######## block 1 ########
Block 1, M3 wires:
Scale: 3 px per um.
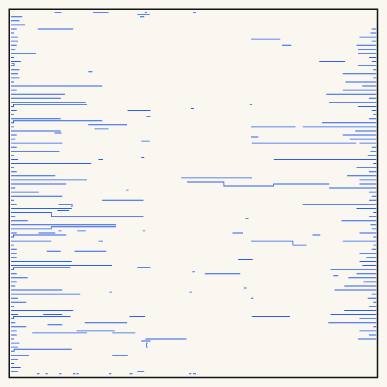
Block 1, routed metal, one colour a layer:
Scale: 3 px per um. Only two layers are drawn.
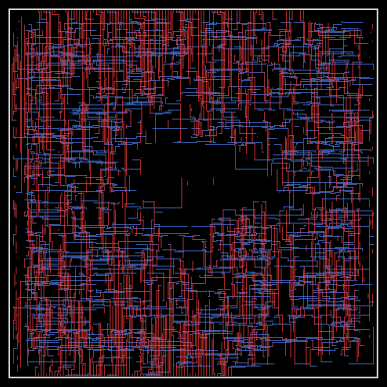
Block 1, cell outlines without signal wires:
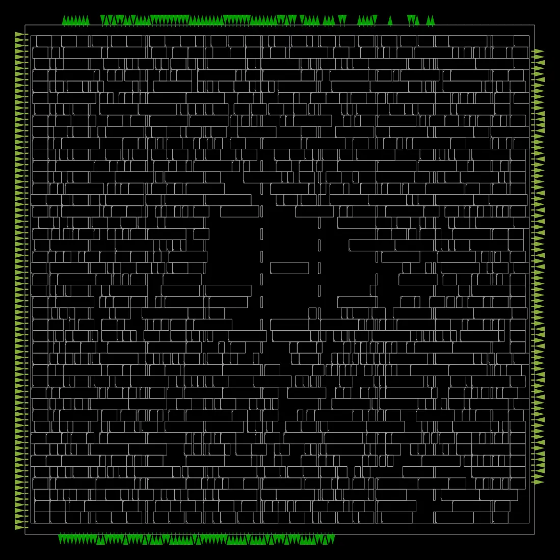
`src/rtl/mem_bus_arbiter_if.sv`:
```
// mem_bus_arbiter_if: two request masters plus the shared memory port
interface mem_bus_arbiter_if #(
  parameter int ADDR_W = 32,
  parameter int DATA_W = 32
);
  localparam int MW = DATA_W / 8;
  logic              m0_req, m0_we, m0_done, m0_err, m0_stall;
  logic [ADDR_W-1:0] m0_addr;
  logic [DATA_W-1:0] m0_wdata, m0_rdata;
  logic [MW-1:0]     m0_mask;
  logic              m1_req, m1_we, m1_done, m1_err, m1_stall;
  logic [ADDR_W-1:0] m1_addr;
  logic [DATA_W-1:0] m1_wdata, m1_rdata;
  logic [MW-1:0]     m1_mask;
  logic              mem_req, mem_we, mem_cs, mem_ack;
  logic [ADDR_W-1:0] mem_addr;
  logic [DATA_W-1:0] mem_wdata, mem_rdata;
  logic [MW-1:0]     mem_mask;
  modport slave (
    input  m0_req, m0_we, m0_addr, m0_wdata, m0_mask,
    output m0_rdata, m0_done, m0_err, m0_stall,
    input  m1_req, m1_we, m1_addr, m1_wdata, m1_mask,
    output m1_rdata, m1_done, m1_err, m1_stall,
    output mem_req, mem_we, mem_addr, mem_wdata, mem_mask, mem_cs,
    input  mem_ack, mem_rdata
  );
  modport master (
    output m0_req, m0_we, m0_addr, m0_wdata, m0_mask,
    input  m0_rdata, m0_done, m0_err, m0_stall,
    output m1_req, m1_we, m1_addr, m1_wdata, m1_mask,
    input  m1_rdata, m1_done, m1_err, m1_stall,
    input  mem_req, mem_we, mem_addr, mem_wdata, mem_mask, mem_cs,
    output mem_ack, mem_rdata
  );
endinterface

```
`src/rtl/mem_bus_arbiter.sv`:
```
// mem_bus_arbiter: round-robin sharing of one memory port between two masters
module mem_bus_arbiter #(
  parameter int ADDR_W  = 32,
  parameter int DATA_W  = 32,
  parameter int TIMEOUT = 255
) (
  input logic clk,
  input logic rst_n,
  mem_bus_arbiter_if.slave bus
);
  localparam int MW = DATA_W / 8;
  localparam int CW = TIMEOUT > 0 ? $clog2(TIMEOUT + 1) : 1;
  localparam logic [CW-1:0] TLAST = CW'(TIMEOUT > 0 ? TIMEOUT - 1 : 0);
  typedef enum logic [1:0] {IDLE, BUSY, RESP} state_t;
  state_t            state_q, state_d;
  logic              gnt_q, gnt_d, last_q, last_d, we_q, we_d;
  logic              err0_q, err0_d, err1_q, err1_d, fire;
  logic [CW-1:0]     cnt_q, cnt_d;
  logic [ADDR_W-1:0] addr_q, addr_d;
  logic [DATA_W-1:0] wdata_q, wdata_d, rdata0_q, rdata0_d, rdata1_q, rdata1_d, rdata_n;
  logic [MW-1:0]     mask_q, mask_d;
  assign fire    = (TIMEOUT != 0) && (cnt_q == TLAST);
  assign rdata_n = bus.mem_ack ? bus.mem_rdata : '0;
  assign bus.mem_req   = state_q == BUSY;
  assign bus.mem_cs    = state_q == BUSY;
  assign bus.mem_we    = (state_q == BUSY) & we_q;
  assign bus.mem_addr  = addr_q;
  assign bus.mem_wdata = wdata_q;
  assign bus.mem_mask  = mask_q;
  assign bus.m0_done   = (state_q == RESP) & ~gnt_q;
  assign bus.m1_done   = (state_q == RESP) & gnt_q;
  assign bus.m0_err    = err0_q;
  assign bus.m1_err    = err1_q;
  assign bus.m0_rdata  = rdata0_q;
  assign bus.m1_rdata  = rdata1_q;
  assign bus.m0_stall  = rst_n & bus.m0_req & ~bus.m0_done;
  assign bus.m1_stall  = rst_n & bus.m1_req & ~bus.m1_done;
  // State and captured-request registers; last grant resets to m1 so m0 wins the first tie
  always_ff @(posedge clk or negedge rst_n) begin
    if (!rst_n) begin
      state_q  <= IDLE;
      gnt_q    <= 1'b0;
      last_q   <= 1'b1;
      we_q     <= 1'b0;
      cnt_q    <= '0;
      addr_q   <= '0;
      wdata_q  <= '0;
      mask_q   <= '0;
      rdata0_q <= '0;
      rdata1_q <= '0;
      err0_q   <= 1'b0;
      err1_q   <= 1'b0;
    end else begin
      state_q  <= state_d;
      gnt_q    <= gnt_d;
      last_q   <= last_d;
      we_q     <= we_d;
      cnt_q    <= cnt_d;
      addr_q   <= addr_d;
      wdata_q  <= wdata_d;
      mask_q   <= mask_d;
      rdata0_q <= rdata0_d;
      rdata1_q <= rdata1_d;
      err0_q   <= err0_d;
      err1_q   <= err1_d;
    end
  end
  // Arbitrate in IDLE, wait for ack or timeout in BUSY, pulse done in RESP; ack beats timeout
  always_comb begin
    state_d  = state_q;
    gnt_d    = gnt_q;
    last_d   = last_q;
    we_d     = we_q;
    cnt_d    = cnt_q;
    addr_d   = addr_q;
    wdata_d  = wdata_q;
    mask_d   = mask_q;
    rdata0_d = rdata0_q;
    rdata1_d = rdata1_q;
    err0_d   = err0_q;
    err1_d   = err1_q;
    case (state_q)
      IDLE: if (bus.m0_req | bus.m1_req) begin
        gnt_d   = (bus.m0_req & bus.m1_req) ? ~last_q : bus.m1_req;
        last_d  = gnt_d;
        we_d    = gnt_d ? bus.m1_we    : bus.m0_we;
        addr_d  = gnt_d ? bus.m1_addr  : bus.m0_addr;
        wdata_d = gnt_d ? bus.m1_wdata : bus.m0_wdata;
        mask_d  = gnt_d ? bus.m1_mask  : bus.m0_mask;
        cnt_d   = '0;
        state_d = BUSY;
      end
      BUSY: if (bus.mem_ack | fire) begin
        rdata0_d = gnt_q ? rdata0_q : rdata_n;
        rdata1_d = gnt_q ? rdata_n  : rdata1_q;
        err0_d   = gnt_q ? err0_q : ~bus.mem_ack;
        err1_d   = gnt_q ? ~bus.mem_ack : err1_q;
        state_d  = RESP;
      end else begin
        cnt_d = cnt_q + CW'(1);
      end
      default: state_d = IDLE;
    endcase
  end
endmodule

```
`src/flat_wrapper.sv`:
```
// flat-port wrapper written by rule: the top's interface ports become plain ports
module mem_bus_arbiter_flat 
#(
  parameter int ADDR_W  = 32,
  parameter int DATA_W  = 32,
  parameter int TIMEOUT = 255
)
  (clk, rst_n, bus_m0_req, bus_m0_we, bus_m0_addr, bus_m0_wdata, bus_m0_mask, bus_m0_rdata, bus_m0_done, bus_m0_err, bus_m0_stall, bus_m1_req, bus_m1_we, bus_m1_addr, bus_m1_wdata, bus_m1_mask, bus_m1_rdata, bus_m1_done, bus_m1_err, bus_m1_stall, bus_mem_req, bus_mem_we, bus_mem_addr, bus_mem_wdata, bus_mem_mask, bus_mem_cs, bus_mem_ack, bus_mem_rdata);
  mem_bus_arbiter_if #(.ADDR_W(ADDR_W), .DATA_W(DATA_W)) bus_i ();
  input logic clk;
  input logic rst_n;
  input wire logic [$bits(bus_i.m0_req)-1:0] bus_m0_req;
  input wire logic [$bits(bus_i.m0_we)-1:0] bus_m0_we;
  input wire logic [$bits(bus_i.m0_addr)-1:0] bus_m0_addr;
  input wire logic [$bits(bus_i.m0_wdata)-1:0] bus_m0_wdata;
  input wire logic [$bits(bus_i.m0_mask)-1:0] bus_m0_mask;
  output wire logic [$bits(bus_i.m0_rdata)-1:0] bus_m0_rdata;
  output wire logic [$bits(bus_i.m0_done)-1:0] bus_m0_done;
  output wire logic [$bits(bus_i.m0_err)-1:0] bus_m0_err;
  output wire logic [$bits(bus_i.m0_stall)-1:0] bus_m0_stall;
  input wire logic [$bits(bus_i.m1_req)-1:0] bus_m1_req;
  input wire logic [$bits(bus_i.m1_we)-1:0] bus_m1_we;
  input wire logic [$bits(bus_i.m1_addr)-1:0] bus_m1_addr;
  input wire logic [$bits(bus_i.m1_wdata)-1:0] bus_m1_wdata;
  input wire logic [$bits(bus_i.m1_mask)-1:0] bus_m1_mask;
  output wire logic [$bits(bus_i.m1_rdata)-1:0] bus_m1_rdata;
  output wire logic [$bits(bus_i.m1_done)-1:0] bus_m1_done;
  output wire logic [$bits(bus_i.m1_err)-1:0] bus_m1_err;
  output wire logic [$bits(bus_i.m1_stall)-1:0] bus_m1_stall;
  output wire logic [$bits(bus_i.mem_req)-1:0] bus_mem_req;
  output wire logic [$bits(bus_i.mem_we)-1:0] bus_mem_we;
  output wire logic [$bits(bus_i.mem_addr)-1:0] bus_mem_addr;
  output wire logic [$bits(bus_i.mem_wdata)-1:0] bus_mem_wdata;
  output wire logic [$bits(bus_i.mem_mask)-1:0] bus_mem_mask;
  output wire logic [$bits(bus_i.mem_cs)-1:0] bus_mem_cs;
  input wire logic [$bits(bus_i.mem_ack)-1:0] bus_mem_ack;
  input wire logic [$bits(bus_i.mem_rdata)-1:0] bus_mem_rdata;
  assign bus_i.m0_req = bus_m0_req;
  assign bus_i.m0_we = bus_m0_we;
  assign bus_i.m0_addr = bus_m0_addr;
  assign bus_i.m0_wdata = bus_m0_wdata;
  assign bus_i.m0_mask = bus_m0_mask;
  assign bus_m0_rdata = bus_i.m0_rdata;
  assign bus_m0_done = bus_i.m0_done;
  assign bus_m0_err = bus_i.m0_err;
  assign bus_m0_stall = bus_i.m0_stall;
  assign bus_i.m1_req = bus_m1_req;
  assign bus_i.m1_we = bus_m1_we;
  assign bus_i.m1_addr = bus_m1_addr;
  assign bus_i.m1_wdata = bus_m1_wdata;
  assign bus_i.m1_mask = bus_m1_mask;
  assign bus_m1_rdata = bus_i.m1_rdata;
  assign bus_m1_done = bus_i.m1_done;
  assign bus_m1_err = bus_i.m1_err;
  assign bus_m1_stall = bus_i.m1_stall;
  assign bus_mem_req = bus_i.mem_req;
  assign bus_mem_we = bus_i.mem_we;
  assign bus_mem_addr = bus_i.mem_addr;
  assign bus_mem_wdata = bus_i.mem_wdata;
  assign bus_mem_mask = bus_i.mem_mask;
  assign bus_mem_cs = bus_i.mem_cs;
  assign bus_i.mem_ack = bus_mem_ack;
  assign bus_i.mem_rdata = bus_mem_rdata;
  mem_bus_arbiter #(.ADDR_W(ADDR_W), .DATA_W(DATA_W), .TIMEOUT(TIMEOUT)) u_core (.clk(clk), .rst_n(rst_n), .bus(bus_i));
endmodule
```
`config.mk`:
```
export PLATFORM = sky130hd
export DESIGN_NAME = mem_bus_arbiter_flat
export DESIGN_NICKNAME = d
export VERILOG_FILES = /design/src/rtl/mem_bus_arbiter_if.sv /design/src/rtl/mem_bus_arbiter.sv /design/src/flat_wrapper.sv
export SDC_FILE = /design/constraint.sdc
export NUM_CORES = 1
export LEC_CHECK = 0
export ABC_AREA = 1
export CAP_MARGIN = 20
export CORE_MARGIN = 1
export CORE_UTILIZATION = 44
export CTS_CLUSTER_SIZE = 8
export DETAILED_ROUTE_END_ITERATION = 7
export HOLD_SLACK_MARGIN = 0.06
export PLACE_DENSITY_LB_ADDON = 0.3
export SLEW_MARGIN = 20
export SYNTH_ARGS = -nofsm -noshare
export SYNTH_HDL_FRONTEND = slang
export SYNTH_SLANG_ARGS = --single-unit
```
`constraint.sdc`:
```
create_clock -name clk -period 2.6 [get_ports clk]
set_input_delay 0.26 -clock clk [delete_from_list [all_inputs] [get_ports clk]]
set_output_delay 0.26 -clock clk [all_outputs]
set_load 0.02 [all_outputs]
```
==> notes.org <==
* Implementation run

** Global route
- Met3 demand-to-capacity share in global routing :: 0.0869

** Pwr
- Power in sequential cells :: 3.76 mW
- Sw Ratio :: 0.374
- The biggest slice of the total power is consumed by combinational logic.
- Power density over the cells :: 1160 nW/um^2
- The script extracted a net switching power of 4.45 mW.
- Of the total power, combinational logic draws 0.455.

** Synthesis
- Post-synth cell types :: 23
- Yosys reported a register bit count of 147.
- Of the post-synthesis cell area, the dominant cell type holds 0.574.
- Synthesis area per yosys :: 6360 sq um
- Commonest cells post-synth :: nand2_1 (193), dfrtp_1 (146), o21ai_0 (144), nor2_1 (78), o21ai_1 (42)
- The synthesized netlist was found by Yosys to have 718 cells.
- Among the non-sequential cells, AND-OR/OR-AND gates take the most area.
- The share of the Yosys chip area taken by registers is 0.578.
- Share of synthesized cell area in full adder, half adder and majority cells :: 0.00393

** Drt
- Detail-routed via count per cell :: 5.08
- Length of routed met3 wiring :: 1670 um
- Per the post-route antenna check, the number of violating nets is 0.
- According to the report, the first pass of detailed routing completed in 4 iterations.
- Summed over all nets, wire length on met2 after detailed routing comes to 9400 um.

** Timing
- Setup repair after global routing left no endpoint under its margin.
- Hold slack :: 0.429 ns
- Max Clock Freq :: 456 MHz
- Final number of setup-violating endpoints :: 0
- Final max-slew violation count :: 0

** Placement
- At the end of routability-driven placement, the weighted congestion stood at 0.837.
- The HPWL after detailed placement is 13,100 um.
- Number of buffers inserted by port buffering :: 315

** Final layout
- Layout clock area frac :: 0.0636
- The finished cells cover 10,300 sq um.
- For this run, combinational gates with multiple inputs come to 506.
- The flow measured a signed area growth from synthesis to layout of 61.2%.
- Nets :: 1,190
- Clock Buffer Count :: 19

** Floorplanning
- Measured along the x axis, the die boundary spans 122 um.
- Number of standard-cell rows in the floorplan :: 43
- The floorplan step set the die height to 122 um.

** Hold path
- End point of the worst hold path :: u_core.bus.m0_rdata[6]$_DFFE_PN0P_
- HP Class :: in -> reg

** Critical path
- Master of the slowest instance on the critical path :: clkdlybuf4s50_1
- Category of the most critical setup path :: reg -> out
- In this run the critical register-to-register path is launched from u_core.last_q$_DFFE_PN1P_.
- Counting stages on the worst path, the most repeated cell is inv_1.
- Top delay family on crit path :: buffers and inverters
- Type of origin of the critical path :: register
- Buffers plus inverters on the worst setup path :: 3

** Status
- The flow ran to the end, and the final reports show no timing, DRC or antenna violations.

** Clock network
- In this run, post-CTS repair resized a total of 0 instances.
- The H-tree was split into 4 levels.
- Maximum clock path buffer count :: 2
- Per the post-CTS timing run, clock transition at the registers of the reported paths is 0.06 ns.
- Clock sink count :: 147
## Picture notes: 'M3 wires' of block 1
The layer holds 8.7% of the routed length. The layer carries 1,670 um of wire. The longest straight run is 34.7 um. 201 nets have wire on it. The wires run mostly horizontal.

## Picture notes: 'routed metal, one colour a layer' of block 1
Key: metal 1 = blue [wire length 7,230 um]; metal 2 = red [wire length 9,400 um]

## Picture notes: 'cell outlines without signal wires' of block 1
well-tap cell count: 180
flip-flop and latch count: 147
register fraction of the total cell area: 0.359


######## block 2 ########
===== src/rtl/adau1761_spi_responder_if.sv =====
// SPI pin bundle between an initiator (master) and the ADAU1761-style responder (slave).
interface adau1761_spi_responder_if;
    logic cs;
    logic sdi;
    logic sdo;

    modport master (output cs, output sdi, input sdo);
    modport slave  (input cs, input sdi, output sdo);
endinterface


===== src/rtl/adau1761_spi_responder.sv =====
// ADAU1761-style SPI register responder: 32-bit frames (ctrl, addr16, data) into a 256x8 register file.
// Optional lock sequence (LOCK_FRAMES cs rises before SPI mode) enabled by ADAU1761_SPI_RESPONDER_LOCK_EN.
module adau1761_spi_responder #(
    parameter logic [7:0] ADDR_PAGE   = 8'h40,
    parameter int         LOCK_FRAMES = 3
) (
    input  logic                            clk,
    input  logic                            resetn,
    adau1761_spi_responder_if.slave         spi,
    output logic                            spi_mode,
    output logic                            wr_strobe,
    output logic [7:0]                      wr_addr,
    output logic [7:0]                      wr_data,
    output logic                            frame_error,
    input  logic [7:0]                      dbg_addr,
    output logic [7:0]                      dbg_data
);

    typedef enum logic [1:0] {LOCK, IDLE, SHIFT, DONE} state_t;

    state_t      state, state_nxt;
    logic [5:0]  bit_cnt;
    logic [30:0] shreg;
    logic [7:0]  regs [256];
    logic [7:0]  rd_sh;
    logic [3:0]  rd_cnt;
    logic        lock_done;

    logic        sample;
    logic        hit24, hit32;
    logic [23:0] word24;
    logic [31:0] word32;
    logic        rd_ok, wr_ok;

`ifdef ADAU1761_SPI_RESPONDER_LOCK_EN
    localparam state_t RST_STATE = LOCK;
    logic       cs_q;
    logic [7:0] lock_cnt;
    logic       cs_rise;

    assign cs_rise   = ~cs_q & spi.cs;
    assign lock_done = cs_rise && (lock_cnt == 8'(LOCK_FRAMES - 1));
    assign spi_mode  = (state != LOCK);

    always_ff @(posedge clk) begin
        if (!resetn) begin
            cs_q     <= 1'b1;
            lock_cnt <= 8'h00;
        end else begin
            cs_q <= spi.cs;
            if (state == LOCK && cs_rise)
                lock_cnt <= lock_cnt + 8'h01;
        end
    end
`else
    localparam state_t RST_STATE = IDLE;
    logic unused_cfg;
    assign unused_cfg = (LOCK_FRAMES == 0);
    assign lock_done  = 1'b0;
    assign spi_mode   = 1'b1;
`endif

    // Frame decode includes the bit being sampled this cycle.
    assign sample = ~spi.cs && (state != LOCK);
    assign hit24  = sample && (bit_cnt == 6'd23);
    assign hit32  = sample && (bit_cnt == 6'd31);
    assign word24 = {shreg[22:0], spi.sdi};
    assign word32 = {shreg, spi.sdi};
    assign rd_ok  = (word24[23:16] == 8'h01) && (word24[15:8] == ADDR_PAGE);
    assign wr_ok  = (word32[31:24] == 8'h00) && (word32[23:16] == ADDR_PAGE);

    assign spi.sdo  = ~spi.cs && (rd_cnt != 4'd0) && rd_sh[7];
    assign dbg_data = regs[dbg_addr];

    always_comb begin
        state_nxt = state;
        case (state)
            LOCK:  if (lock_done)             state_nxt = IDLE;
            IDLE:  if (!spi.cs)               state_nxt = SHIFT;
            SHIFT: if (spi.cs)                state_nxt = IDLE;
                   else if (bit_cnt == 6'd31) state_nxt = DONE;
            DONE:  if (spi.cs)                state_nxt = IDLE;
            default:                          state_nxt = RST_STATE;
        endcase
    end

    always_ff @(posedge clk) begin
        if (!resetn) begin
            state       <= RST_STATE;
            bit_cnt     <= 6'd0;
            shreg       <= 31'd0;
            rd_sh       <= 8'h00;
            rd_cnt      <= 4'd0;
            wr_strobe   <= 1'b0;
            wr_addr     <= 8'h00;
            wr_data     <= 8'h00;
            frame_error <= 1'b0;
            for (int i = 0; i < 256; i++)
                regs[i] <= 8'h00;
        end else begin
            state       <= state_nxt;
            wr_strobe   <= 1'b0;
            frame_error <= (state == SHIFT) && spi.cs;

            if (spi.cs)
                bit_cnt <= 6'd0;
            else if (bit_cnt != 6'd32)
                bit_cnt <= bit_cnt + 6'd1;

            if (sample)
                shreg <= word32[30:0];

            if (spi.cs) begin
                rd_cnt <= 4'd0;
            end else if (hit24) begin
                rd_sh  <= rd_ok ? regs[word24[7:0]] : 8'h00;
                rd_cnt <= 4'd8;
            end else if (rd_cnt != 4'd0) begin
                rd_sh  <= {rd_sh[6:0], 1'b0};
                rd_cnt <= rd_cnt - 4'd1;
            end

            if (hit32 && wr_ok) begin
                regs[word32[15:8]] <= word32[7:0];
                wr_strobe          <= 1'b1;
                wr_addr            <= word32[15:8];
                wr_data            <= word32[7:0];
            end
        end
    end

endmodule


===== src/flat_wrapper.sv =====
// flat-port wrapper written by rule: the top's interface ports become plain ports
module adau1761_spi_responder_flat 
#(
    parameter logic [7:0] ADDR_PAGE   = 8'h40,
    parameter int         LOCK_FRAMES = 3
)
  (clk, resetn, spi_mode, wr_strobe, wr_addr, wr_data, frame_error, dbg_addr, dbg_data, spi_cs, spi_sdi, spi_sdo);
  adau1761_spi_responder_if spi_i ();
  input  logic clk;
  input  logic resetn;
  output logic spi_mode;
  output logic wr_strobe;
  output logic [7:0] wr_addr;
  output logic [7:0] wr_data;
  output logic frame_error;
  input  logic [7:0] dbg_addr;
  output logic [7:0] dbg_data;
  input wire logic [$bits(spi_i.cs)-1:0] spi_cs;
  input wire logic [$bits(spi_i.sdi)-1:0] spi_sdi;
  output wire logic [$bits(spi_i.sdo)-1:0] spi_sdo;
  assign spi_i.cs = spi_cs;
  assign spi_i.sdi = spi_sdi;
  assign spi_sdo = spi_i.sdo;
  adau1761_spi_responder #(.ADDR_PAGE(ADDR_PAGE), .LOCK_FRAMES(LOCK_FRAMES)) u_core (.clk(clk), .resetn(resetn), .spi(spi_i), .spi_mode(spi_mode), .wr_strobe(wr_strobe), .wr_addr(wr_addr), .wr_data(wr_data), .frame_error(frame_error), .dbg_addr(dbg_addr), .dbg_data(dbg_data));
endmodule

===== config.mk =====
export PLATFORM = sky130hd
export DESIGN_NAME = adau1761_spi_responder_flat
export DESIGN_NICKNAME = d
export VERILOG_FILES = /design/src/rtl/adau1761_spi_responder_if.sv /design/src/rtl/adau1761_spi_responder.sv /design/src/flat_wrapper.sv
export SDC_FILE = /design/constraint.sdc
export NUM_CORES = 2
export LEC_CHECK = 0
export CAP_MARGIN = 30
export CORE_UTILIZATION = 58
export DETAILED_ROUTE_END_ITERATION = 8
export GPL_ROUTABILITY_DRIVEN = 0
export PLACE_DENSITY = 0.74
export SLEW_MARGIN = 20
export SYNTH_ARGS = -nofsm -noshare
export SYNTH_HDL_FRONTEND = slang
export SYNTH_SLANG_ARGS = --single-unit

===== constraint.sdc =====
create_clock -name clk -period 4.41 [get_ports clk]
set_input_delay 0.882 -clock clk [delete_from_list [all_inputs] [get_ports clk]]
set_output_delay 0.882 -clock clk [all_outputs]
set_load 0.01 [all_outputs]

Block 2, cell outlines without signal wires:
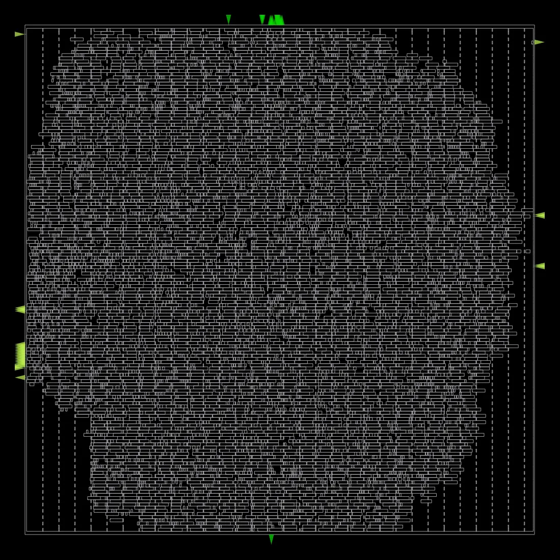
number of standard cells in the layout, taps in and fillers out: 10,500
register fraction of the total cell area: 0.502

==> notes.org <==
* Implementation run

** Timing
- Post-route period utilization is reported as 1.09.
- After layout, the worst setup slack is -0.407 ns.
- Setup violations remaining at the end of the flow were counted as 8.
- The worst path in the final design needs a cycle of 4.82 ns, including I/O delays and setup.

** Final layout
- The design has 2,117 sequential cells.
- After routing the design area is 125,000 sq um.
- Biggest register :: u_core.regs
- Leading cell types in the layout, fill and taps excluded :: edfxtp_1 (2,048), nor2_1 (1,325), mux4_2 (1,140)
- Counting the fill cells in the layout gives 12,500.
- The post-route utilization of the core is recorded as 0.665.
- Most instantiated logic cell after routing :: edfxtp_1
- Layout buffer count excluding clock buffers :: 714

** Pwr
- Proportion of power drawn by flip-flops and latches :: 0.496
- Portion of total power attributed to the clock network :: 0.390
- Power consumed by the clock network :: 18.6 mW
- The power report attributes to the combinational group a share of 0.114.
- The net switching power in the latest report is 11.8 mW.
- IR Drop Worst-Case VDD :: 0.403 mV
- The script computed the net switching share of total power as 0.247.
- Combinational Power :: 5.43 mW

** Clock network
- TritonCTS built the clock tree.
- Buffers inserted during clock tree synthesis total 213.
- Post-CTS timing repair inserted 21 buffers for setup.
- Buffers inserted to repair hold after CTS numbered 0.
- Insertion delay of the later-clocked pin in the worst-skew pair :: 0.92 ns

** Status
- Outcome :: finished, violations left
- Violated checks :: negative setup slack

** Drt
- Detail-routed via count per cell :: 7.51
- In the final routing, the length of wire on met1 measures 117,000 um.
- The detailed router placed 79,000 vias in this run.
- Iteration-0 DRC count of the detailed router :: 14,600

** Critical path
- Worst-case reg-to-reg path depth :: 9
- Launch point of the worst path :: dbg_addr[1]
- The arrival time of data at the worst endpoint is listed as 3.93 ns.
- Looking at the reg2reg group, the worst path ends at u_core.rd_sh[4]$_SDFFE_PN0P_.

** Global route
- met2 is the most crowded layer.

** Synthesis
- Async set-or-reset flop fraction in the synthesized netlist :: 0
- The largest total area in the synthesized netlist belongs to edfxtp_1.
- Per the synthesis report, the AND-OR/OR-AND share of the synthesized area is 0.0282.
- The synthesized netlist was found by Yosys to have 7,726 cells.
- After synthesis the cells add up to 110,000 sq um.
- Share of synthesized cell area in full adder, half adder and majority cells :: 0.000454
- In this run, the synthesized area fraction spent on and/or/nand/nor cells is recorded as 0.126.
- Area share of xor/xnor cells in the synthesized design :: 0.000556
- The portion of synthesized area spent on multiplexers is 0.245.
- Ys Warns :: 0

** Floorplanning
- Number of standard-cell rows in the floorplan :: 159
- Well-tap cell count :: 2,495
- Vertical die dimension :: 438 um
- For this design the top-level I/O count stands at 40.

** Placement
- Instance area after placement :: 117,000 sq um
- Once detailed placement completed, the half-perimeter wirelength came to 252,000 um.

** Flow run
- The report counts max-capacitance violations totalling 0.
Block 2, sequential cells grouped by signal name:
Scale: 1 px per um. Other sequential cells in the stronger grey, the rest of the logic in the fainter grey.
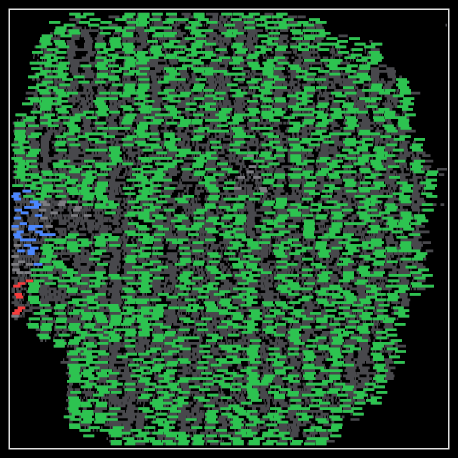
Key: u_core.regs = green [sequential cells 2,048, where spread over the die]; u_core.shreg = blue [sequential cells 31, where middle left]; u_core.wr_data = red [sequential cells 8]
Another 30 sequential cells are not coloured.


######## block 3 ########
<file path="src/rtl/wimuse_pkg.sv">
// Shared types, port/code constants and address decode for the WiMuse capture path.
// WIMUSE_TEST_ADDR_EN additionally accepts test ports 0x00/0x01 as codes 000/001.
package wimuse_pkg;

  localparam logic [7:0] PORT_TEST_A = 8'h00;
  localparam logic [7:0] PORT_TEST_D = 8'h01;
  localparam logic [7:0] PORT_OPLL_A = 8'h7C;
  localparam logic [7:0] PORT_OPLL_D = 8'h7D;
  localparam logic [7:0] PORT_PSG_A  = 8'hA0;
  localparam logic [7:0] PORT_PSG_D  = 8'hA1;
  localparam logic [7:0] PORT_AUD_A  = 8'hC0;
  localparam logic [7:0] PORT_AUD_D  = 8'hC1;

  localparam logic [2:0] CODE_TEST_A = 3'b000;
  localparam logic [2:0] CODE_TEST_D = 3'b001;
  localparam logic [2:0] CODE_OPLL_A = 3'b010;
  localparam logic [2:0] CODE_OPLL_D = 3'b011;
  localparam logic [2:0] CODE_PSG_A  = 3'b100;
  localparam logic [2:0] CODE_PSG_D  = 3'b101;
  localparam logic [2:0] CODE_AUD_A  = 3'b110;
  localparam logic [2:0] CODE_AUD_D  = 3'b111;

  typedef enum logic [1:0] {
    W_IDLE,
    W_DECODE,
    W_PUSH
  } wstate_t;

  typedef struct packed {
    logic [2:0] ct;
    logic [2:0] ad;
    logic [7:0] dt;
  } entry_t;

  // Returns {valid, code}; unknown ports come back as all zeros.
  function automatic logic [3:0] decode(input logic [7:0] addr);
    logic [3:0] res;
    res = 4'b0000;
    case (addr)
      PORT_OPLL_A: res = {1'b1, CODE_OPLL_A};
      PORT_OPLL_D: res = {1'b1, CODE_OPLL_D};
      PORT_PSG_A:  res = {1'b1, CODE_PSG_A};
      PORT_PSG_D:  res = {1'b1, CODE_PSG_D};
      PORT_AUD_A:  res = {1'b1, CODE_AUD_A};
      PORT_AUD_D:  res = {1'b1, CODE_AUD_D};
`ifdef WIMUSE_TEST_ADDR_EN
      PORT_TEST_A: res = {1'b1, CODE_TEST_A};
      PORT_TEST_D: res = {1'b1, CODE_TEST_D};
`endif
      default:     res = 4'b0000;
    endcase
    return res;
  endfunction

endpackage

</file>
<file path="src/rtl/wimuse_sync_edge.sv">
// Synchronizes an async active-low strobe and emits a one-cycle pulse on its falling edge.
// Pulse appears SYNC_STAGES edges after the first edge that samples the strobe low.
module wimuse_sync_edge #(
  parameter int SYNC_STAGES = 2
) (
  input  logic clk,
  input  logic rst_n,
  input  logic async_in,
  output logic fall_pulse
);

  logic [SYNC_STAGES-1:0] sync_q;
  logic                   dly_q;

  // Reset to 0 so a strobe already low at release never produces a pulse.
  always_ff @(posedge clk or negedge rst_n) begin
    if (!rst_n) begin
      sync_q <= '0;
      dly_q  <= 1'b0;
    end else begin
      sync_q <= {sync_q[SYNC_STAGES-2:0], async_in};
      dly_q  <= sync_q[SYNC_STAGES-1];
    end
  end

  assign fall_pulse = ~sync_q[SYNC_STAGES-1] & dly_q;

endmodule

</file>
<file path="src/rtl/wimuse_capture_ctrl.sv">
// Captures decoded MSX sound-port writes into a ring buffer popped by the ESP strobe.
// esp_rdy rises SYNC_STAGES+4 edges after msx_req is sampled low; full buffer drops and sets sticky ovf (WIMUSE_TEST_ADDR_EN in pkg).
module wimuse_capture_ctrl
  import wimuse_pkg::*;
#(
  parameter int DEPTH_LOG2  = 5,
  parameter int SYNC_STAGES = 2
) (
  input  logic                  clk,
  input  logic                  rst_n,
  input  logic                  msx_req,
  input  logic [7:0]            msx_ad,
  input  logic [7:0]            msx_dt,
  input  logic                  esp_req,
  output logic [2:0]            esp_ct,
  output logic [2:0]            esp_ad,
  output logic [7:0]            esp_dt,
  output logic                  esp_rdy,
  output logic                  ovf,
  output logic [DEPTH_LOG2:0]   level
);

  localparam int DEPTH = 1 << DEPTH_LOG2;
  localparam logic [DEPTH_LOG2:0] FULL_LVL = (DEPTH_LOG2+1)'(DEPTH);

  logic                  msx_fall, esp_fall;
  wstate_t               state_q, state_d;
  logic                  latch_en, push_req;
  logic [7:0]            ad_q, dt_q;
  logic [3:0]            dec;
  logic                  pop, room, push, drop;
  logic [DEPTH_LOG2-1:0] wp_q, rp_q;
  logic [2:0]            ct_q;
  entry_t                new_entry;
  entry_t                mem [DEPTH];

  wimuse_sync_edge #(.SYNC_STAGES(SYNC_STAGES)) u_msx_sync (
    .clk        (clk),
    .rst_n      (rst_n),
    .async_in   (msx_req),
    .fall_pulse (msx_fall)
  );

  wimuse_sync_edge #(.SYNC_STAGES(SYNC_STAGES)) u_esp_sync (
    .clk        (clk),
    .rst_n      (rst_n),
    .async_in   (esp_req),
    .fall_pulse (esp_fall)
  );

  always_ff @(posedge clk or negedge rst_n) begin
    if (!rst_n) state_q <= W_IDLE;
    else        state_q <= state_d;
  end

  always_comb begin
    state_d = state_q;
    case (state_q)
      W_IDLE:   if (msx_fall) state_d = W_DECODE;
      W_DECODE: state_d = dec[3] ? W_PUSH : W_IDLE;
      W_PUSH:   state_d = W_IDLE;
      default:  state_d = W_IDLE;
    endcase
  end

  always_comb begin
    latch_en = (state_q == W_IDLE) && msx_fall;
    push_req = (state_q == W_PUSH);
  end

  assign dec       = decode(ad_q);
  assign pop       = esp_fall && (level != '0);
  // A same-cycle pop frees a slot, so a full buffer can still take the push.
  assign room      = (level < FULL_LVL) || pop;
  assign push      = push_req && room;
  assign drop      = push_req && !room;
  assign new_entry = '{ct: ct_q + 3'd1, ad: dec[2:0], dt: dt_q};

  always_ff @(posedge clk) begin
    if (push) mem[wp_q] <= new_entry;
  end

  always_ff @(posedge clk or negedge rst_n) begin
    if (!rst_n) begin
      ad_q    <= '0;
      dt_q    <= '0;
      wp_q    <= '0;
      rp_q    <= '0;
      ct_q    <= '0;
      level   <= '0;
      ovf     <= 1'b0;
      esp_ct  <= '0;
      esp_ad  <= '0;
      esp_dt  <= '0;
      esp_rdy <= 1'b0;
    end else begin
      if (latch_en) begin
        ad_q <= msx_ad;
        dt_q <= msx_dt;
      end
      if (push) begin
        wp_q <= wp_q + 1'b1;
        ct_q <= ct_q + 3'd1;
      end
      if (pop) rp_q <= rp_q + 1'b1;
      if (drop) ovf <= 1'b1;
      case ({push, pop})
        2'b10:   level <= level + 1'b1;
        2'b01:   level <= level - 1'b1;
        default: level <= level;
      endcase
      // Head follows mem[rp] only while non-empty, so the last popped entry stays visible.
      if (level != '0) begin
        esp_ct <= mem[rp_q].ct;
        esp_ad <= mem[rp_q].ad;
        esp_dt <= mem[rp_q].dt;
      end
      esp_rdy <= (level != '0);
    end
  end

endmodule

</file>
<file path="config.mk">
export PLATFORM = sky130hd
export DESIGN_NAME = wimuse_capture_ctrl
export DESIGN_NICKNAME = d
export VERILOG_FILES = /design/src/rtl/wimuse_pkg.sv /design/src/rtl/wimuse_sync_edge.sv /design/src/rtl/wimuse_capture_ctrl.sv
export SDC_FILE = /design/constraint.sdc
export NUM_CORES = 1
export LEC_CHECK = 0
export CAP_MARGIN = 20
export CORE_MARGIN = 3
export CORE_UTILIZATION = 30
export CTS_CLUSTER_SIZE = 28
export DETAILED_ROUTE_END_ITERATION = 16
export GPL_ROUTABILITY_DRIVEN = 0
export GPL_TIMING_DRIVEN = 0
export PLACE_DENSITY_LB_ADDON = 0.05
export SLEW_MARGIN = 40
export SYNTH_ARGS = -nofsm -noshare
export SYNTH_HDL_FRONTEND = slang
export SYNTH_SLANG_ARGS = --single-unit
</file>
<file path="constraint.sdc">
create_clock -name clk -period 5.5 [get_ports clk]
set_input_delay 1.1 -clock clk [delete_from_list [all_inputs] [get_ports clk]]
set_output_delay 1.1 -clock clk [all_outputs]
set_load 0.05 [all_outputs]
</file>
Block 3, routed metal, one colour a layer:
Scale: 1.5 px per um. Only two layers are drawn.
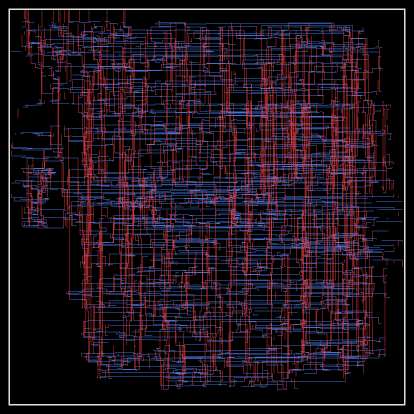
Key: metal 2 = red [wire length 24.1 mm]; metal 1 = blue [wire length 25.0 mm]

Block 3, cell outlines without signal wires:
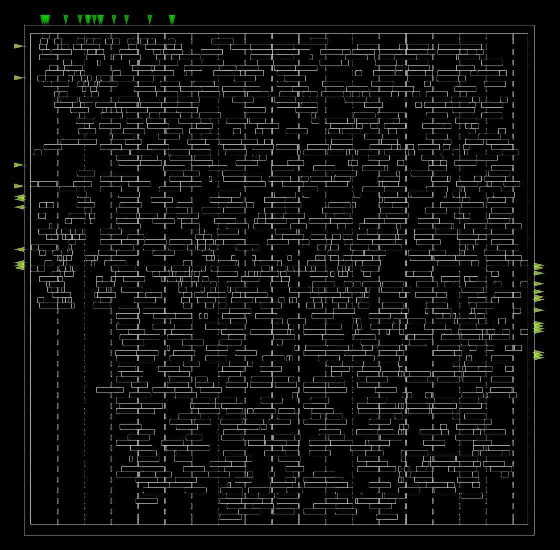
register fraction of the total cell area: 0.631
flip-flop and latch count: 507
area of the placeable core: 64,800 sq um
well-tap cell count: 855
number of standard cells in the layout, taps in and fillers out: 2,003

==> notes.org <==
* Implementation run

** Status
- The flow ran to the end, and the final reports show no timing, DRC or antenna violations.

** Placement
- Worst setup slack before clock tree synthesis :: 1.82 ns
- Detailed placement reports a standard cell area of 21,900 sq um.

** Synthesis
- At floorplan, the net count of the design was reported as 1,018.
- #FFs+latches synth :: 507
- Async set-or-reset flop fraction in the synthesized netlist :: 0.116
- A synthesized cell averages 20.1 sq um.
- Library cell occupying the most area in the post-synthesis netlist :: edfxtp_1
- In this run the cell area of the synthesized design comes to 19,800 sq um.

** Global route
- For met2 alone, demand over resource in global routing was 0.233.
- Met3 demand-to-capacity share in global routing :: 0.0262

** Final layout
- Per the cell usage report, the commonest logic cells after layout are edfxtp_1 (448), mux4_2 (84), mux2i_1 (70).
- Multi-In Gates :: 422
- Most instantiated logic cell after routing :: edfxtp_1
- Biggest register :: mem
- Clock Buffer Count :: 87
- The layout report lists the multi-input gate area as 4800 sq um.
- For this run, the script counts the antenna cells in the layout as 2.
- Flip-flop and latch area :: 14,900 sq um
- After routing the design area is 23,700 sq um.

** Timing
- For the final routed database, the setup TNS stands at 0 ns.
- Slew at the pin closest to its max-slew limit :: 0.857 ns

** Pwr
- The internal portion of the total power is 7.98 mW.
- The share of total power dissipated in sequential elements is 0.404.
- Largest power group :: registers
- Combinational share of power :: 0.281
- The power report puts the net switching power at 3.74 mW.
- Power consumed by the clock network :: 3.69 mW

** Drt
- The routed layout reports a DRC error count of 0.
- The routed layout has 9,635 vias.
- Total routed wire length on the met1 layer :: 25,000 um

** Floorplanning
- Core Util at FP :: 0.305
- For reference, the placement row count at floorplan is 93.

** Clock network
- For the worst-skew pair, the clock arrives at the later sink with an insertion delay of 0.60 ns.
- Maximum clock path buffer count :: 3

** Critical path
- For the worst reg-to-reg path, the startpoint reported by OpenROAD is state_q[0]$_DFFE_PN0P_.
- The timing report shows that the slowest cell on the worst path is or4b_2.

** Flow run
- Max capacitance violation total :: 0

######## block 4 ########
Block 4, sequential cells grouped by signal name:
Scale: 6 px per um. Other sequential cells in the stronger grey, the rest of the logic in the fainter grey.
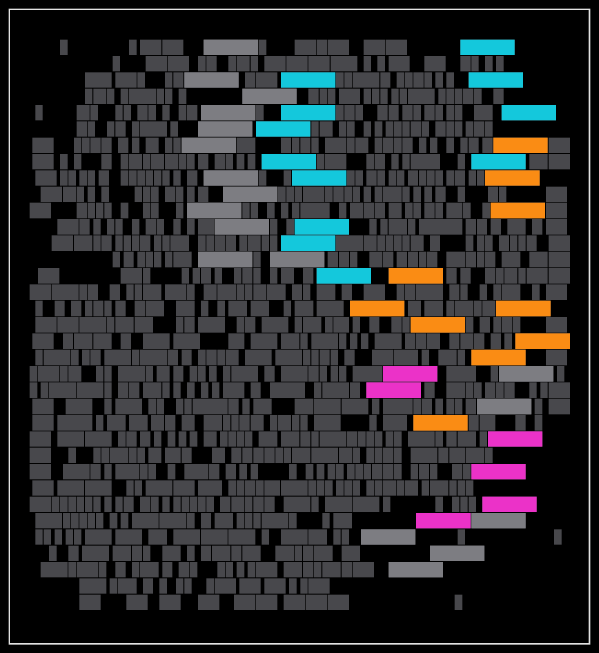
Block 4, routed metal, one colour a layer:
Scale: 4 px per um. Only two layers are drawn.
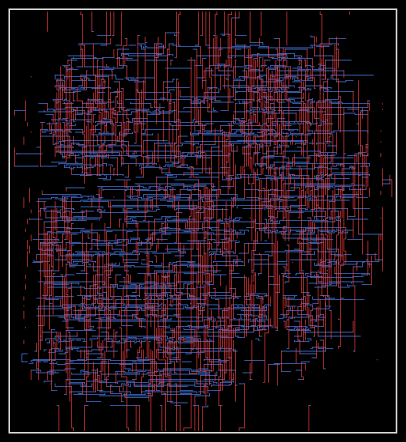
Block 4, placement by cell class:
Scale: 2 px per um.
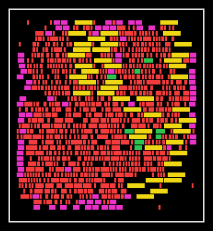
==> config.mk <==
export PLATFORM = sky130hd
export DESIGN_NAME = collision_score_unit
export DESIGN_NICKNAME = d
export VERILOG_FILES = /design/src/rtl/flappy_pkg.sv /design/src/rtl/pipe_hit_check.sv /design/src/rtl/collision_score_unit.sv
export SDC_FILE = /design/constraint.sdc
export NUM_CORES = 1
export LEC_CHECK = 0
export ABC_AREA = 1
export ABC_CLOCK_PERIOD_IN_PS = 6700
export CORE_ASPECT_RATIO = 1.1
export CORE_MARGIN = 3
export CORE_UTILIZATION = 60
export CTS_CLUSTER_DIAMETER = 80
export DETAILED_ROUTE_END_ITERATION = 12
export PLACE_DENSITY = 0.91
export SLEW_MARGIN = 10
export SYNTH_ARGS = -nofsm -noshare
export SYNTH_HDL_FRONTEND = slang
export SYNTH_SLANG_ARGS = --single-unit
==> constraint.sdc <==
create_clock -name clk -period 6.7 [get_ports clk]
set_input_delay 1.005 -clock clk [delete_from_list [all_inputs] [get_ports clk]]
set_output_delay 1.005 -clock clk [all_outputs]
set_load 0.1 [all_outputs]
==> src/rtl/flappy_pkg.sv <==
// Shared game definitions: the state encoding, the screen limits and the pipe geometry
// used by the collision logic and by the pipe renderer.
package flappy_pkg;

  typedef enum logic [1:0] {
    IDLE = 2'd0,
    PLAY = 2'd1,
    DEAD = 2'd2
  } game_state_t;

  localparam int TOP_LIMIT   = 35;
  localparam int BOT_LIMIT   = 515;
  localparam int X_MIN       = 94;
  localparam int X_MAX       = 850;
  localparam int GAP_HALF    = 50;
  localparam int PIPE_HALF_W = 50;

endpackage

==> src/rtl/pipe_hit_check.sv <==
// Per-pipe collision and pass detection. It keeps the pipe x position seen on the
// previous frame tick, so a pass is a move from right of the bird to at or left of it.
module pipe_hit_check
  import flappy_pkg::*;
#(
  parameter int BIRD_X    = 200,
  parameter int BIRD_HALF = 10
) (
  input  logic        clk,
  input  logic        rst,
  input  logic        i_frame_tick,
  input  logic [10:0] i_bird_y,
  input  logic [11:0] i_pipe_x,
  input  logic [10:0] i_pipe_y,
  output logic        o_hit,
  output logic        o_pass
);

  localparam logic signed [12:0] C_BIRD_X = 13'(BIRD_X);
  localparam logic signed [12:0] C_BIRD_H = 13'(BIRD_HALF);
  localparam logic signed [12:0] C_GAP_H  = 13'(GAP_HALF);
  localparam logic signed [12:0] C_REACH  = 13'(PIPE_HALF_W + BIRD_HALF);

  logic [11:0]        r_prev_x;
  logic signed [12:0] w_px, w_py, w_by, w_dx, w_adx;
  logic               w_on_screen, w_in_x, w_out_gap;

  // Widened by a zero sign bit so differences can go negative without wrapping.
  assign w_px  = $signed({1'b0, i_pipe_x});
  assign w_py  = $signed({2'b00, i_pipe_y});
  assign w_by  = $signed({2'b00, i_bird_y});
  assign w_dx  = w_px - C_BIRD_X;
  assign w_adx = w_dx[12] ? -w_dx : w_dx;

  assign w_on_screen = (i_pipe_x >= 12'(X_MIN)) && (i_pipe_x <= 12'(X_MAX));
  assign w_in_x      = w_on_screen && (w_adx <= C_REACH);
  assign w_out_gap   = ((w_by - C_BIRD_H) < (w_py - C_GAP_H)) ||
                       ((w_by + C_BIRD_H) > (w_py + C_GAP_H));

  assign o_hit  = w_in_x && w_out_gap;
  assign o_pass = (r_prev_x > 12'(BIRD_X)) && (i_pipe_x <= 12'(BIRD_X));

  // NOTE: sequential state uses non-blocking assignments so every flop samples pre-edge values.
  always_ff @(posedge clk or posedge rst) begin
    if (rst)               r_prev_x <= '0;
    else if (i_frame_tick) r_prev_x <= i_pipe_x;
  end

endmodule

==> src/rtl/collision_score_unit.sv <==
// Per-frame collision, scoring and IDLE/PLAY/DEAD game-state control for the bird.
// Define COLLISION_HIGH_SCORE_EN to keep a best-score register; otherwise high_score is 0.
module collision_score_unit
  import flappy_pkg::*;
#(
  parameter int BIRD_X      = 200,
  parameter int BIRD_HALF   = 10,
  parameter int HOLD_FRAMES = 60,
  parameter int SCORE_MAX   = 999
) (
  input  logic        clk,
  input  logic        rst,
  input  logic        frame_tick,
  input  logic        up,
  input  logic [10:0] bird_y,
  input  logic [11:0] pipe0_x,
  input  logic [10:0] pipe0_y,
  input  logic [11:0] pipe1_x,
  input  logic [10:0] pipe1_y,
  output logic        game_run,
  output logic        dead,
  output logic [9:0]  score,
  output logic [9:0]  high_score
);

  localparam int HOLD_W = $clog2(HOLD_FRAMES + 1);

  game_state_t       r_state, w_state_next;
  logic              r_up_meta, r_up_sync, r_up_prev, r_up_pulse;
  logic [HOLD_W-1:0] r_hold;
  logic [9:0]        r_score;
  logic              w_hit0, w_hit1, w_pass0, w_pass1, w_bound_hit, w_hit;
  logic              w_to_play, w_to_dead;
  logic [10:0]       w_score_sum;
  logic [9:0]        w_score_sat;

  pipe_hit_check #(.BIRD_X(BIRD_X), .BIRD_HALF(BIRD_HALF)) u_pipe0 (
    .clk(clk), .rst(rst), .i_frame_tick(frame_tick), .i_bird_y(bird_y),
    .i_pipe_x(pipe0_x), .i_pipe_y(pipe0_y), .o_hit(w_hit0), .o_pass(w_pass0)
  );

  pipe_hit_check #(.BIRD_X(BIRD_X), .BIRD_HALF(BIRD_HALF)) u_pipe1 (
    .clk(clk), .rst(rst), .i_frame_tick(frame_tick), .i_bird_y(bird_y),
    .i_pipe_x(pipe1_x), .i_pipe_y(pipe1_y), .o_hit(w_hit1), .o_pass(w_pass1)
  );

  assign w_bound_hit = ({2'b00, bird_y} < 13'(TOP_LIMIT + BIRD_HALF)) ||
                       ({2'b00, bird_y} + 13'(BIRD_HALF) > 13'(BOT_LIMIT));
  assign w_hit       = w_hit0 || w_hit1 || w_bound_hit;

  assign w_score_sum = {1'b0, r_score} + 11'(w_pass0) + 11'(w_pass1);
  assign w_score_sat = (w_score_sum > 11'(SCORE_MAX)) ? 10'(SCORE_MAX) : w_score_sum[9:0];

  // Two-flop synchroniser, then a registered rising-edge pulse.
  always_ff @(posedge clk or posedge rst) begin
    if (rst) begin
      r_up_meta  <= 1'b0;
      r_up_sync  <= 1'b0;
      r_up_prev  <= 1'b0;
      r_up_pulse <= 1'b0;
    end else begin
      r_up_meta  <= up;
      r_up_sync  <= r_up_meta;
      r_up_prev  <= r_up_sync;
      r_up_pulse <= r_up_sync && !r_up_prev;
    end
  end

  always_ff @(posedge clk or posedge rst) begin
    if (rst) r_state <= IDLE;
    else     r_state <= w_state_next;
  end

  // NOTE: every signal driven in always_comb gets a default first so no latch is inferred.
  always_comb begin
    w_state_next = r_state;
    unique case (r_state)
      IDLE: if (r_up_pulse)                        w_state_next = PLAY;
      PLAY: if (frame_tick && w_hit)               w_state_next = DEAD;
      DEAD: if (frame_tick && r_hold <= HOLD_W'(1)) w_state_next = IDLE;
      default:                                     w_state_next = IDLE;
    endcase
  end

  always_comb begin
    game_run = (r_state == PLAY);
    dead     = (r_state == DEAD);
  end

  assign w_to_play = (r_state == IDLE) && (w_state_next == PLAY);
  assign w_to_dead = (r_state == PLAY) && (w_state_next == DEAD);

  always_ff @(posedge clk or posedge rst) begin
    if (rst) begin
      r_score <= '0;
      r_hold  <= '0;
    end else begin
      if (w_to_play)
        r_score <= '0;
      else if (r_state == PLAY && frame_tick && !w_hit)
        r_score <= w_score_sat;

      if (w_to_dead)
        r_hold <= HOLD_W'(HOLD_FRAMES);
      else if (r_state == DEAD && frame_tick && r_hold != '0)
        r_hold <= r_hold - HOLD_W'(1);
    end
  end

  assign score = r_score;

`ifdef COLLISION_HIGH_SCORE_EN
  logic [9:0] r_high;

  // Score is frozen on the dying tick, so the value compared is the final game score.
  always_ff @(posedge clk or posedge rst) begin
    if (rst)                               r_high <= '0;
    else if (w_to_dead && r_score > r_high) r_high <= r_score;
  end

  assign high_score = r_high;
`else
  assign high_score = '0;
`endif

endmodule

==> notes.org <==
* Implementation run

** Status
- Outcome :: complete, no violations

** Timing
- Final hold analysis gives a worst-case slack of 0.362 ns.
- Per the timing report, the achievable frequency comes out to 238 MHz.
- Final Hold Violating Endpoints :: 0
- Share of the clock period used by the worst path :: 0.627
- In the final report, the number of endpoints failing setup comes to 0.

** Drt
- After detailed routing, the wire length on met1 is 5430 um.
- Overall routed net length :: 12,300 um
- Detailed route wirelength on metal2 :: 6080 um
- Length of routed met3 wiring :: 619 um
- Number of iterations in the first detailed-routing pass :: 5

** Synthesis
- Dominant register cell in the synthesized netlist :: dfrtp_1
- Sorting the Yosys area breakdown by cell type puts at the top dfrtp_1.
- During synthesis, Yosys emitted a total of 0 warnings.
- According to the Yosys statistics, the synthesized design has a chip area of 5400 sq um.
- Cell count in the Yosys report :: 831
- Proportion of synthesized area in mux cells :: 0
- Cell area after synthesis :: 5400 sq um
- Main logic family after synthesis :: simple AND/OR/NAND/NOR gates
- A synthesized cell averages 6.50 sq um.
- For reference, the top cells by count after synthesis are nand2_1 (234), inv_1 (117), nand3_1 (80), nor2_1 (63), ha_1 (60).
- Per the synthesis report, the simple-gate share of the synthesized area is 0.352.

** Final layout
- Summing all non-filler instances in the final layout gives an area of 6260 sq um.
- The layout has 128 inverters outside the clock class.
- Most instantiated logic cell after routing :: nand2_1
- Per the layout report, the design carries 694 filler cells.
- ANT cells :: 0
- Number of standard cells in the layout, taps in and fillers out :: 1,009
- The layout report lists the non-clock buffer share of cell area as 0.116.
- Flip-flop and latch area :: 1150 sq um
- The design has 46 sequential cells.

** Floorplanning
- Die Width :: 96.5 um
- For this configuration, the core starts out at a cell density of 0.629.
- Number of standard-cell rows in the floorplan :: 35
- Vertical die dimension :: 106 um
- The flow inserted 111 tap cells.
- Area of the placeable core :: 8580 sq um

** Pwr
- The share of total power dissipated in the clock network is 0.207.
- Leakage :: 3.32 nW
- For the sequential group, total power comes out at 0.319 mW.
- Per the summary, power density relative to cell area is 142 nW/um^2.
- Sw Pwr :: 0.371 mW
- Internal cell power :: 0.520 mW
- Sw Ratio :: 0.417
- Of the total power, registers draw 0.358.

** Global route
- Gr busiest metal :: met2
- Entering global routing, the biggest net connects 47 pins.
- Antenna violations before repair :: 0
- Met3 demand-to-capacity share in global routing :: 0.0257

** Critical path
- The startpoint identified for the worst register-to-register timing path is u_pipe1.r_prev_x[1]$_DFFE_PP0P_.
- Top delay family on crit path :: simple AND/OR/NAND/NOR gates
- Worst-case reg-to-reg path depth :: 19
- At the worst endpoint, the arrival time is 4.39 ns.
- Looking at the reg2reg group, the worst path ends at score[0]$_DFFE_PP0P_.
- In this run the worst setup path begins at bird_y[1].
- The most numerous cell type found on the critical path is nand2_1.
- Critical-path maximum fanout :: 12

** Flow run
- Warning total across the stage logs :: 35

** Clock network
- CTS tree :: done
- Post-CTS Resized :: 0

** Hold path
- The worst hold path passes through 0 cells.
- End point of the worst hold path :: r_up_sync$_DFF_PP0_

** Placement
- RePlAce Congestion :: 0.951
- OpenSTA, run right after detailed placement, puts the worst setup slack at 2.24 ns.
- Port buffering added 72 buffers.
- Post-DP HPWL :: 10,200 um
- After detailed placement, the total cell area comes to 6160 sq um.
## Picture notes: 'sequential cells grouped by signal name' of block 4
Key: score = orange [sequential cells 10, where middle right]; u_pipe1.r_prev_x = cyan [sequential cells 12, where top centre]; r_hold = magenta [sequential cells 6]
Another 18 sequential cells are not coloured.

## Picture notes: 'routed metal, one colour a layer' of block 4
Key: metal 1 = blue [wire length 5,430 um]; metal 2 = red [wire length 6,080 um]

## Picture notes: 'placement by cell class' of block 4
Key: clock drivers and dummy loads = green [cells 8]; combinational and other logic = red [cells 771]; sequential cells = yellow [cells 46]; remaining buffers and delay cells = magenta [cells 73]


######## block 5 ########
Block 5, sequential cells grouped by signal name:
Scale: 4 px per um. Other sequential cells in the stronger grey, the rest of the logic in the fainter grey.
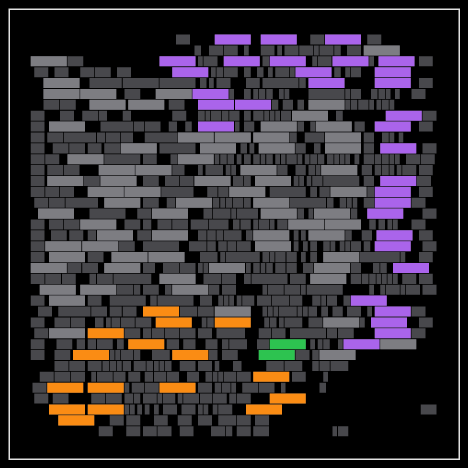
Block 5, M3 wires:
Scale: 3 px per um.
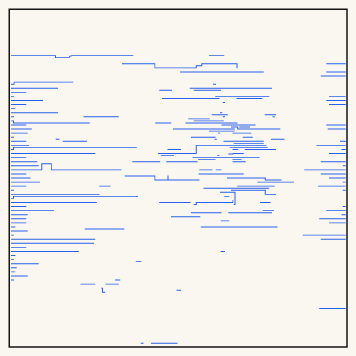
==> config.mk <==
export PLATFORM = sky130hd
export DESIGN_NAME = mem_word_transfer_unit
export DESIGN_NICKNAME = d
export VERILOG_FILES = /design/src/rtl/mem_word_transfer_unit.sv
export SDC_FILE = /design/constraint.sdc
export NUM_CORES = 1
export LEC_CHECK = 0
export CAP_MARGIN = 20
export CORE_MARGIN = 5
export CORE_UTILIZATION = 55
export CTS_CLUSTER_DIAMETER = 40
export DETAILED_ROUTE_END_ITERATION = 8
export GPL_ROUTABILITY_DRIVEN = 0
export GPL_TIMING_DRIVEN = 0
export PLACE_DENSITY = 0.9
export SYNTH_ARGS = -nofsm -noshare
export SYNTH_HDL_FRONTEND = slang
export SYNTH_SLANG_ARGS = --single-unit
==> constraint.sdc <==
create_clock -name Clock -period 5.9 [get_ports Clock]
set_input_delay 1.77 -clock Clock [delete_from_list [all_inputs] [get_ports Clock]]
set_output_delay 1.77 -clock Clock [all_outputs]
set_load 0.1 [all_outputs]
==> src/rtl/mem_word_transfer_unit.sv <==
// mem_word_transfer_unit
//
// Bus master for the byte-wide system Memory. It accepts 1/2/4-byte load/store
// requests from the control unit and runs them as consecutive single-byte
// Memory accesses. Store data is sent out one byte at a time, little-endian.
// Load data is collected byte by byte into a 32-bit word.
//
// Optional build macro:
//   MISALIGN_CHECK_EN  When defined, a misaligned 2-byte or 4-byte request does
//                      not touch Memory. It completes one cycle after accept
//                      with rsp_err=1. When undefined, any alignment is legal
//                      and rsp_err is tied to 0.
//
// Parameters:
//   ADDR_W      Memory address width
//   GAP_CYCLES  idle cycles (Mem_CS high) between consecutive bytes, 0..3
//
// Ports:
//   Clock        system clock, rising edge
//   Reset        asynchronous, active-low reset
//   req_valid    request present (ignored while busy)
//   req_ready    unit can accept a request (IDLE)
//   req_write    1 = store, 0 = load
//   req_size     00 = 1 byte, 01 = 2 bytes, 10/11 = 4 bytes
//   req_addr     address of byte 0
//   req_wdata    store data, little-endian
//   rsp_valid    one-cycle completion pulse
//   rsp_rdata    load data, zero-extended; 0 for stores; held until next completion
//   rsp_err      misalignment error, valid with rsp_valid
//   Mem_Address  Memory address
//   Mem_Data     Memory write data
//   Mem_WR       1 = write, 0 = read
//   Mem_CS       active-low chip select
//   MemOut       Memory read data (combinational read)
//   busy         transfer in progress

module mem_word_transfer_unit #(
  parameter int unsigned ADDR_W     = 16,
  parameter int unsigned GAP_CYCLES = 0
) (
  input  logic              Clock,
  input  logic              Reset,
  input  logic              req_valid,
  output logic              req_ready,
  input  logic              req_write,
  input  logic [1:0]        req_size,
  input  logic [ADDR_W-1:0] req_addr,
  input  logic [31:0]       req_wdata,
  output logic              rsp_valid,
  output logic [31:0]       rsp_rdata,
  output logic              rsp_err,
  output logic [ADDR_W-1:0] Mem_Address,
  output logic [7:0]        Mem_Data,
  output logic              Mem_WR,
  output logic              Mem_CS,
  input  logic [7:0]        MemOut,
  output logic              busy
);

  localparam logic [1:0] StIdle = 2'd0;
  localparam logic [1:0] StXfer = 2'd1;
  localparam logic [1:0] StGap  = 2'd2;
  localparam logic [1:0] StDone = 2'd3;

  // Last value of the gap counter before returning to XFER.
  localparam logic [1:0] GapLast = (GAP_CYCLES == 0) ? 2'd0 : 2'(GAP_CYCLES - 1);

  logic [1:0]        stateQ, stateD;
  logic              writeQ, writeD;
  logic [1:0]        lastCntQ, lastCntD;   // byte index of the final byte (N-1)
  logic [ADDR_W-1:0] addrQ, addrD;
  logic [31:0]       wdataQ, wdataD;
  logic [1:0]        cntQ, cntD;
  logic [1:0]        gapCntQ, gapCntD;
  logic [31:0]       accQ, accD;           // load accumulator for the running transfer
  logic [31:0]       rspDataQ, rspDataD;   // response word, held between completions
  logic              reqMisaligned;
  logic              inXfer;

  // Size decode: 11 is reserved and handled as a 4-byte transfer.
  function automatic logic [1:0] sizeToLast(input logic [1:0] size);
    unique case (size)
      2'b00:   return 2'd0;
      2'b01:   return 2'd1;
      default: return 2'd3;
    endcase
  endfunction

`ifdef MISALIGN_CHECK_EN
  assign reqMisaligned = ((req_size == 2'b01) && req_addr[0]) ||
                         (req_size[1] && (req_addr[1:0] != 2'b00));
`else
  assign reqMisaligned = 1'b0;
`endif

  always_comb begin
    stateD   = stateQ;
    writeD   = writeQ;
    lastCntD = lastCntQ;
    addrD    = addrQ;
    wdataD   = wdataQ;
    cntD     = cntQ;
    gapCntD  = gapCntQ;
    accD     = accQ;
    rspDataD = rspDataQ;

    unique case (stateQ)
      StIdle: begin
        if (req_valid) begin
          writeD   = req_write;
          lastCntD = sizeToLast(req_size);
          addrD    = req_addr;
          wdataD   = req_wdata;
          cntD     = 2'd0;
          gapCntD  = 2'd0;
          accD     = 32'h0;
          if (reqMisaligned) begin
            // No Memory access: complete straight away with zero data.
            rspDataD = 32'h0;
            stateD   = StDone;
          end else begin
            stateD = StXfer;
          end
        end
      end

      StXfer: begin
        // Memory read is combinational; capture the byte at the end of this cycle.
        if (!writeQ) begin
          accD[8*cntQ +: 8] = MemOut;
        end
        if (cntQ == lastCntQ) begin
          // Stores never write the accumulator, so this yields 0 for them.
          rspDataD = accD;
          stateD   = StDone;
        end else if (GAP_CYCLES == 0) begin
          cntD = cntQ + 2'd1;
        end else begin
          gapCntD = 2'd0;
          stateD  = StGap;
        end
      end

      StGap: begin
        if (gapCntQ == GapLast) begin
          cntD   = cntQ + 2'd1;
          stateD = StXfer;
        end else begin
          gapCntD = gapCntQ + 2'd1;
        end
      end

      StDone: begin
        stateD = StIdle;
      end

      default: begin
        stateD = StIdle;
      end
    endcase
  end

  always_ff @(posedge Clock or negedge Reset) begin
    if (!Reset) begin
      stateQ   <= StIdle;
      writeQ   <= 1'b0;
      lastCntQ <= 2'd0;
      addrQ    <= '0;
      wdataQ   <= 32'h0;
      cntQ     <= 2'd0;
      gapCntQ  <= 2'd0;
      accQ     <= 32'h0;
      rspDataQ <= 32'h0;
    end else begin
      stateQ   <= stateD;
      writeQ   <= writeD;
      lastCntQ <= lastCntD;
      addrQ    <= addrD;
      wdataQ   <= wdataD;
      cntQ     <= cntD;
      gapCntQ  <= gapCntD;
      accQ     <= accD;
      rspDataQ <= rspDataD;
    end
  end

`ifdef MISALIGN_CHECK_EN
  logic errQ, errD;

  always_comb begin
    errD = errQ;
    if ((stateQ == StIdle) && req_valid) begin
      errD = reqMisaligned;
    end
  end

  always_ff @(posedge Clock or negedge Reset) begin
    if (!Reset) begin
      errQ <= 1'b0;
    end else begin
      errQ <= errD;
    end
  end

  assign rsp_err = errQ && (stateQ == StDone);
`else
  assign rsp_err = 1'b0;
`endif

  // Memory-side outputs are forced idle outside XFER so Mem_WR can never be
  // asserted while the chip is deselected.
  assign inXfer      = (stateQ == StXfer);
  assign Mem_CS      = !inXfer;
  assign Mem_WR      = inXfer && writeQ;
  assign Mem_Address = inXfer ? (addrQ + ADDR_W'(cntQ)) : '0;
  assign Mem_Data    = inXfer ? wdataQ[8*cntQ +: 8] : 8'h00;

  assign req_ready = (stateQ == StIdle);
  assign busy      = (stateQ != StIdle);
  assign rsp_valid = (stateQ == StDone);
  assign rsp_rdata = rspDataQ;

endmodule

==> notes.org <==
* Implementation run

** Clock network
- Clock-pin slew was measured on the worst setup and hold paths at 0.06 ns.
- After clock tree synthesis, the flow added hold-fix buffers numbering 0.
- CTS tree :: done
- Maximum clock path buffer count :: 2
- Post-CTS Setup Bufs :: 0

** Timing
- Subtracting the final worst setup slack from the clock period gives 5.39 ns.
- Final max-slew violation count :: 0
- Final Hold Violating Endpoints :: 0
- Per the timing report, the achievable frequency comes out to 186 MHz.
- Worst clock skew :: 0.0118 ns

** Drt
- The routed design shows a wire length per standard cell of 18.8 um.
- Iteration-0 DRC count of the detailed router :: 340
- Detail-routed via count per cell :: 5.70
- The final route contains 4,597 vias.
- In this run the remaining antenna-violating nets after routing total 0.
- Total routed wire length on the met1 layer :: 5790 um

** Final layout
- Leaving out filler cells and counting taps, the final layout contains 807.
- For this run, the script counts the antenna cells in the layout as 0.
- Multi-In Gates :: 357
- In the layout the commonest cells are dfrtp_1 (121), clkdlybuf4s50_1 (121), nand2_1 (85).
- The area growth from synthesis to layout is 34.2%.
- In the final design, more cell area goes to flip-flops and latches than to any other class.
- The layout report gives the register share of total cell area as 0.393.
- The finished cells cover 7700 sq um.

** Synthesis
- In this run, synthesis produced a sequential element count of 121.
- Counting every instance in the synthesized netlist gives 516.
- Flip-flops with a built-in enable :: 0
- By instance count, the leading cell after synthesis is dfrtp_1.
- By count the netlist is led by dfrtp_1 (121), nand2_1 (85), o21ai_0 (64), mux2_2 (50), a22oi_1 (32).
- The mapped netlist covers 5730 sq um.
- The cell-mix breakdown from Yosys lists the adder-cell area share as 0.0319.

** Critical path
- R2r setup slk :: 2.99 ns
- Count of cell instances traversed by the critical path :: 6
- Data arrival time at the worst-slack endpoint :: 3.62 ns
- Critical-path cell list :: inv_1 > ha_1 > clkbuf_1 > clkbuf_1 > and2_1 > clkdlybuf4s50_1

** Global route
- All-layer global routing usage :: 0.245
- Met1 usage :: 0.289

** Placement
- Total placed cells including tap cells :: 775
- Instance area after placement :: 7150 sq um
- Once detailed placement completed, the half-perimeter wirelength came to 10,800 um.

** Floorplanning
- Die Width :: 112 um
- For reference, the placement row count at floorplan is 37.

** Status
- Outcome :: complete, no violations
About 'sequential cells grouped by signal name' of block 5:
Key: rsp_rdata = purple [sequential cells 32]; stateQ = green [sequential cells 2]; addrQ = orange [sequential cells 16]

About 'M3 wires' of block 5:
The layer holds 9.7% of the routed length. The longest straight run is 41.4 um. 127 nets have wire on it. The layer carries 1,470 um of wire.


######## block 6 ########
Block 6, placement by cell class:
Scale: 1.5 px per um.
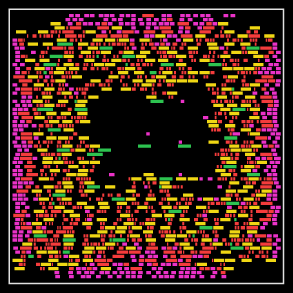
Block 6, M3 wires:
Scale: 2 px per um.
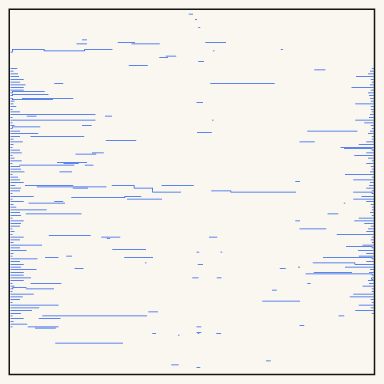
<file path="src/rtl/pipe_delay_line_pkg.sv">
// Shared constants and helpers for the PipeGen delay line.
// Width derivations (TapW, CntW) use the clog2 helper below.
package pipe_delay_line_pkg;

  localparam int DEF_DATA_W = 32;
  localparam int DEF_DEPTH  = 8;

  // ceil(log2(v)); used for constant parameter derivation only.
  function automatic int clog2(input int v);
    int r;
    r = 0;
    while ((1 << r) < v) r++;
    return r;
  endfunction

endpackage

</file>
<file path="src/rtl/pipe_delay_line_stage.sv">
// One delay-line stage: data register plus valid bit.
// load captures {v_in, d_in}; clr drops only the valid bit and keeps the data.
module pipe_stage
  import pipe_delay_line_pkg::*;
#(
  parameter int DataWidth = DEF_DATA_W
) (
  input  logic                 clk,
  input  logic                 rst,
  input  logic                 load,
  input  logic                 clr,
  input  logic [DataWidth-1:0] d_in,
  input  logic                 v_in,
  output logic [DataWidth-1:0] d_out,
  output logic                 v_out,
  output logic                 v_nxt
);

  logic [DataWidth-1:0] data_q, data_d;
  logic                 vld_q,  vld_d;

  always_comb begin
    data_d = data_q;
    vld_d  = vld_q;
    if (load) begin
      data_d = d_in;
      vld_d  = v_in;
    end else if (clr) begin
      vld_d  = 1'b0;
    end
  end

  always_ff @(posedge clk) begin
    if (rst) begin
      data_q <= '0;
      vld_q  <= 1'b0;
    end else begin
      data_q <= data_d;
      vld_q  <= vld_d;
    end
  end

  assign d_out = data_q;
  assign v_out = vld_q;
  assign v_nxt = vld_d;

endmodule

</file>
<file path="src/rtl/pipe_delay_line.sv">
// Stall-aware, valid-tracked delay line with a runtime output tap.
// Holds the stage chain, the tap mux, the registered occupancy count and the packed views.
module pipe_delay_line
  import pipe_delay_line_pkg::*;
#(
  parameter int DataWidth = DEF_DATA_W,
  parameter int Depth     = DEF_DEPTH,
  parameter int TapW      = clog2(Depth),
  parameter int CntW      = clog2(Depth + 1)
) (
  input  logic                       clk,
  input  logic                       rst,
  input  logic                       stall,
  input  logic                       flush,
  input  logic                       din_valid,
  input  logic [DataWidth-1:0]       din,
  input  logic [TapW-1:0]            tap,
  output logic [DataWidth-1:0]       dout,
  output logic                       dout_valid,
  output logic [DataWidth*Depth-1:0] wdout,
  output logic [Depth-1:0]           wvalid,
  output logic [CntW-1:0]            count,
  output logic                       busy
);

  localparam logic [TapW:0] LAST = (TapW + 1)'(Depth - 1);

  logic [Depth-1:0][DataWidth-1:0] stage_data;
  logic [Depth-1:0][DataWidth-1:0] in_data;
  logic [Depth-1:0]                in_vld;
  logic [Depth-1:0]                vld_next;
  logic [Depth-1:0]                load;
  logic [Depth-1:0]                clr;

  // Stage 0 still loads during a flush when not stalled (flush-and-load);
  // every other stage just loses its valid bit.
  for (genvar i = 0; i < Depth; i++) begin : g_stage
    if (i == 0) begin : g_head
      assign in_data[i] = din;
      assign in_vld[i]  = din_valid;
      assign load[i]    = ~stall;
    end else begin : g_body
      assign in_data[i] = stage_data[i-1];
      assign in_vld[i]  = wvalid[i-1];
      assign load[i]    = ~stall & ~flush;
    end
    assign clr[i] = flush & ~load[i];

    pipe_stage #(.DataWidth(DataWidth)) u_stage (
      .clk   (clk),
      .rst   (rst),
      .load  (load[i]),
      .clr   (clr[i]),
      .d_in  (in_data[i]),
      .v_in  (in_vld[i]),
      .d_out (stage_data[i]),
      .v_out (wvalid[i]),
      .v_nxt (vld_next[i])
    );
  end

  logic [CntW-1:0] count_q, count_d;

  always_comb begin
    count_d = '0;
    for (int i = 0; i < Depth; i++) count_d = count_d + CntW'(vld_next[i]);
  end

  always_ff @(posedge clk) begin
    if (rst) count_q <= '0;
    else     count_q <= count_d;
  end

  // Out-of-range taps (non-power-of-2 Depth) clamp to the last stage.
  logic [TapW-1:0] sel;
  always_comb begin
    sel = tap;
    if ({1'b0, tap} > LAST) sel = LAST[TapW-1:0];
  end

  assign dout       = stage_data[sel];
  assign dout_valid = wvalid[sel];
  assign wdout      = stage_data;
  assign count      = count_q;
  assign busy       = |wvalid;

endmodule

</file>
<file path="config.mk">
export PLATFORM = sky130hd
export DESIGN_NAME = pipe_delay_line
export DESIGN_NICKNAME = d
export VERILOG_FILES = /design/src/rtl/pipe_delay_line_pkg.sv /design/src/rtl/pipe_delay_line_stage.sv /design/src/rtl/pipe_delay_line.sv
export SDC_FILE = /design/constraint.sdc
export NUM_CORES = 1
export LEC_CHECK = 0
export CAP_MARGIN = 10
export CORE_UTILIZATION = 40
export DETAILED_ROUTE_END_ITERATION = 12
export PLACE_DENSITY = 0.69
export SLEW_MARGIN = 20
export SYNTH_ARGS = -nofsm -noshare
export SYNTH_HDL_FRONTEND = slang
export SYNTH_SLANG_ARGS = --single-unit
export TNS_END_PERCENT = 20
</file>
<file path="constraint.sdc">
create_clock -name clk -period 10.9 [get_ports clk]
set_input_delay 3.27 -clock clk [delete_from_list [all_inputs] [get_ports clk]]
set_output_delay 3.27 -clock clk [all_outputs]
set_load 0.01 [all_outputs]
</file>
==> notes.org <==
* Implementation run

** Pwr
- Internal cell power :: 1.63 mW
- Looking at the VDD voltage map, the peak drop is 0.110 mV.
- Summing internal, switching and leakage power gives 2.13 mW.
- Power consumed by the clock network :: 0.960 mW
- Power in sequential cells :: 1.01 mW
- Of the total power, combinational logic draws 0.078.
- Power density over the cells :: 124 nW/um^2

** Timing
- In the final report, the number of endpoints failing setup comes to 0.
- For the pin with the worst max-slew slack, the measured transition is 1.09 ns.
- Max_slew headroom :: 0.275
- The critical path in the final layout is reported with a setup slack of 2.02 ns.

** Final layout
- Clock Buffer Count :: 36
- Max reg flops :: 256
- Ranking logic cells in the layout by count gives the top entries clkdlybuf4s50_1 (335), dfxtp_1 (268), a21oi_1 (226).
- The multi-input combinational cells in the finished layout cover a total of 6850 sq um.
- Util after Layout :: 0.541
- According to the cell report, the number of logic gates is 876.
- Dominant class by area :: multi-input combinational cells
- The non-clock inverters instantiated in the layout total 6.
- The flow measured a signed area growth from synthesis to layout of 32.5%.
- Fraction of final layout cells with drive strength greater than 1 :: 0.104

** Drt
- Remaining antenna violation count :: 0
- Detail-routed via count per cell :: 5.59
- Top routing layer in use :: met4
- After detailed routing, the number of remaining DRC violations is 0.
- Before antenna repair, the detailed router went through 5 iterations.
- Routed wire length per instance :: 18.0 um
- Overall routed net length :: 35,000 um

** Synthesis
- After technology mapping, the gate count stands at 1,311.
- Per the synthesis report, the adder-cell share of the synthesized area is 0.00909.
- Per the synthesis report, the AND-OR/OR-AND share of the synthesized area is 0.174.
- Async set-or-reset flop fraction in the synthesized netlist :: 0
- #FFs+latches synth :: 268
- Synth area leaders :: dfxtp_1 (41%), or3b_1 (15%), mux4_2 (11%), a21oi_1 (8.7%), o21ai_0 (7.4%)
- For reference, the post-synthesis area per instance comes to 9.87 sq um.
- Cell area after synthesis :: 12,900 sq um
- After synthesis, the largest family of logic cells by area is multiplexers.
- The commonest register cell is dfxtp_1.
- Synthesized netlist net count :: 1,358
- Cell count in the Yosys report :: 1,311

** Clock network
- Post-CTS Resized :: 0
- For this design, the sink count on the clock tree is 268.
- The root buffer cell chosen for the clock tree is clkbuf_16.
- At the later pin of the worst-skew pair, clock insertion delay measures 0.53 ns.
- Post-CTS Setup Bufs :: 0

** Global route
- Wire length of the first global-routing pass :: 55,700 um
- Antenna violations before repair :: 0
- Pin count of the biggest net entering global routing :: 143
- The total overflow left after global routing is 0.

** Critical path
- Launch point of the worst path :: tap[0]
- Critical path's largest stage delay :: 0.70 ns
- Most frequent CP cell :: buf_4
- According to the timing report, the arrival time at the worst endpoint equals 5.61 ns.
- According to the timing report, the critical path is captured at dout[7].
- Logic depth along the worst register-to-register path is recorded as 11.
- Launching point of the worst reg2reg path :: g_stage[3].u_stage.v_out$_SDFF_PP0_
- STA classifies the critical path endpoint as a primary output.
- Endpoint of the worst register-to-register path :: count[2]$_SDFF_PP0_
- Critical-path cell list :: buf_4 > buf_4 > mux4_2 > mux2_2 > clkdlybuf4s50_1
- Master of the slowest instance on the critical path :: buf_4
- Critical-path maximum fanout :: 53

** Placement
- Number of buffers inserted by port buffering :: 341
- Post-DP HPWL :: 22,000 um

** Status
- The run finished with clean final reports.

** Flow run
- Max capacitance violation total :: 0

** Floorplanning
- Die Width :: 182 um
- Area of the chip :: 33,100 sq um
- The flow inserted 402 tap cells.

** Hold path
- End point of the worst hold path :: g_stage[7].u_stage.d_out[19]$_SDFFE_PP0P_
## Picture notes: 'placement by cell class' of block 6
Key: sequential cells = yellow [cells 268]; remaining buffers and delay cells = magenta [cells 351]; clock drivers and dummy loads = green [cells 48]; combinational and other logic = red [cells 882]

## Picture notes: 'M3 wires' of block 6
The wires run mostly horizontal. 235 nets have wire on it. The layer holds 5.7% of the routed length. The layer carries 1,990 um of wire.


######## block 7 ########
Block 7, sequential cells grouped by signal name:
Scale: 4 px per um. Other sequential cells in the stronger grey, the rest of the logic in the fainter grey.
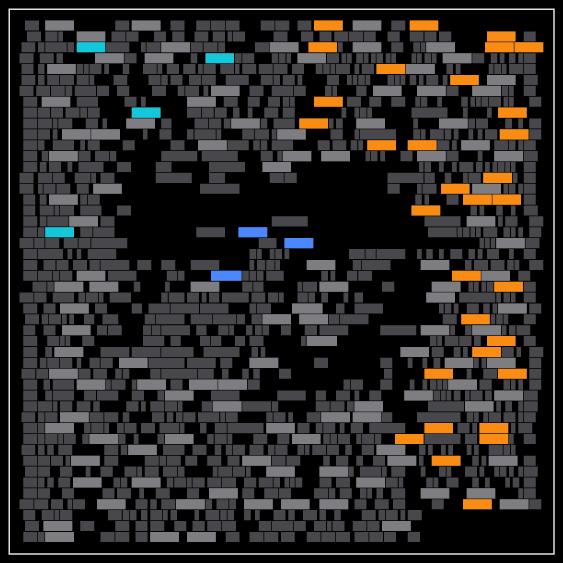
Block 7, cell outlines without signal wires:
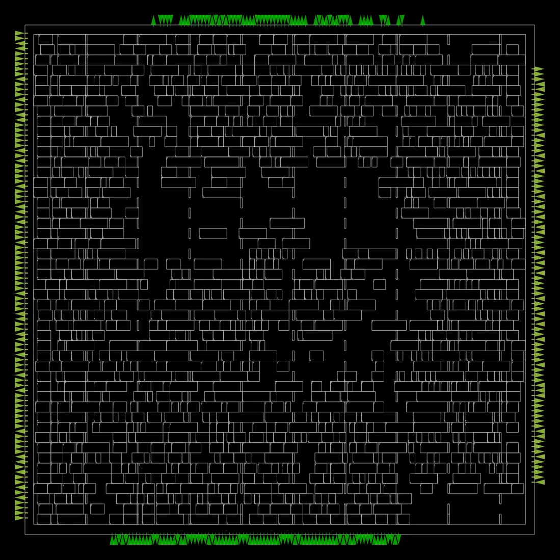
Block 7, routed metal, one colour a layer:
Scale: 3 px per um. Only two layers are drawn.
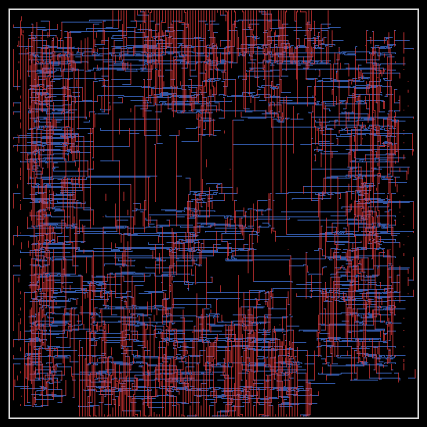
### src/rtl/memory_arbiter_pkg.sv
// Shared types and encodings for the two-master memory arbiter.
package memory_arbiter_pkg;

  // Access sequencing: sample/arbitrate, wait for memory, report completion.
  typedef enum logic [1:0] {
    IDLE     = 2'd0,
    ACCESS   = 2'd1,
    COMPLETE = 2'd2
  } state_t;

  // Bus transfer type driven on mem_trans.
  localparam logic [1:0] TRANS_IDLE   = 2'd0;
  localparam logic [1:0] TRANS_NONSEQ = 2'd2;
  localparam logic [1:0] TRANS_SEQ    = 2'd3;

  // Access size encodings on mN_size / mem_size.
  localparam logic [1:0] SIZE_BYTE = 2'd0;
  localparam logic [1:0] SIZE_HALF = 2'd1;
  localparam logic [1:0] SIZE_WORD = 2'd2;

  // A held (locked) grant continues a burst; anything else starts a new one.
  function automatic logic [1:0] grant_trans(input logic held);
    return held ? TRANS_SEQ : TRANS_NONSEQ;
  endfunction

endpackage

### src/rtl/memory_arbiter_arb_pick.sv
// Combinational two-way picker: a lone requester wins; on a tie the hold
// owner wins when its hold is valid, otherwise the master not granted last.
module arb_pick (
  input  logic req0,
  input  logic req1,
  input  logic last_grant,
  input  logic hold_owner,
  input  logic hold_valid,
  output logic valid,
  output logic winner
);

  // Resolve the winner from the two request levels.
  always_comb begin
    valid  = req0 | req1;
    winner = 1'b0;
    if (req0 && req1) begin
      winner = hold_valid ? hold_owner : ~last_grant;
    end else if (req1) begin
      winner = 1'b1;
    end
  end

endmodule

### src/rtl/memory_arbiter.sv
// Two-master arbiter in front of the single memory_controller port.
// Registers the winning request onto the memory bus, waits for mem_ready,
// and returns rdata/abort to the owner with a one-cycle done pulse.
module memory_arbiter
  import memory_arbiter_pkg::*;
#(
  parameter int ADDR_W   = 32,
  parameter int DATA_W   = 32,
  parameter int MAX_LOCK = 4
) (
  input  logic              clk,
  input  logic              reset,
  input  logic              m0_req,
  input  logic              m0_lock,
  input  logic [ADDR_W-1:0] m0_addr,
  input  logic [DATA_W-1:0] m0_wdata,
  input  logic              m0_write,
  input  logic [1:0]        m0_size,
  input  logic [3:0]        m0_prot,
  output logic              m0_gnt,
  output logic              m0_done,
  output logic [DATA_W-1:0] m0_rdata,
  output logic              m0_abort,
  input  logic              m1_req,
  input  logic              m1_lock,
  input  logic [ADDR_W-1:0] m1_addr,
  input  logic [DATA_W-1:0] m1_wdata,
  input  logic              m1_write,
  input  logic [1:0]        m1_size,
  input  logic [3:0]        m1_prot,
  output logic              m1_gnt,
  output logic              m1_done,
  output logic [DATA_W-1:0] m1_rdata,
  output logic              m1_abort,
  output logic [ADDR_W-1:0] mem_addr,
  output logic [DATA_W-1:0] mem_wdata,
  output logic              mem_write,
  output logic [1:0]        mem_size,
  output logic [3:0]        mem_prot,
  output logic [1:0]        mem_trans,
  input  logic [DATA_W-1:0] mem_rdata,
  input  logic              mem_abort,
  input  logic              mem_ready
);

  localparam int              CNT_W    = $clog2(MAX_LOCK + 1);
  localparam logic [CNT_W-1:0] LOCK_MAX = CNT_W'(MAX_LOCK);

  state_t              state_reg, state_next;
  logic                last_grant_reg, last_grant_next;
  logic                prev_lock_reg, prev_lock_next;
  logic                prev_abort_reg, prev_abort_next;
  logic [CNT_W-1:0]    lock_cnt_reg, lock_cnt_next;
  logic [ADDR_W-1:0]   addr_reg, addr_next;
  logic [DATA_W-1:0]   wdata_reg, wdata_next;
  logic                write_reg, write_next;
  logic [1:0]          size_reg, size_next;
  logic [3:0]          prot_reg, prot_next;
  logic [1:0]          trans_reg, trans_next;
  logic [1:0]          gnt_reg, gnt_next;
  logic [1:0]          done_reg, done_next;

  logic                own_req, other_req;
  logic                hold_valid, held;
  logic                pick_valid, pick_winner;
  logic [CNT_W-1:0]    lock_cnt_inc;

  // The previous owner may keep the bus while its lock stands; the count
  // bound only applies while the other master is actually waiting.
  always_comb begin
    own_req      = last_grant_reg ? m1_req : m0_req;
    other_req    = last_grant_reg ? m0_req : m1_req;
    hold_valid   = prev_lock_reg && !prev_abort_reg && own_req &&
                   ((lock_cnt_reg < LOCK_MAX) || !other_req);
    held         = pick_valid && hold_valid && (pick_winner == last_grant_reg);
    lock_cnt_inc = (lock_cnt_reg == LOCK_MAX) ? LOCK_MAX : lock_cnt_reg + CNT_W'(1);
  end

  arb_pick u_pick (
    .req0       (m0_req),
    .req1       (m1_req),
    .last_grant (last_grant_reg),
    .hold_owner (last_grant_reg),
    .hold_valid (hold_valid),
    .valid      (pick_valid),
    .winner     (pick_winner)
  );

  // Next-state and bus/handshake register values.
  always_comb begin
    state_next      = state_reg;
    last_grant_next = last_grant_reg;
    prev_lock_next  = prev_lock_reg;
    prev_abort_next = prev_abort_reg;
    lock_cnt_next   = lock_cnt_reg;
    addr_next       = addr_reg;
    wdata_next      = wdata_reg;
    write_next      = write_reg;
    size_next       = size_reg;
    prot_next       = prot_reg;
    trans_next      = trans_reg;
    gnt_next        = gnt_reg;
    done_next       = done_reg;
    case (state_reg)
      IDLE: begin
        done_next = 2'b00;
        if (pick_valid) begin
          state_next      = ACCESS;
          last_grant_next = pick_winner;
          prev_lock_next  = pick_winner ? m1_lock : m0_lock;
          lock_cnt_next   = held ? lock_cnt_inc : '0;
          addr_next       = pick_winner ? m1_addr  : m0_addr;
          wdata_next      = pick_winner ? m1_wdata : m0_wdata;
          write_next      = pick_winner ? m1_write : m0_write;
          size_next       = pick_winner ? m1_size  : m0_size;
          prot_next       = pick_winner ? m1_prot  : m0_prot;
          trans_next      = grant_trans(held);
          gnt_next        = pick_winner ? 2'b10 : 2'b01;
        end
      end
      ACCESS: begin
        if (mem_ready) begin
          state_next                = COMPLETE;
          done_next[last_grant_reg] = 1'b1;
          prev_abort_next           = mem_abort;
          trans_next                = TRANS_IDLE;
        end
      end
      COMPLETE: begin
        state_next = IDLE;
        gnt_next   = 2'b00;
        done_next  = 2'b00;
      end
      default: begin
        state_next = IDLE;
      end
    endcase
  end

  // State, arbitration history and memory bus registers.
  always_ff @(posedge clk) begin
    if (reset) begin
      state_reg      <= IDLE;
      last_grant_reg <= 1'b1;
      prev_lock_reg  <= 1'b0;
      prev_abort_reg <= 1'b0;
      lock_cnt_reg   <= '0;
      addr_reg       <= '0;
      wdata_reg      <= '0;
      write_reg      <= 1'b0;
      size_reg       <= 2'd0;
      prot_reg       <= 4'd0;
      trans_reg      <= TRANS_IDLE;
      gnt_reg        <= 2'b00;
      done_reg       <= 2'b00;
    end else begin
      state_reg      <= state_next;
      last_grant_reg <= last_grant_next;
      prev_lock_reg  <= prev_lock_next;
      prev_abort_reg <= prev_abort_next;
      lock_cnt_reg   <= lock_cnt_next;
      addr_reg       <= addr_next;
      wdata_reg      <= wdata_next;
      write_reg      <= write_next;
      size_reg       <= size_next;
      prot_reg       <= prot_next;
      trans_reg      <= trans_next;
      gnt_reg        <= gnt_next;
      done_reg       <= done_next;
    end
  end

  // Per-master response capture; rdata/abort hold until that master's next completion.
  for (genvar gi = 0; gi < 2; gi++) begin : g_resp
    logic [DATA_W-1:0] rdata_reg;
    logic              abort_reg;

    // Latch the memory response when this master's access completes.
    always_ff @(posedge clk) begin
      if (reset) begin
        rdata_reg <= '0;
        abort_reg <= 1'b0;
      end else if (state_reg == ACCESS && mem_ready && last_grant_reg == 1'(gi)) begin
        rdata_reg <= mem_rdata;
        abort_reg <= mem_abort;
      end
    end
  end

  assign m0_gnt    = gnt_reg[0];
  assign m1_gnt    = gnt_reg[1];
  assign m0_done   = done_reg[0];
  assign m1_done   = done_reg[1];
  assign m0_rdata  = g_resp[0].rdata_reg;
  assign m1_rdata  = g_resp[1].rdata_reg;
  assign m0_abort  = g_resp[0].abort_reg;
  assign m1_abort  = g_resp[1].abort_reg;
  assign mem_addr  = addr_reg;
  assign mem_wdata = wdata_reg;
  assign mem_write = write_reg;
  assign mem_size  = size_reg;
  assign mem_prot  = prot_reg;
  assign mem_trans = trans_reg;

endmodule

### config.mk
export PLATFORM = sky130hd
export DESIGN_NAME = memory_arbiter
export DESIGN_NICKNAME = d
export VERILOG_FILES = /design/src/rtl/memory_arbiter_pkg.sv /design/src/rtl/memory_arbiter_arb_pick.sv /design/src/rtl/memory_arbiter.sv
export SDC_FILE = /design/constraint.sdc
export NUM_CORES = 1
export LEC_CHECK = 0
export CAP_MARGIN = 20
export CORE_MARGIN = 2
export CORE_UTILIZATION = 36
export DETAILED_ROUTE_END_ITERATION = 12
export PLACE_DENSITY = 0.78
export SLEW_MARGIN = 40
export SYNTH_ARGS = -nofsm -noshare
export SYNTH_HDL_FRONTEND = slang
export SYNTH_SLANG_ARGS = --single-unit
### constraint.sdc
create_clock -name clk -period 1.6 [get_ports clk]
set_clock_uncertainty 0.1 [all_clocks]
set_input_delay 0.32 -clock clk [delete_from_list [all_inputs] [get_ports clk]]
set_output_delay 0.32 -clock clk [all_outputs]
set_load 0.02 [all_outputs]
==> notes.org <==
* Implementation run

** Status
- The run finished, with violations left.
- The checks that failed: negative setup slack.

** Final layout
- In the final design, more cell area goes to buffers than to any other class.
- The finished layout holds 1,329 standard cells, fillers aside.
- Clock Buffer Count :: 18

** Placement
- In the placement report, post-DP HPWL is listed as 15,300 um.
- Worst setup slack before clock tree synthesis :: -0.551 ns

** Hold path
- Worst hold path depth :: 2
- Looking at hold timing, the worst path starts from reset.
- Hold analysis lists the worst path endpoint as prev_abort_reg$_SDFFE_PP0P_.

** Critical path
- The cell sequence reported for the critical path is nor3b_4 > buf_4 > mux2_4 > buf_12 > o21ai_1 > a311oi_2.
- Launching point of the worst reg2reg path :: lock_cnt_reg[2]$_SDFFE_PP0P_
- Worst-case reg-to-reg path depth :: 6
- Setup slack on the worst reg-to-reg path comes out at -0.21 ns.

** Synthesis
- The area fraction of the largest cell type after synthesis is 0.483.
- Ys Warns :: 0
- Post-synth cell types :: 35
- Post-Syn Area per Cell :: 8.09 sq um
- Synthesized netlist net count :: 957

** Timing
- Post-route worst setup slack :: -0.210 ns
- The final timing report counts setup violations totalling 73.
- Final setup TNS :: -12.19 ns
- Dividing the final minimum period by the clock period gives 1.13.

** Global route
- For this run the aggregate overflow at the end of global routing stands at 0.

** Floorplanning
- Area of the chip :: 18,400 sq um
- Number of standard-cell rows in the floorplan :: 48
- Vertical die dimension :: 136 um

** Drt
- The routed wirelength on the met1 layer is recorded as 8660 um.

** Pwr
- The internal power of the cells totals 7.60 mW.
- The combinational power reported by the tool is 2.79 mW.
- Of the total power, the clock network draws 0.362.
## Picture notes: 'sequential cells grouped by signal name' of block 7
Key: mem_prot = cyan [sequential cells 4, where upper left]; m0_rdata = orange [sequential cells 32]; lock_cnt_reg = blue [sequential cells 3]
Another 112 sequential cells are not coloured.

## Picture notes: 'cell outlines without signal wires' of block 7
Util after Layout: 0.634
well-tap cell count: 225
register fraction of the total cell area: 0.279
Layout fillers: 1,498

## Picture notes: 'routed metal, one colour a layer' of block 7
Key: metal 1 = blue [wire length 8,660 um]; metal 2 = red [wire length 11,000 um]


######## block 8 ########
Block 8, routed metal, one colour a layer:
Scale: 3 px per um. Only two layers are drawn.
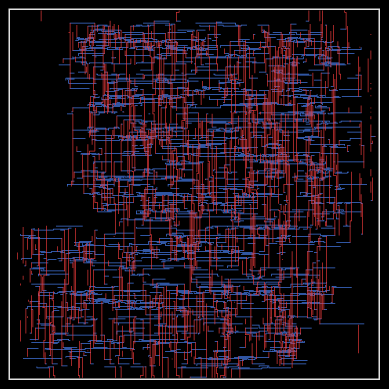
Block 8, placement by cell class:
Scale: 2 px per um.
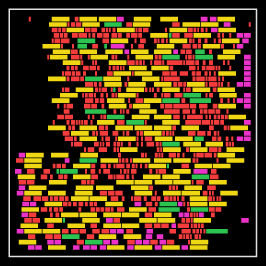
Block 8, M3 wires:
Scale: 3 px per um.
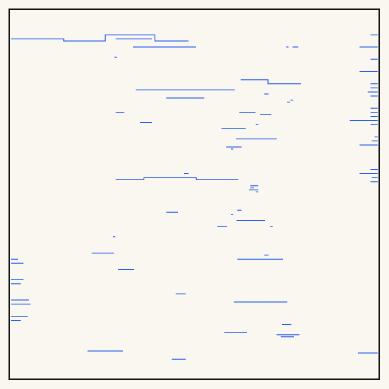
**src/rtl/seg_pkg.sv**
```systemverilog
// seg_pkg: shared constants, types and helpers for the scanned BCD 7-seg driver.
//   SEG_0..SEG_9, SEG_OFF : segment codes, bit order {g,f,e,d,c,b,a}, active-high
//   conv_state_e          : conversion FSM states
//   bcd_to_seg()          : BCD digit -> segment code (non-BCD codes show blank)
//   clog2()               : counter width helper
//   dec_digits()          : decimal digits needed to hold any w-bit binary value
package seg_pkg;

    localparam logic [6:0] SEG_0   = 7'h3F;
    localparam logic [6:0] SEG_1   = 7'h06;
    localparam logic [6:0] SEG_2   = 7'h5B;
    localparam logic [6:0] SEG_3   = 7'h4F;
    localparam logic [6:0] SEG_4   = 7'h66;
    localparam logic [6:0] SEG_5   = 7'h6D;
    localparam logic [6:0] SEG_6   = 7'h7D;
    localparam logic [6:0] SEG_7   = 7'h07;
    localparam logic [6:0] SEG_8   = 7'h7F;
    localparam logic [6:0] SEG_9   = 7'h6F;
    localparam logic [6:0] SEG_OFF = 7'h00;

    typedef enum logic [2:0] {
        ST_IDLE,
        ST_CAP,
        ST_SHIFT,
        ST_NEXT,
        ST_COMMIT
    } conv_state_e;

    function automatic logic [6:0] bcd_to_seg(input logic [3:0] d);
        case (d)
            4'd0:    return SEG_0;
            4'd1:    return SEG_1;
            4'd2:    return SEG_2;
            4'd3:    return SEG_3;
            4'd4:    return SEG_4;
            4'd5:    return SEG_5;
            4'd6:    return SEG_6;
            4'd7:    return SEG_7;
            4'd8:    return SEG_8;
            4'd9:    return SEG_9;
            default: return SEG_OFF;
        endcase
    endfunction

    function automatic int clog2(input int n);
        int r;
        r = 0;
        while ((1 << r) < n) r++;
        return r;
    endfunction

    // floor(w*log10(2))+1; 2^w is never a power of ten, so this also
    // counts the digits of 2^w-1.
    function automatic int dec_digits(input int w);
        return (w * 30103) / 100000 + 1;
    endfunction

endpackage

```
**src/rtl/bcd_dd_serial.sv**
```systemverilog
// bcd_dd_serial: one-channel sequential double-dabble converter.
//   clock, rst_n : clock, async active-low reset
//   start        : load bin and clear the BCD accumulator (1 cycle)
//   bin          : binary value, sampled on the start edge
//   done         : high during the last shift cycle; bcd/ovf are valid from
//                  the following cycle until the next start
//   bcd          : DIGITS BCD digits, saturated to all-9s on overflow
//   ovf          : value did not fit in DIGITS decimal digits
module bcd_dd_serial import seg_pkg::*; #(
    parameter int VAL_W  = 14,
    parameter int DIGITS = 4
) (
    input  logic                  clock,
    input  logic                  rst_n,
    input  logic                  start,
    input  logic [VAL_W-1:0]      bin,
    output logic                  done,
    output logic [4*DIGITS-1:0]   bcd,
    output logic                  ovf
);

    // Accumulator is wide enough for any VAL_W-bit value so overflow can be
    // read straight off the digits above DIGITS.
    localparam int NEED  = dec_digits(VAL_W);
    localparam int FULL  = (NEED > DIGITS) ? NEED : DIGITS;
    localparam int CNT_W = (clog2(VAL_W) < 1) ? 1 : clog2(VAL_W);

    logic [VAL_W-1:0]  sh;
    logic [4*FULL-1:0] acc;
    logic [4*FULL-1:0] adj;
    logic [CNT_W-1:0]  cnt;
    logic              active;

    always_comb begin
        adj = acc;
        for (int i = 0; i < FULL; i++) begin
            if (acc[4*i +: 4] >= 4'd5) adj[4*i +: 4] = acc[4*i +: 4] + 4'd3;
        end
    end

    assign done = active && (cnt == CNT_W'(VAL_W - 1));

    always_ff @(posedge clock or negedge rst_n) begin
        if (!rst_n) begin
            sh     <= '0;
            acc    <= '0;
            cnt    <= '0;
            active <= 1'b0;
        end else if (start) begin
            sh     <= bin;
            acc    <= '0;
            cnt    <= '0;
            active <= 1'b1;
        end else if (active) begin
            // Top digit of adj is always 0 because FULL covers the input range.
            {acc, sh} <= {adj[4*FULL-2:0], sh, 1'b0};
            cnt       <= cnt + CNT_W'(1);
            if (done) active <= 1'b0;
        end
    end

    generate
        if (FULL > DIGITS) begin : g_ovf
            assign ovf = |acc[4*FULL-1:4*DIGITS];
        end else begin : g_no_ovf
            assign ovf = 1'b0;
        end
    endgenerate

    assign bcd = ovf ? {DIGITS{4'h9}} : acc[4*DIGITS-1:0];

endmodule

```
**src/rtl/seg_scan_bcd.sv**
```systemverilog
// seg_scan_bcd: NUM_CH binary values -> BCD (one shared serial converter)
// -> time-multiplexed 7-seg banks, one bank of DIGITS digits per channel.
//   clock, rst_n : clock, async active-low reset
//   value        : packed inputs, channel c at [c*VAL_W +: VAL_W]
//   load         : 1-cycle request to capture value and convert
//   lz_blank     : blank leading zeros (digit 0 always shows)
//   seg          : per channel {dp,g,f,e,d,c,b,a}, polarity per SEG_ACT_LOW
//   dig          : per channel one-hot digit select, polarity per DIG_ACT_LOW
//   busy         : conversion in progress
//   ovf          : per channel, value exceeded 10^DIGITS-1 at last commit
module seg_scan_bcd import seg_pkg::*; #(
    parameter int VAL_W       = 14,
    parameter int DIGITS      = 4,
    parameter int NUM_CH      = 2,
    parameter int SCAN_DIV    = 18562,
    parameter int SEG_ACT_LOW = 0,
    parameter int DIG_ACT_LOW = 0
) (
    input  logic                      clock,
    input  logic                      rst_n,
    input  logic [NUM_CH*VAL_W-1:0]   value,
    input  logic                      load,
    input  logic                      lz_blank,
    output logic [NUM_CH*8-1:0]       seg,
    output logic [NUM_CH*DIGITS-1:0]  dig,
    output logic                      busy,
    output logic [NUM_CH-1:0]         ovf
);

    localparam int CH_W   = (clog2(NUM_CH) < 1) ? 1 : clog2(NUM_CH);
    localparam int DIG_W  = (clog2(DIGITS) < 1) ? 1 : clog2(DIGITS);
    localparam int SCAN_W = (clog2(SCAN_DIV) < 1) ? 1 : clog2(SCAN_DIV);

    localparam logic [NUM_CH*8-1:0]      SEG_RST = {(NUM_CH*8){SEG_ACT_LOW != 0}};
    localparam logic [NUM_CH*DIGITS-1:0] DIG_RST = {(NUM_CH*DIGITS){DIG_ACT_LOW != 0}};

    // ---------------- conversion control ----------------
    conv_state_e state, state_nx;

    logic [NUM_CH-1:0][VAL_W-1:0]    val_q;
    logic [CH_W-1:0]                 ch, ch_sel;
    logic                            pending;
    logic                            capture;
    logic [NUM_CH-1:0][4*DIGITS-1:0] stage_bcd, disp_bcd;
    logic [NUM_CH-1:0]               stage_ovf;

    logic                 dd_start, dd_done, dd_ovf;
    logic [VAL_W-1:0]     dd_bin;
    logic [4*DIGITS-1:0]  dd_bcd;

    assign busy = (state != ST_IDLE);

    // CAP starts channel 0; NEXT harvests channel ch and starts ch+1 in the
    // same cycle. The last channel goes straight from SHIFT to COMMIT, which
    // gives NUM_CH*(VAL_W+1)+1 busy cycles.
    always_comb begin
        state_nx = state;
        dd_start = 1'b0;
        ch_sel   = ch;
        capture  = 1'b0;
        case (state)
            ST_IDLE: begin
                if (load) begin
                    state_nx = ST_CAP;
                    capture  = 1'b1;
                end
            end
            ST_CAP: begin
                dd_start = 1'b1;
                ch_sel   = '0;
                state_nx = ST_SHIFT;
            end
            ST_SHIFT: begin
                if (dd_done) state_nx = (ch == CH_W'(NUM_CH - 1)) ? ST_COMMIT : ST_NEXT;
            end
            ST_NEXT: begin
                dd_start = 1'b1;
                ch_sel   = ch + CH_W'(1);
                state_nx = ST_SHIFT;
            end
            ST_COMMIT: begin
                // A load landing in the commit cycle restarts just like a
                // pending one, so busy never drops between the two.
                if (pending || load) begin
                    state_nx = ST_CAP;
                    capture  = 1'b1;
                end else begin
                    state_nx = ST_IDLE;
                end
            end
            default: state_nx = ST_IDLE;
        endcase
    end

    assign dd_bin = val_q[ch_sel];

    always_ff @(posedge clock or negedge rst_n) begin
        if (!rst_n) begin
            state     <= ST_IDLE;
            pending   <= 1'b0;
            ch        <= '0;
            val_q     <= '0;
            stage_bcd <= '0;
            stage_ovf <= '0;
            disp_bcd  <= '0;
            ovf       <= '0;
        end else begin
            state <= state_nx;
            ch    <= ch_sel;
            if (capture) val_q <= value;
            if (state == ST_COMMIT)  pending <= 1'b0;
            else if (busy && load)   pending <= 1'b1;
            if (state == ST_NEXT) begin
                stage_bcd[ch] <= dd_bcd;
                stage_ovf[ch] <= dd_ovf;
            end
            // All channels land together so the display is never half-updated.
            if (state == ST_COMMIT) begin
                for (int c = 0; c < NUM_CH; c++) begin
                    if (c == NUM_CH - 1) begin
                        disp_bcd[c] <= dd_bcd;
                        ovf[c]      <= dd_ovf;
                    end else begin
                        disp_bcd[c] <= stage_bcd[c];
                        ovf[c]      <= stage_ovf[c];
                    end
                end
            end
        end
    end

    bcd_dd_serial #(
        .VAL_W  (VAL_W),
        .DIGITS (DIGITS)
    ) u_dd (
        .clock (clock),
        .rst_n (rst_n),
        .start (dd_start),
        .bin   (dd_bin),
        .done  (dd_done),
        .bcd   (dd_bcd),
        .ovf   (dd_ovf)
    );

    // ---------------- scan ----------------
    logic [SCAN_W-1:0]          scan_cnt;
    logic [DIG_W-1:0]           idx;
    logic                       tick;
    logic [NUM_CH*8-1:0]        seg_nx;
    logic [NUM_CH*DIGITS-1:0]   dig_nx;

    assign tick = (scan_cnt == SCAN_W'(SCAN_DIV - 1));

    always_comb begin
        logic [3:0]        cur;
        logic              upper_nz;
        logic [7:0]        raw;
        logic [DIGITS-1:0] oh;
        seg_nx = '0;
        dig_nx = '0;
        for (int c = 0; c < NUM_CH; c++) begin
            cur      = disp_bcd[c][4*idx +: 4];
            upper_nz = 1'b0;
            for (int d = 0; d < DIGITS; d++) begin
                if (d >= int'(idx) && disp_bcd[c][4*d +: 4] != 4'd0) upper_nz = 1'b1;
            end
            // dp stays off; blank only above the highest non-zero digit.
            if (lz_blank && idx != '0 && !upper_nz) raw = {1'b0, SEG_OFF};
            else                                    raw = {1'b0, bcd_to_seg(cur)};
            oh = DIGITS'(1) << idx;
            seg_nx[c*8 +: 8]           = (SEG_ACT_LOW != 0) ? ~raw : raw;
            dig_nx[c*DIGITS +: DIGITS] = (DIG_ACT_LOW != 0) ? ~oh  : oh;
        end
    end

    // seg and dig load from the same index on the same edge: no ghosting.
    always_ff @(posedge clock or negedge rst_n) begin
        if (!rst_n) begin
            scan_cnt <= '0;
            idx      <= '0;
            seg      <= SEG_RST;
            dig      <= DIG_RST;
        end else begin
            scan_cnt <= tick ? '0 : scan_cnt + SCAN_W'(1);
            if (tick) begin
                idx <= (idx == DIG_W'(DIGITS - 1)) ? '0 : idx + DIG_W'(1);
                seg <= seg_nx;
                dig <= dig_nx;
            end
        end
    end

endmodule
```
**config.mk**
```make
export PLATFORM = sky130hd
export DESIGN_NAME = seg_scan_bcd
export DESIGN_NICKNAME = d
export VERILOG_FILES = /design/src/rtl/seg_pkg.sv /design/src/rtl/bcd_dd_serial.sv /design/src/rtl/seg_scan_bcd.sv
export SDC_FILE = /design/constraint.sdc
export NUM_CORES = 1
export LEC_CHECK = 0
export CAP_MARGIN = 20
export CORE_MARGIN = 2
export CORE_UTILIZATION = 53
export CTS_CLUSTER_DIAMETER = 30
export DETAILED_ROUTE_END_ITERATION = 16
export PLACE_DENSITY = 0.74
export SLEW_MARGIN = 20
export SYNTH_ARGS = -nofsm -noshare
export SYNTH_HDL_FRONTEND = slang
export SYNTH_SLANG_ARGS = --single-unit
```
**constraint.sdc**
```tcl
create_clock -name clock -period 2.7 [get_ports clock]
set_clock_uncertainty 0.05 [all_clocks]
set_input_delay 0.54 -clock clock [delete_from_list [all_inputs] [get_ports clock]]
set_output_delay 0.54 -clock clock [all_outputs]
set_load 0.005 [all_outputs]
```
==> notes.org <==
* Implementation run

** Critical path
- STA lists the endpoint of the worst register-to-register path as seg[11]$_DFFE_PN0N_.
- Master of the slowest instance on the critical path :: dfrtp_1
- OpenSTA lists the critical path startpoint as state[2]$_DFFE_PN0P_.
- Category of the most critical setup path :: reg -> out
- R2r setup slk :: 0.40 ns
- Critical path's largest stage delay :: 0.50 ns
- The worst register-to-register path depth is 6.
- Count of cell instances traversed by the critical path :: 2
- STA classifies the critical path startpoint as a register.
- Looking at the reg2reg group, the worst path starts from idx[0]$_DFFE_PN0N_.
- The number of buffers and inverters on the critical path is 1.
- Among cell families on the critical path, the largest total delay comes from flip-flops.
- Critical-path maximum fanout :: 10

** Timing
- Final number of setup-violating endpoints :: 0
- The transition time recorded at the tightest slew-check pin is 0.592 ns.

** Pwr
- Sw Ratio :: 0.315
- Power density over the cells :: 961 nW/um^2
- Power consumed by the clock network :: 2.49 mW
- Of the total power, combinational logic draws 0.284.
- Power after layout :: 8.47 mW

** Global route
- The first global-routing pass estimated 24,700 um of wire.
- Recorded from the global router log, the overflow total was 0.
- Routing resource usage on met1 recorded by global route was 0.275.

** Status
- Outcome :: complete, no violations

** Final layout
- Layout fillers :: 1,041
- Multi-In Gates :: 483
- Clock Buffer Count :: 23
- The library cells used most frequently in the layout, excluding fill and tap cells, are dfrtp_1 (157), nand2_1 (95), clkdlybuf4s50_1 (55).
- Nets :: 806
- Measured on the final layout, the clock distribution area share stands at 0.0695.
- Number of standard cells in the layout, taps in and fillers out :: 937
- Of the total standard cell area in the layout, the multi-input combinational portion is 0.373.
- The layout has 66 buffers outside the clock class.
- According to the cell report, flip-flops and latches in the layout number 158.
- Register fraction of the total cell area :: 0.449
- Inverter count :: 20

** Synthesis
- Post-synth the commonest register cell is dfrtp_1.
- By area, the combinational part of the netlist is dominated by simple AND/OR/NAND/NOR gates.
- Dividing the synthesized area by the synthesized cell count gives 10.7 sq um.
- Post-synthesis instance total :: 700
- Of the total synthesized cell area, the portion taken by AND-OR and OR-AND cells is 0.0961.
- Of the synthesized area, sequential elements account for 0.528.
- dfrtp_1 takes more of the synthesized area than any other cell.
- Cell area after synthesis :: 7490 sq um
- The area recorded from the Yosys report for this design is 7490 sq um.
- In this run, the synthesized area fraction spent on adder and majority cells is recorded as 0.0468.

** Clock network
- Clock sink count :: 158
- Post-CTS Setup Bufs :: 0
- Master cell of the clock root buffer :: clkbuf_16
- The longest clock path from root to sink contains 2 buffers.
- In this run the number of H-tree levels came out at 4.
- Total clock buffers created by CTS :: 17

** Floorplanning
- Number of primary I/O pins :: 59
- Core Util at FP :: 0.541
- Well-tap cell count :: 180

** Placement
- The pre-CTS setup check shows a worst slack of 0.405 ns.
- After detailed placement, the design holds a cell count of 907.

** Drt
- Top routing layer in use :: met4
- The final layout contains routed wiring with a total length of 14,200 um.
- Per the detail_route log, met2 wirelength is 6900 um.
- Remaining antenna violation count :: 0
Notes on 'routed metal, one colour a layer' of block 8 above:
Key: metal 2 = red [wire length 6,900 um]; metal 1 = blue [wire length 6,420 um]

Notes on 'placement by cell class' of block 8 above:
Key: remaining buffers and delay cells = magenta [cells 66]; sequential cells = yellow [cells 158]; clock drivers and dummy loads = green [cells 30]; combinational and other logic = red [cells 503]

Notes on 'M3 wires' of block 8 above:
The longest straight run is 32.7 um. 55 nets have wire on it.


######## block 9 ########
Block 9, cell outlines without signal wires:
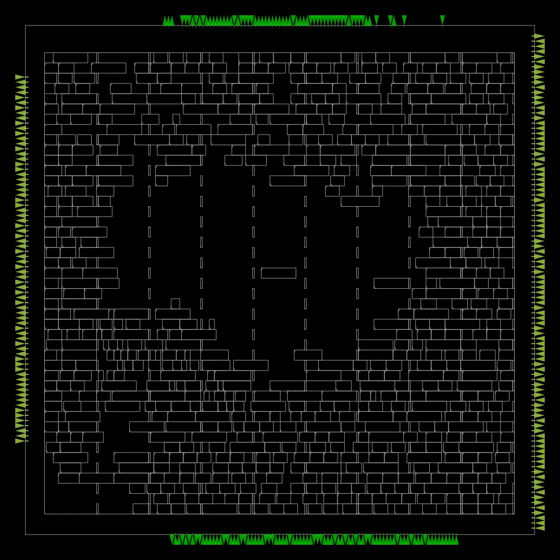
Block 9, placement by cell class:
Scale: 2 px per um.
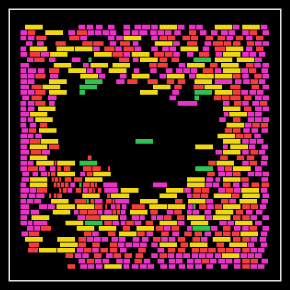
==> src/rtl/alu_share_arb.sv <==
// alu_share_arb: shares one ALU between two valid/ready requesters (round-robin or fixed priority).
// Latency: accept at T, ALU driven T+1..T+ALU_LAT, rsp_valid at T+ALU_LAT+1; one op per ALU_LAT+2 cycles.
// Backpressure: one op in flight; requests wait in IDLE, the result is held in RESP until the owner takes it.
//
// Build option: define ALU_ARB_FIXED_PRIO_EN for fixed priority (port 0 wins contention,
// port 1 may starve); left undefined, contention alternates round-robin.
//
// Ports:
//   clk, rst_n           clock, asynchronous active-low reset
//   flush                synchronous abort of the in-flight op; blocks acceptance in IDLE
//   reqN_valid/ready     request handshake, payload reqN_ctl (5b), reqN_op_a/op_b (DW)
//   rspN_valid/ready     response handshake, payload rspN_data (DW)
//   alu_ctl/op_a/op_b    registered drive to the shared ALU; alu_result back from it
//   busy                 registered, high whenever the sequencer is not IDLE
module alu_share_arb #(
  parameter int DW      = 32,
  parameter int ALU_LAT = 1   // legal range 1..8
) (
  input  logic          clk,
  input  logic          rst_n,
  input  logic          flush,
  input  logic          req0_valid,
  output logic          req0_ready,
  input  logic [4:0]    req0_ctl,
  input  logic [DW-1:0] req0_op_a,
  input  logic [DW-1:0] req0_op_b,
  output logic          rsp0_valid,
  input  logic          rsp0_ready,
  output logic [DW-1:0] rsp0_data,
  input  logic          req1_valid,
  output logic          req1_ready,
  input  logic [4:0]    req1_ctl,
  input  logic [DW-1:0] req1_op_a,
  input  logic [DW-1:0] req1_op_b,
  output logic          rsp1_valid,
  input  logic          rsp1_ready,
  output logic [DW-1:0] rsp1_data,
  output logic [4:0]    alu_ctl,
  output logic [DW-1:0] alu_op_a,
  output logic [DW-1:0] alu_op_b,
  input  logic [DW-1:0] alu_result,
  output logic          busy
);

  localparam int CW = 3;  // holds ALU_LAT-1 up to 7
  localparam logic [CW-1:0] CNT_INIT = CW'(ALU_LAT - 1);

  typedef enum logic [1:0] {
    S_IDLE = 2'd0,
    S_EXEC = 2'd1,
    S_RESP = 2'd2
  } state_t;

  state_t        r_state;
  logic [CW-1:0] r_cnt;
  logic          r_owner;
  logic [4:0]    r_ctl;
  logic [DW-1:0] r_op_a;
  logic [DW-1:0] r_op_b;
  logic [DW-1:0] r_result;
  logic          r_rsp0_valid;
  logic          r_rsp1_valid;
  logic          r_busy;
`ifndef ALU_ARB_FIXED_PRIO_EN
  logic          r_last_grant;
`endif

  logic          w_grant;    // 0: port 0 wins, 1: port 1 wins
  logic          w_accept;
  logic          w_rsp_hs;
  logic [4:0]    w_ctl;
  logic [DW-1:0] w_op_a;
  logic [DW-1:0] w_op_b;

  // A lone valid requester always wins; only contention consults the policy.
  always_comb begin
    w_grant = 1'b0;
`ifdef ALU_ARB_FIXED_PRIO_EN
    w_grant = ~req0_valid & req1_valid;
`else
    if (req0_valid && req1_valid) begin
      w_grant = ~r_last_grant;
    end else begin
      w_grant = req1_valid;
    end
`endif
  end

  assign req0_ready = (r_state == S_IDLE) & ~w_grant & req0_valid & ~flush;
  assign req1_ready = (r_state == S_IDLE) &  w_grant & req1_valid & ~flush;
  assign w_accept   = req0_ready | req1_ready;

  assign w_ctl  = w_grant ? req1_ctl  : req0_ctl;
  assign w_op_a = w_grant ? req1_op_a : req0_op_a;
  assign w_op_b = w_grant ? req1_op_b : req0_op_b;

  // Only the owner's valid is ever set, so either handshake term identifies completion.
  assign w_rsp_hs = (r_rsp0_valid & rsp0_ready) | (r_rsp1_valid & rsp1_ready);

  always_ff @(posedge clk or negedge rst_n) begin
    if (!rst_n) begin
      r_state      <= S_IDLE;
      r_cnt        <= '0;
      r_owner      <= 1'b0;
      r_ctl        <= '0;
      r_op_a       <= '0;
      r_op_b       <= '0;
      r_result     <= '0;
      r_rsp0_valid <= 1'b0;
      r_rsp1_valid <= 1'b0;
      r_busy       <= 1'b0;
`ifndef ALU_ARB_FIXED_PRIO_EN
      r_last_grant <= 1'b1;  // port 0 wins the first contention
`endif
    end else begin
      case (r_state)
        S_IDLE: begin
          if (w_accept) begin
            r_ctl   <= w_ctl;
            r_op_a  <= w_op_a;
            r_op_b  <= w_op_b;
            r_owner <= w_grant;
            r_cnt   <= CNT_INIT;
            r_state <= S_EXEC;
            r_busy  <= 1'b1;
`ifndef ALU_ARB_FIXED_PRIO_EN
            // Recorded at grant time so a later flush still counts as this port's turn.
            r_last_grant <= w_grant;
`endif
          end
        end
        S_EXEC: begin
          if (flush) begin
            r_state <= S_IDLE;
            r_busy  <= 1'b0;
          end else if (r_cnt == '0) begin
            r_result     <= alu_result;
            r_rsp0_valid <= ~r_owner;
            r_rsp1_valid <= r_owner;
            r_state      <= S_RESP;
          end else begin
            r_cnt <= r_cnt - CW'(1);
          end
        end
        S_RESP: begin
          // No accept on the completing cycle: IDLE is entered first.
          if (flush || w_rsp_hs) begin
            r_rsp0_valid <= 1'b0;
            r_rsp1_valid <= 1'b0;
            r_state      <= S_IDLE;
            r_busy       <= 1'b0;
          end
        end
        default: begin
          r_rsp0_valid <= 1'b0;
          r_rsp1_valid <= 1'b0;
          r_state      <= S_IDLE;
          r_busy       <= 1'b0;
        end
      endcase
    end
  end

  assign alu_ctl    = r_ctl;
  assign alu_op_a   = r_op_a;
  assign alu_op_b   = r_op_b;
  assign rsp0_valid = r_rsp0_valid;
  assign rsp1_valid = r_rsp1_valid;
  assign rsp0_data  = r_result;
  assign rsp1_data  = r_result;
  assign busy       = r_busy;

endmodule

==> config.mk <==
export PLATFORM = sky130hd
export DESIGN_NAME = alu_share_arb
export DESIGN_NICKNAME = d
export VERILOG_FILES = /design/src/rtl/alu_share_arb.sv
export SDC_FILE = /design/constraint.sdc
export NUM_CORES = 1
export LEC_CHECK = 0
export CORE_MARGIN = 5
export CORE_UTILIZATION = 35
export DETAILED_ROUTE_END_ITERATION = 6
export PLACE_DENSITY = 0.89
export SYNTH_ARGS = -nofsm -noshare
export SYNTH_HDL_FRONTEND = slang
export SYNTH_SLANG_ARGS = --single-unit
export TNS_END_PERCENT = 5
==> constraint.sdc <==
create_clock -name clk -period 1.77 [get_ports clk]
set_clock_uncertainty 0.05 [all_clocks]
set_input_delay 0.2655 -clock clk [delete_from_list [all_inputs] [get_ports clk]]
set_output_delay 0.2655 -clock clk [all_outputs]
set_load 0.03 [all_outputs]
==> notes.org <==
* Implementation run

** Status
- Outcome :: finished, violations left
- Violated checks :: negative setup slack

** Drt
- The detailed router finished its first iteration with 144 violations.
- Remaining antenna violation count :: 0
- Remaining design rule violation count :: 0
- Top routing layer in use :: met4

** Synthesis
- Simple-gate portion of the synthesized area :: 0.0267
- Measured against the total synthesized area, the mux share comes to 0.375.
- Of the synthesized area, sequential elements account for 0.508.
- Dominant register cell in the synthesized netlist :: dfrtp_1
- Flip-flops with a built-in enable :: 0
- The synthesized netlist contains 32 unique library cells.
- Leading cell type by number of instances after synthesis :: mux2_2
- Post-Synth AOI/OAI Area :: 0.0160
- By count the netlist is led by mux2_2 (141), dfrtp_1 (110), buf_4 (32), mux2_4 (29), buf_2 (12).
- Share of synthesized cell area in full adder, half adder and majority cells :: 0.00457
- Post-Syn Area per Cell :: 14.6 sq um
- Async set-or-reset flop fraction in the synthesized netlist :: 1.00

** Pwr
- Combinational share of power :: 0.609
- Leakage :: 4.07 nW
- Largest power group :: combinational logic
- Portion of total power attributed to the clock network :: 0.110

** Final layout
- In the final layout, the clock buffer count is 12.
- Register fraction of the total cell area :: 0.301
- Most instantiated logic cell after routing :: clkdlybuf4s50_1
- Per the run report, area growth between synthesis and finish was 68.5%.

** Clock network
- Master cell of the clock root buffer :: clkbuf_16
- The number of hold buffers added after CTS was 1.
- The clock H-tree reported by CTS has 3 levels.
- Clock transition at path regs :: 0.07 ns

** Timing
- Final number of setup-violating endpoints :: 11
- Counting endpoints that fail hold in the final report gives 0.
- Share of the clock period used by the worst path :: 1.01
- Across all setup checks in the final design, the least slack found is -0.0146 ns.
- Across all hold checks on the routed design, the worst slack comes to 0.431 ns.
- Final setup TNS :: -0.0633 ns

** Global route
- Total global routing overflow :: 0
- Met3 demand-to-capacity share in global routing :: 0.0477

** Placement
- Worst setup slack before clock tree synthesis :: -0.395 ns
- Number of buffers inserted by port buffering :: 314

** Critical path
- Launch point of the worst path :: r_state[1]$_DFFE_PN0P_
- Critical-path maximum fanout :: 11
- Count of cell instances traversed by the critical path :: 5

** Flow run
- Max capacitance violation total :: 0

** Floorplanning
- Core Util at FP :: 0.359
## Picture notes: 'cell outlines without signal wires' of block 9
Layout fillers: 1,155
Util after Layout: 0.604
flip-flop and latch count: 111
area of the placeable core: 15,300 sq um

## Picture notes: 'placement by cell class' of block 9
Key: combinational and other logic = red [cells 215]; remaining buffers and delay cells = magenta [cells 345]; clock drivers and dummy loads = green [cells 15]; sequential cells = yellow [cells 111]


######## block 10 ########
**config.mk**
```make
export PLATFORM = sky130hd
export DESIGN_NAME = rom_access_arbiter
export DESIGN_NICKNAME = d
export VERILOG_FILES = /design/src/rtl/rom_access_arbiter.sv
export SDC_FILE = /design/constraint.sdc
export NUM_CORES = 1
export LEC_CHECK = 0
export CORE_MARGIN = 2
export CORE_UTILIZATION = 40
export CTS_CLUSTER_SIZE = 40
export DETAILED_ROUTE_END_ITERATION = 6
export GPL_TIMING_DRIVEN = 0
export PLACE_DENSITY = 0.82
export SYNTH_ARGS = -nofsm -noshare
export SYNTH_HDL_FRONTEND = slang
export SYNTH_SLANG_ARGS = --single-unit
```
**constraint.sdc**
```tcl
create_clock -name clk -period 13.5 [get_ports clk]
set_input_delay 4.05 -clock clk [delete_from_list [all_inputs] [get_ports clk]]
set_output_delay 4.05 -clock clk [all_outputs]
set_load 0.01 [all_outputs]
```
**src/rtl/rom_access_arbiter.sv**
```systemverilog
// Two-lane round-robin arbiter in front of the C / Occ / read_and_D ROMs.
// A winning lookup is latched, issued to all three ROMs for one cycle,
// and after ROM_LAT cycles the ROM data is captured into a response that
// is held until the consumer accepts it.
//
// state | meaning
// ------+---------------------------------------------------------------
// IDLE  | waiting for req0/req1; arbitrates and latches winner operands
// ISSUE | one cycle: gnt to the winner, all ROM enables high
// WAIT  | down-counter runs out the ROM latency, then captures ROM data
// RESP  | rsp_valid high, rsp_* frozen until rsp_ready is sampled
module rom_access_arbiter #(
    parameter int ROM_LAT = 1
) (
    input  logic        clk,
    input  logic        rst,
    input  logic        req0,
    input  logic        req1,
    input  logic [7:0]  i0,
    input  logic [7:0]  i1,
    input  logic [7:0]  k0,
    input  logic [7:0]  l0,
    input  logic [7:0]  k1,
    input  logic [7:0]  l1,
    input  logic [1:0]  sym0,
    input  logic [1:0]  sym1,
    output logic        gnt0,
    output logic        gnt1,
    output logic        ce_rom_C,
    output logic        ce_rom_Occ,
    output logic        ce_rom_read_and_D,
    output logic [1:0]  addr_rom_C,
    output logic [7:0]  addr1_rom_Occ,
    output logic [7:0]  addr2_rom_Occ,
    output logic [7:0]  addr_rom_read_and_D,
    input  logic [31:0] data,
    input  logic [31:0] data_1,
    input  logic [31:0] data_2,
    input  logic [7:0]  d_i,
    input  logic [1:0]  read_i,
    output logic        rsp_valid,
    output logic        rsp_id,
    input  logic        rsp_ready,
    output logic [31:0] rsp_C,
    output logic [31:0] rsp_occ1,
    output logic [31:0] rsp_occ2,
    output logic [7:0]  rsp_d,
    output logic [1:0]  rsp_read
);

    localparam logic [1:0] IDLE  = 2'd0;
    localparam logic [1:0] ISSUE = 2'd1;
    localparam logic [1:0] WAIT  = 2'd2;
    localparam logic [1:0] RESP  = 2'd3;

    // WAIT loads ROM_LAT-1 and captures on terminal count zero.
    localparam logic [1:0] CNT_INIT = 2'(ROM_LAT - 1);

    logic [1:0] state;
    logic [1:0] cnt;
    logic       win_q;      // lane that owns the current transaction
    logic       last_gnt;   // lane granted most recently
    logic       ce_q;

    logic       win_id;
    logic [7:0] sel_i;
    logic [7:0] sel_k;
    logic [7:0] sel_l;
    logic [1:0] sel_sym;

    // Round-robin pick: on contention the lane not granted last wins.
    always_comb begin
        win_id = 1'b0;
        if (req0 && req1)
            win_id = ~last_gnt;
        else if (req1)
            win_id = 1'b1;
        sel_i   = win_id ? i1   : i0;
        sel_k   = win_id ? k1   : k0;
        sel_l   = win_id ? l1   : l0;
        sel_sym = win_id ? sym1 : sym0;
    end

    assign ce_rom_C          = ce_q;
    assign ce_rom_Occ        = ce_q;
    assign ce_rom_read_and_D = ce_q;

    // Sequencing FSM: grant/enable pulses, address latches, latency counter.
    always_ff @(posedge clk or posedge rst) begin
        if (rst) begin
            state               <= IDLE;
            cnt                 <= 2'd0;
            win_q               <= 1'b0;
            last_gnt            <= 1'b1;
            gnt0                <= 1'b0;
            gnt1                <= 1'b0;
            ce_q                <= 1'b0;
            addr_rom_C          <= 2'd0;
            addr1_rom_Occ       <= 8'd0;
            addr2_rom_Occ       <= 8'd0;
            addr_rom_read_and_D <= 8'd0;
        end else begin
            gnt0 <= 1'b0;
            gnt1 <= 1'b0;
            ce_q <= 1'b0;
            case (state)
                IDLE: begin
                    if (req0 || req1) begin
                        state               <= ISSUE;
                        win_q               <= win_id;
                        gnt0                <= ~win_id;
                        gnt1                <= win_id;
                        ce_q                <= 1'b1;
                        addr_rom_C          <= sel_sym;
                        addr1_rom_Occ       <= sel_k;
                        addr2_rom_Occ       <= sel_l;
                        addr_rom_read_and_D <= sel_i;
                    end
                end
                ISSUE: begin
                    last_gnt <= win_q;
                    cnt      <= CNT_INIT;
                    state    <= WAIT;
                end
                WAIT: begin
                    if (cnt == 2'd0)
                        state <= RESP;
                    else
                        cnt <= cnt - 2'd1;
                end
                RESP: begin
                    if (rsp_ready)
                        state <= IDLE;
                end
                default: state <= IDLE;
            endcase
        end
    end

    // Response register: capture ROM data at terminal count, hold until accepted.
    always_ff @(posedge clk or posedge rst) begin
        if (rst) begin
            rsp_valid <= 1'b0;
            rsp_id    <= 1'b0;
            rsp_C     <= 32'd0;
            rsp_occ1  <= 32'd0;
            rsp_occ2  <= 32'd0;
            rsp_d     <= 8'd0;
            rsp_read  <= 2'd0;
        end else if (state == WAIT && cnt == 2'd0) begin
            rsp_valid <= 1'b1;
            rsp_id    <= win_q;
            rsp_C     <= data;
            rsp_occ1  <= data_1;
            rsp_occ2  <= data_2;
            rsp_d     <= d_i;
            rsp_read  <= read_i;
        end else if (state == RESP && rsp_ready) begin
            rsp_valid <= 1'b0;
        end
    end

endmodule

```
Block 10, sequential cells grouped by signal name:
Scale: 4 px per um. Other sequential cells in the stronger grey, the rest of the logic in the fainter grey.
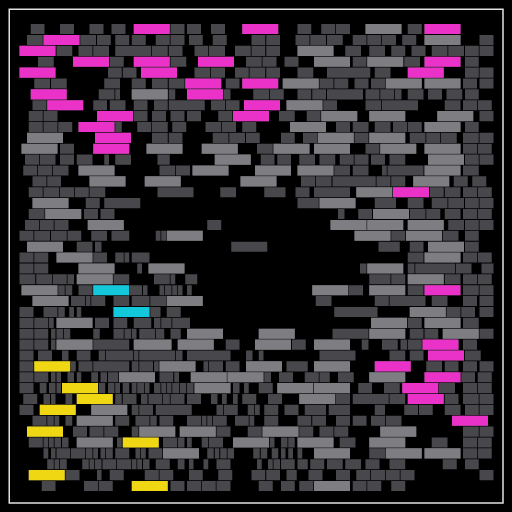
Key: state = cyan [sequential cells 2]; addr_rom_read_and_D = yellow [sequential cells 8, where lower left]; rsp_C = magenta [sequential cells 32, where spread over the die]
Another 101 sequential cells are not coloured.

Block 10, routed metal, one colour a layer:
Scale: 3 px per um. Only two layers are drawn.
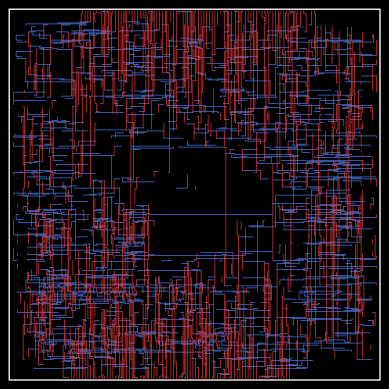
Key: metal 2 = red [wire length 8,480 um]; metal 1 = blue [wire length 5,850 um]

==> notes.org <==
* Implementation run

** Timing
- Share of the clock period used by the worst path :: 0.405
- Setup repair after global routing left no endpoint under its margin.
- Adding up every negative setup slack in the final design gives 0 ns.
- Pins over their slew limit in the final report were tallied at 0.

** Placement
- In this run, placement finished with an instance count of 894.
- The wire-length estimate of the detail-placed layout is 12,200 um.

** Critical path
- Count of cell instances traversed by the critical path :: 2
- WP data required :: 9.45 ns
- Among all stages on the critical path, the maximum delay recorded is 0.52 ns.
- Setup slack on the worst reg-to-reg path comes out at 11.70 ns.
- The critical path goes through buf_4 > clkdlybuf4s50_1.

** Synthesis
- Commonest cells post-synth :: dfrtp_1 (142), mux2_2 (101), a21oi_1 (52), nand2_1 (30), nor2_1 (28)
- Leading cell type by number of instances after synthesis :: dfrtp_1
- When the netlist entered floorplanning its net count stood at 580.
- Each instance of the synthesized netlist takes up on average 13.8 sq um.
- Async set-or-reset flop fraction in the synthesized netlist :: 1.00
- Area share of xor/xnor cells in the synthesized design :: 0.00154

** Pwr
- Power in sequential cells :: 0.768 mW
- Of the total power, registers draw 0.327.
- In this run the static leakage power is 4.05 nW.
- Power after layout :: 2.35 mW
- Power attributed to the clock group is 0.479 mW.

** Clock network
- Clock transition at path regs :: 0.06 ns
- Clock tree synthesis selected as its root buffer the cell clkbuf_16.

** Drt
- Top routing layer in use :: met4
- Wire segments on met2 add up to 8480 um in the final route.
- Iteration-0 DRC count of the detailed router :: 164
- Routed wire length per instance :: 17.4 um
- Remaining antenna violation count :: 0

** Global route
- Gr busiest metal :: met2
- The number of global-route vias before repair is 4,692.

** Status
- The run finished with clean final reports.

** Final layout
- Multi-input gate area :: 1910 sq um
- Per the layout report, the design carries 951 filler cells.
- Flip-flop and latch area :: 3580 sq um

** Hold path
- HP Class :: reg -> reg
- Beginning of the worst hold path :: rsp_valid$_DFFE_PP0P_

** Flow run
- Warning total across the stage logs :: 29

** Floorplanning
- Core Util at FP :: 0.409


==> layout pictures side by side <==
M3 wires.
(a)
Scale: 1.5 px per um.
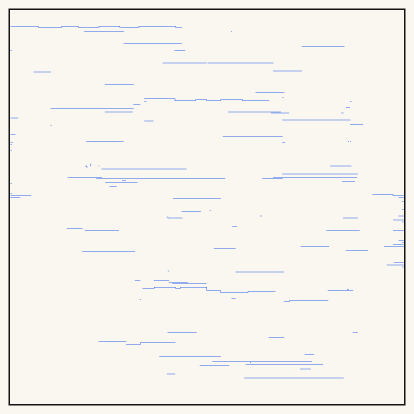
(b)
Scale: 3 px per um.
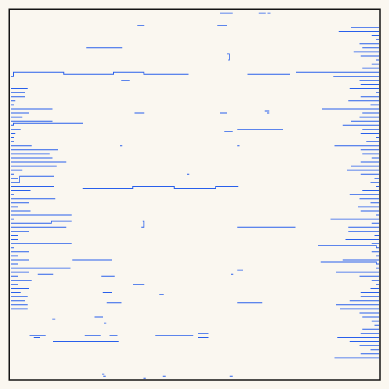
(c)
Scale: 1 px per um.
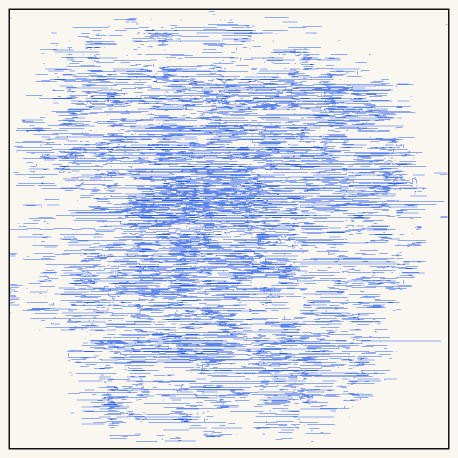
(d)
Scale: 3 px per um.
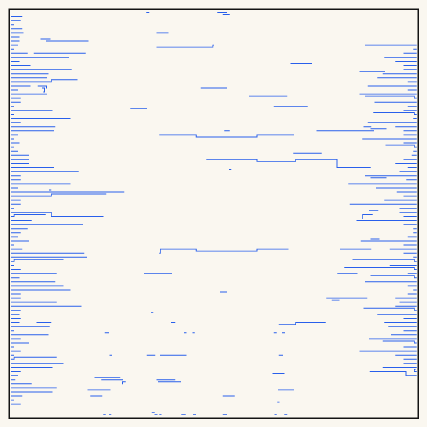
(e)
Scale: 3 px per um.
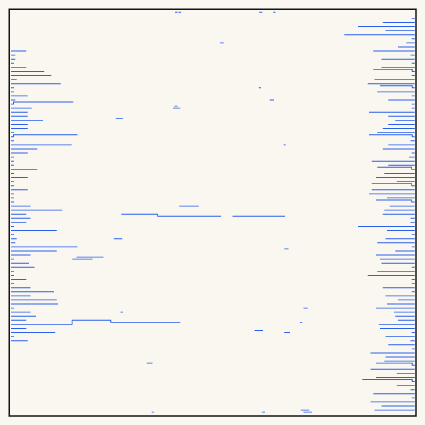
(f)
Scale: 4 px per um.
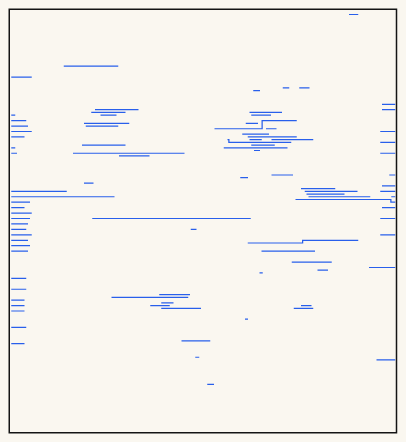
block 9 -> (e)
block 10 -> (b)
block 3 -> (a)
block 4 -> (f)
block 2 -> (c)
block 7 -> (d)
- smallest die: (f)


==> layout pictures side by side <==
Cell outlines without signal wires.
panel A
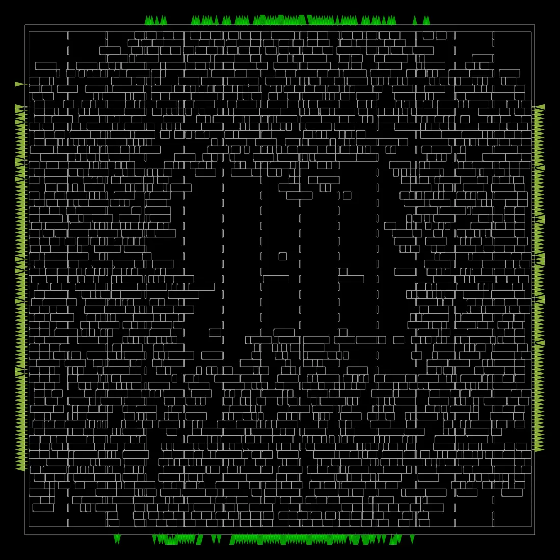
panel B
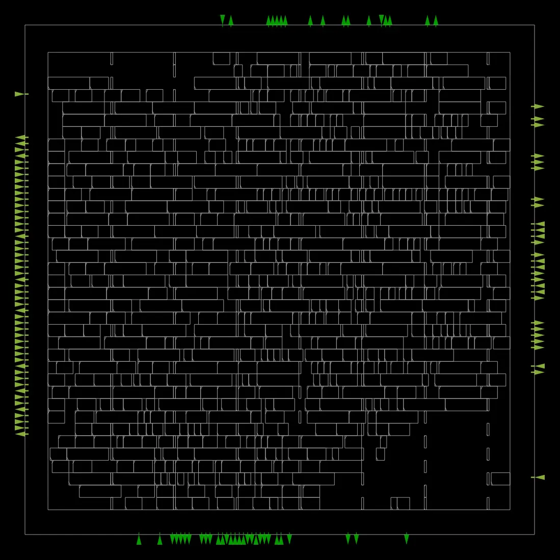
panel C
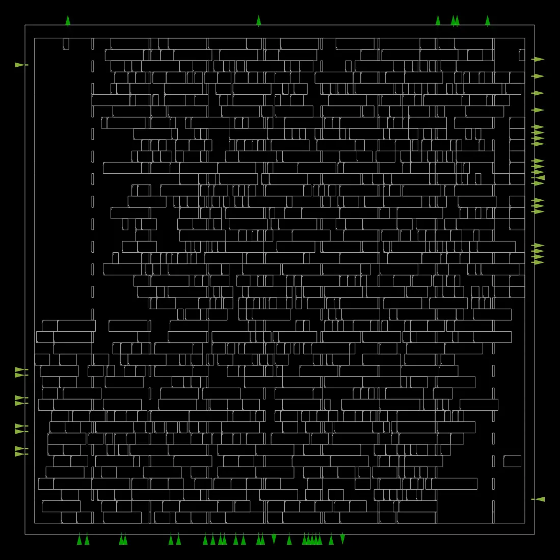
panel D
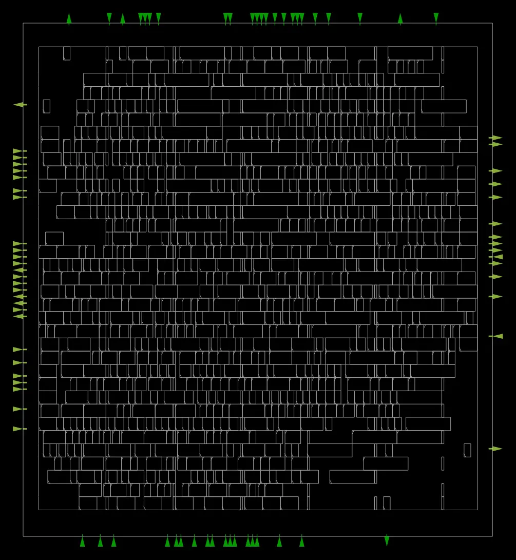
panel E
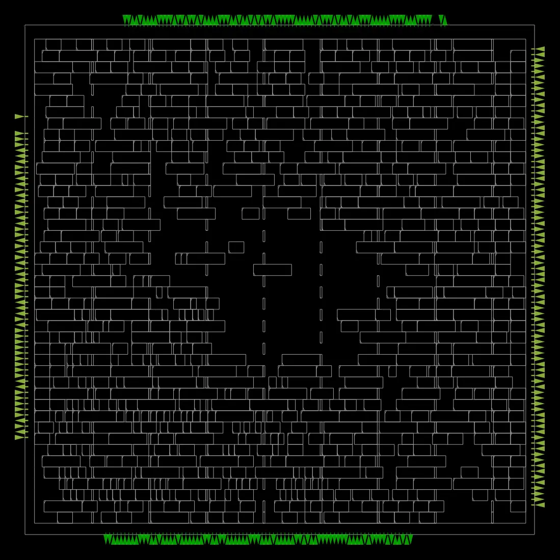
- block 10 = panel E
- block 8 = panel C
- block 4 = panel D
- block 6 = panel A
- block 5 = panel B
- most sequential cells: panel A
- lowest utilization: panel A

Power figures rest on the tool's default switching activity, not on a simulated workload.
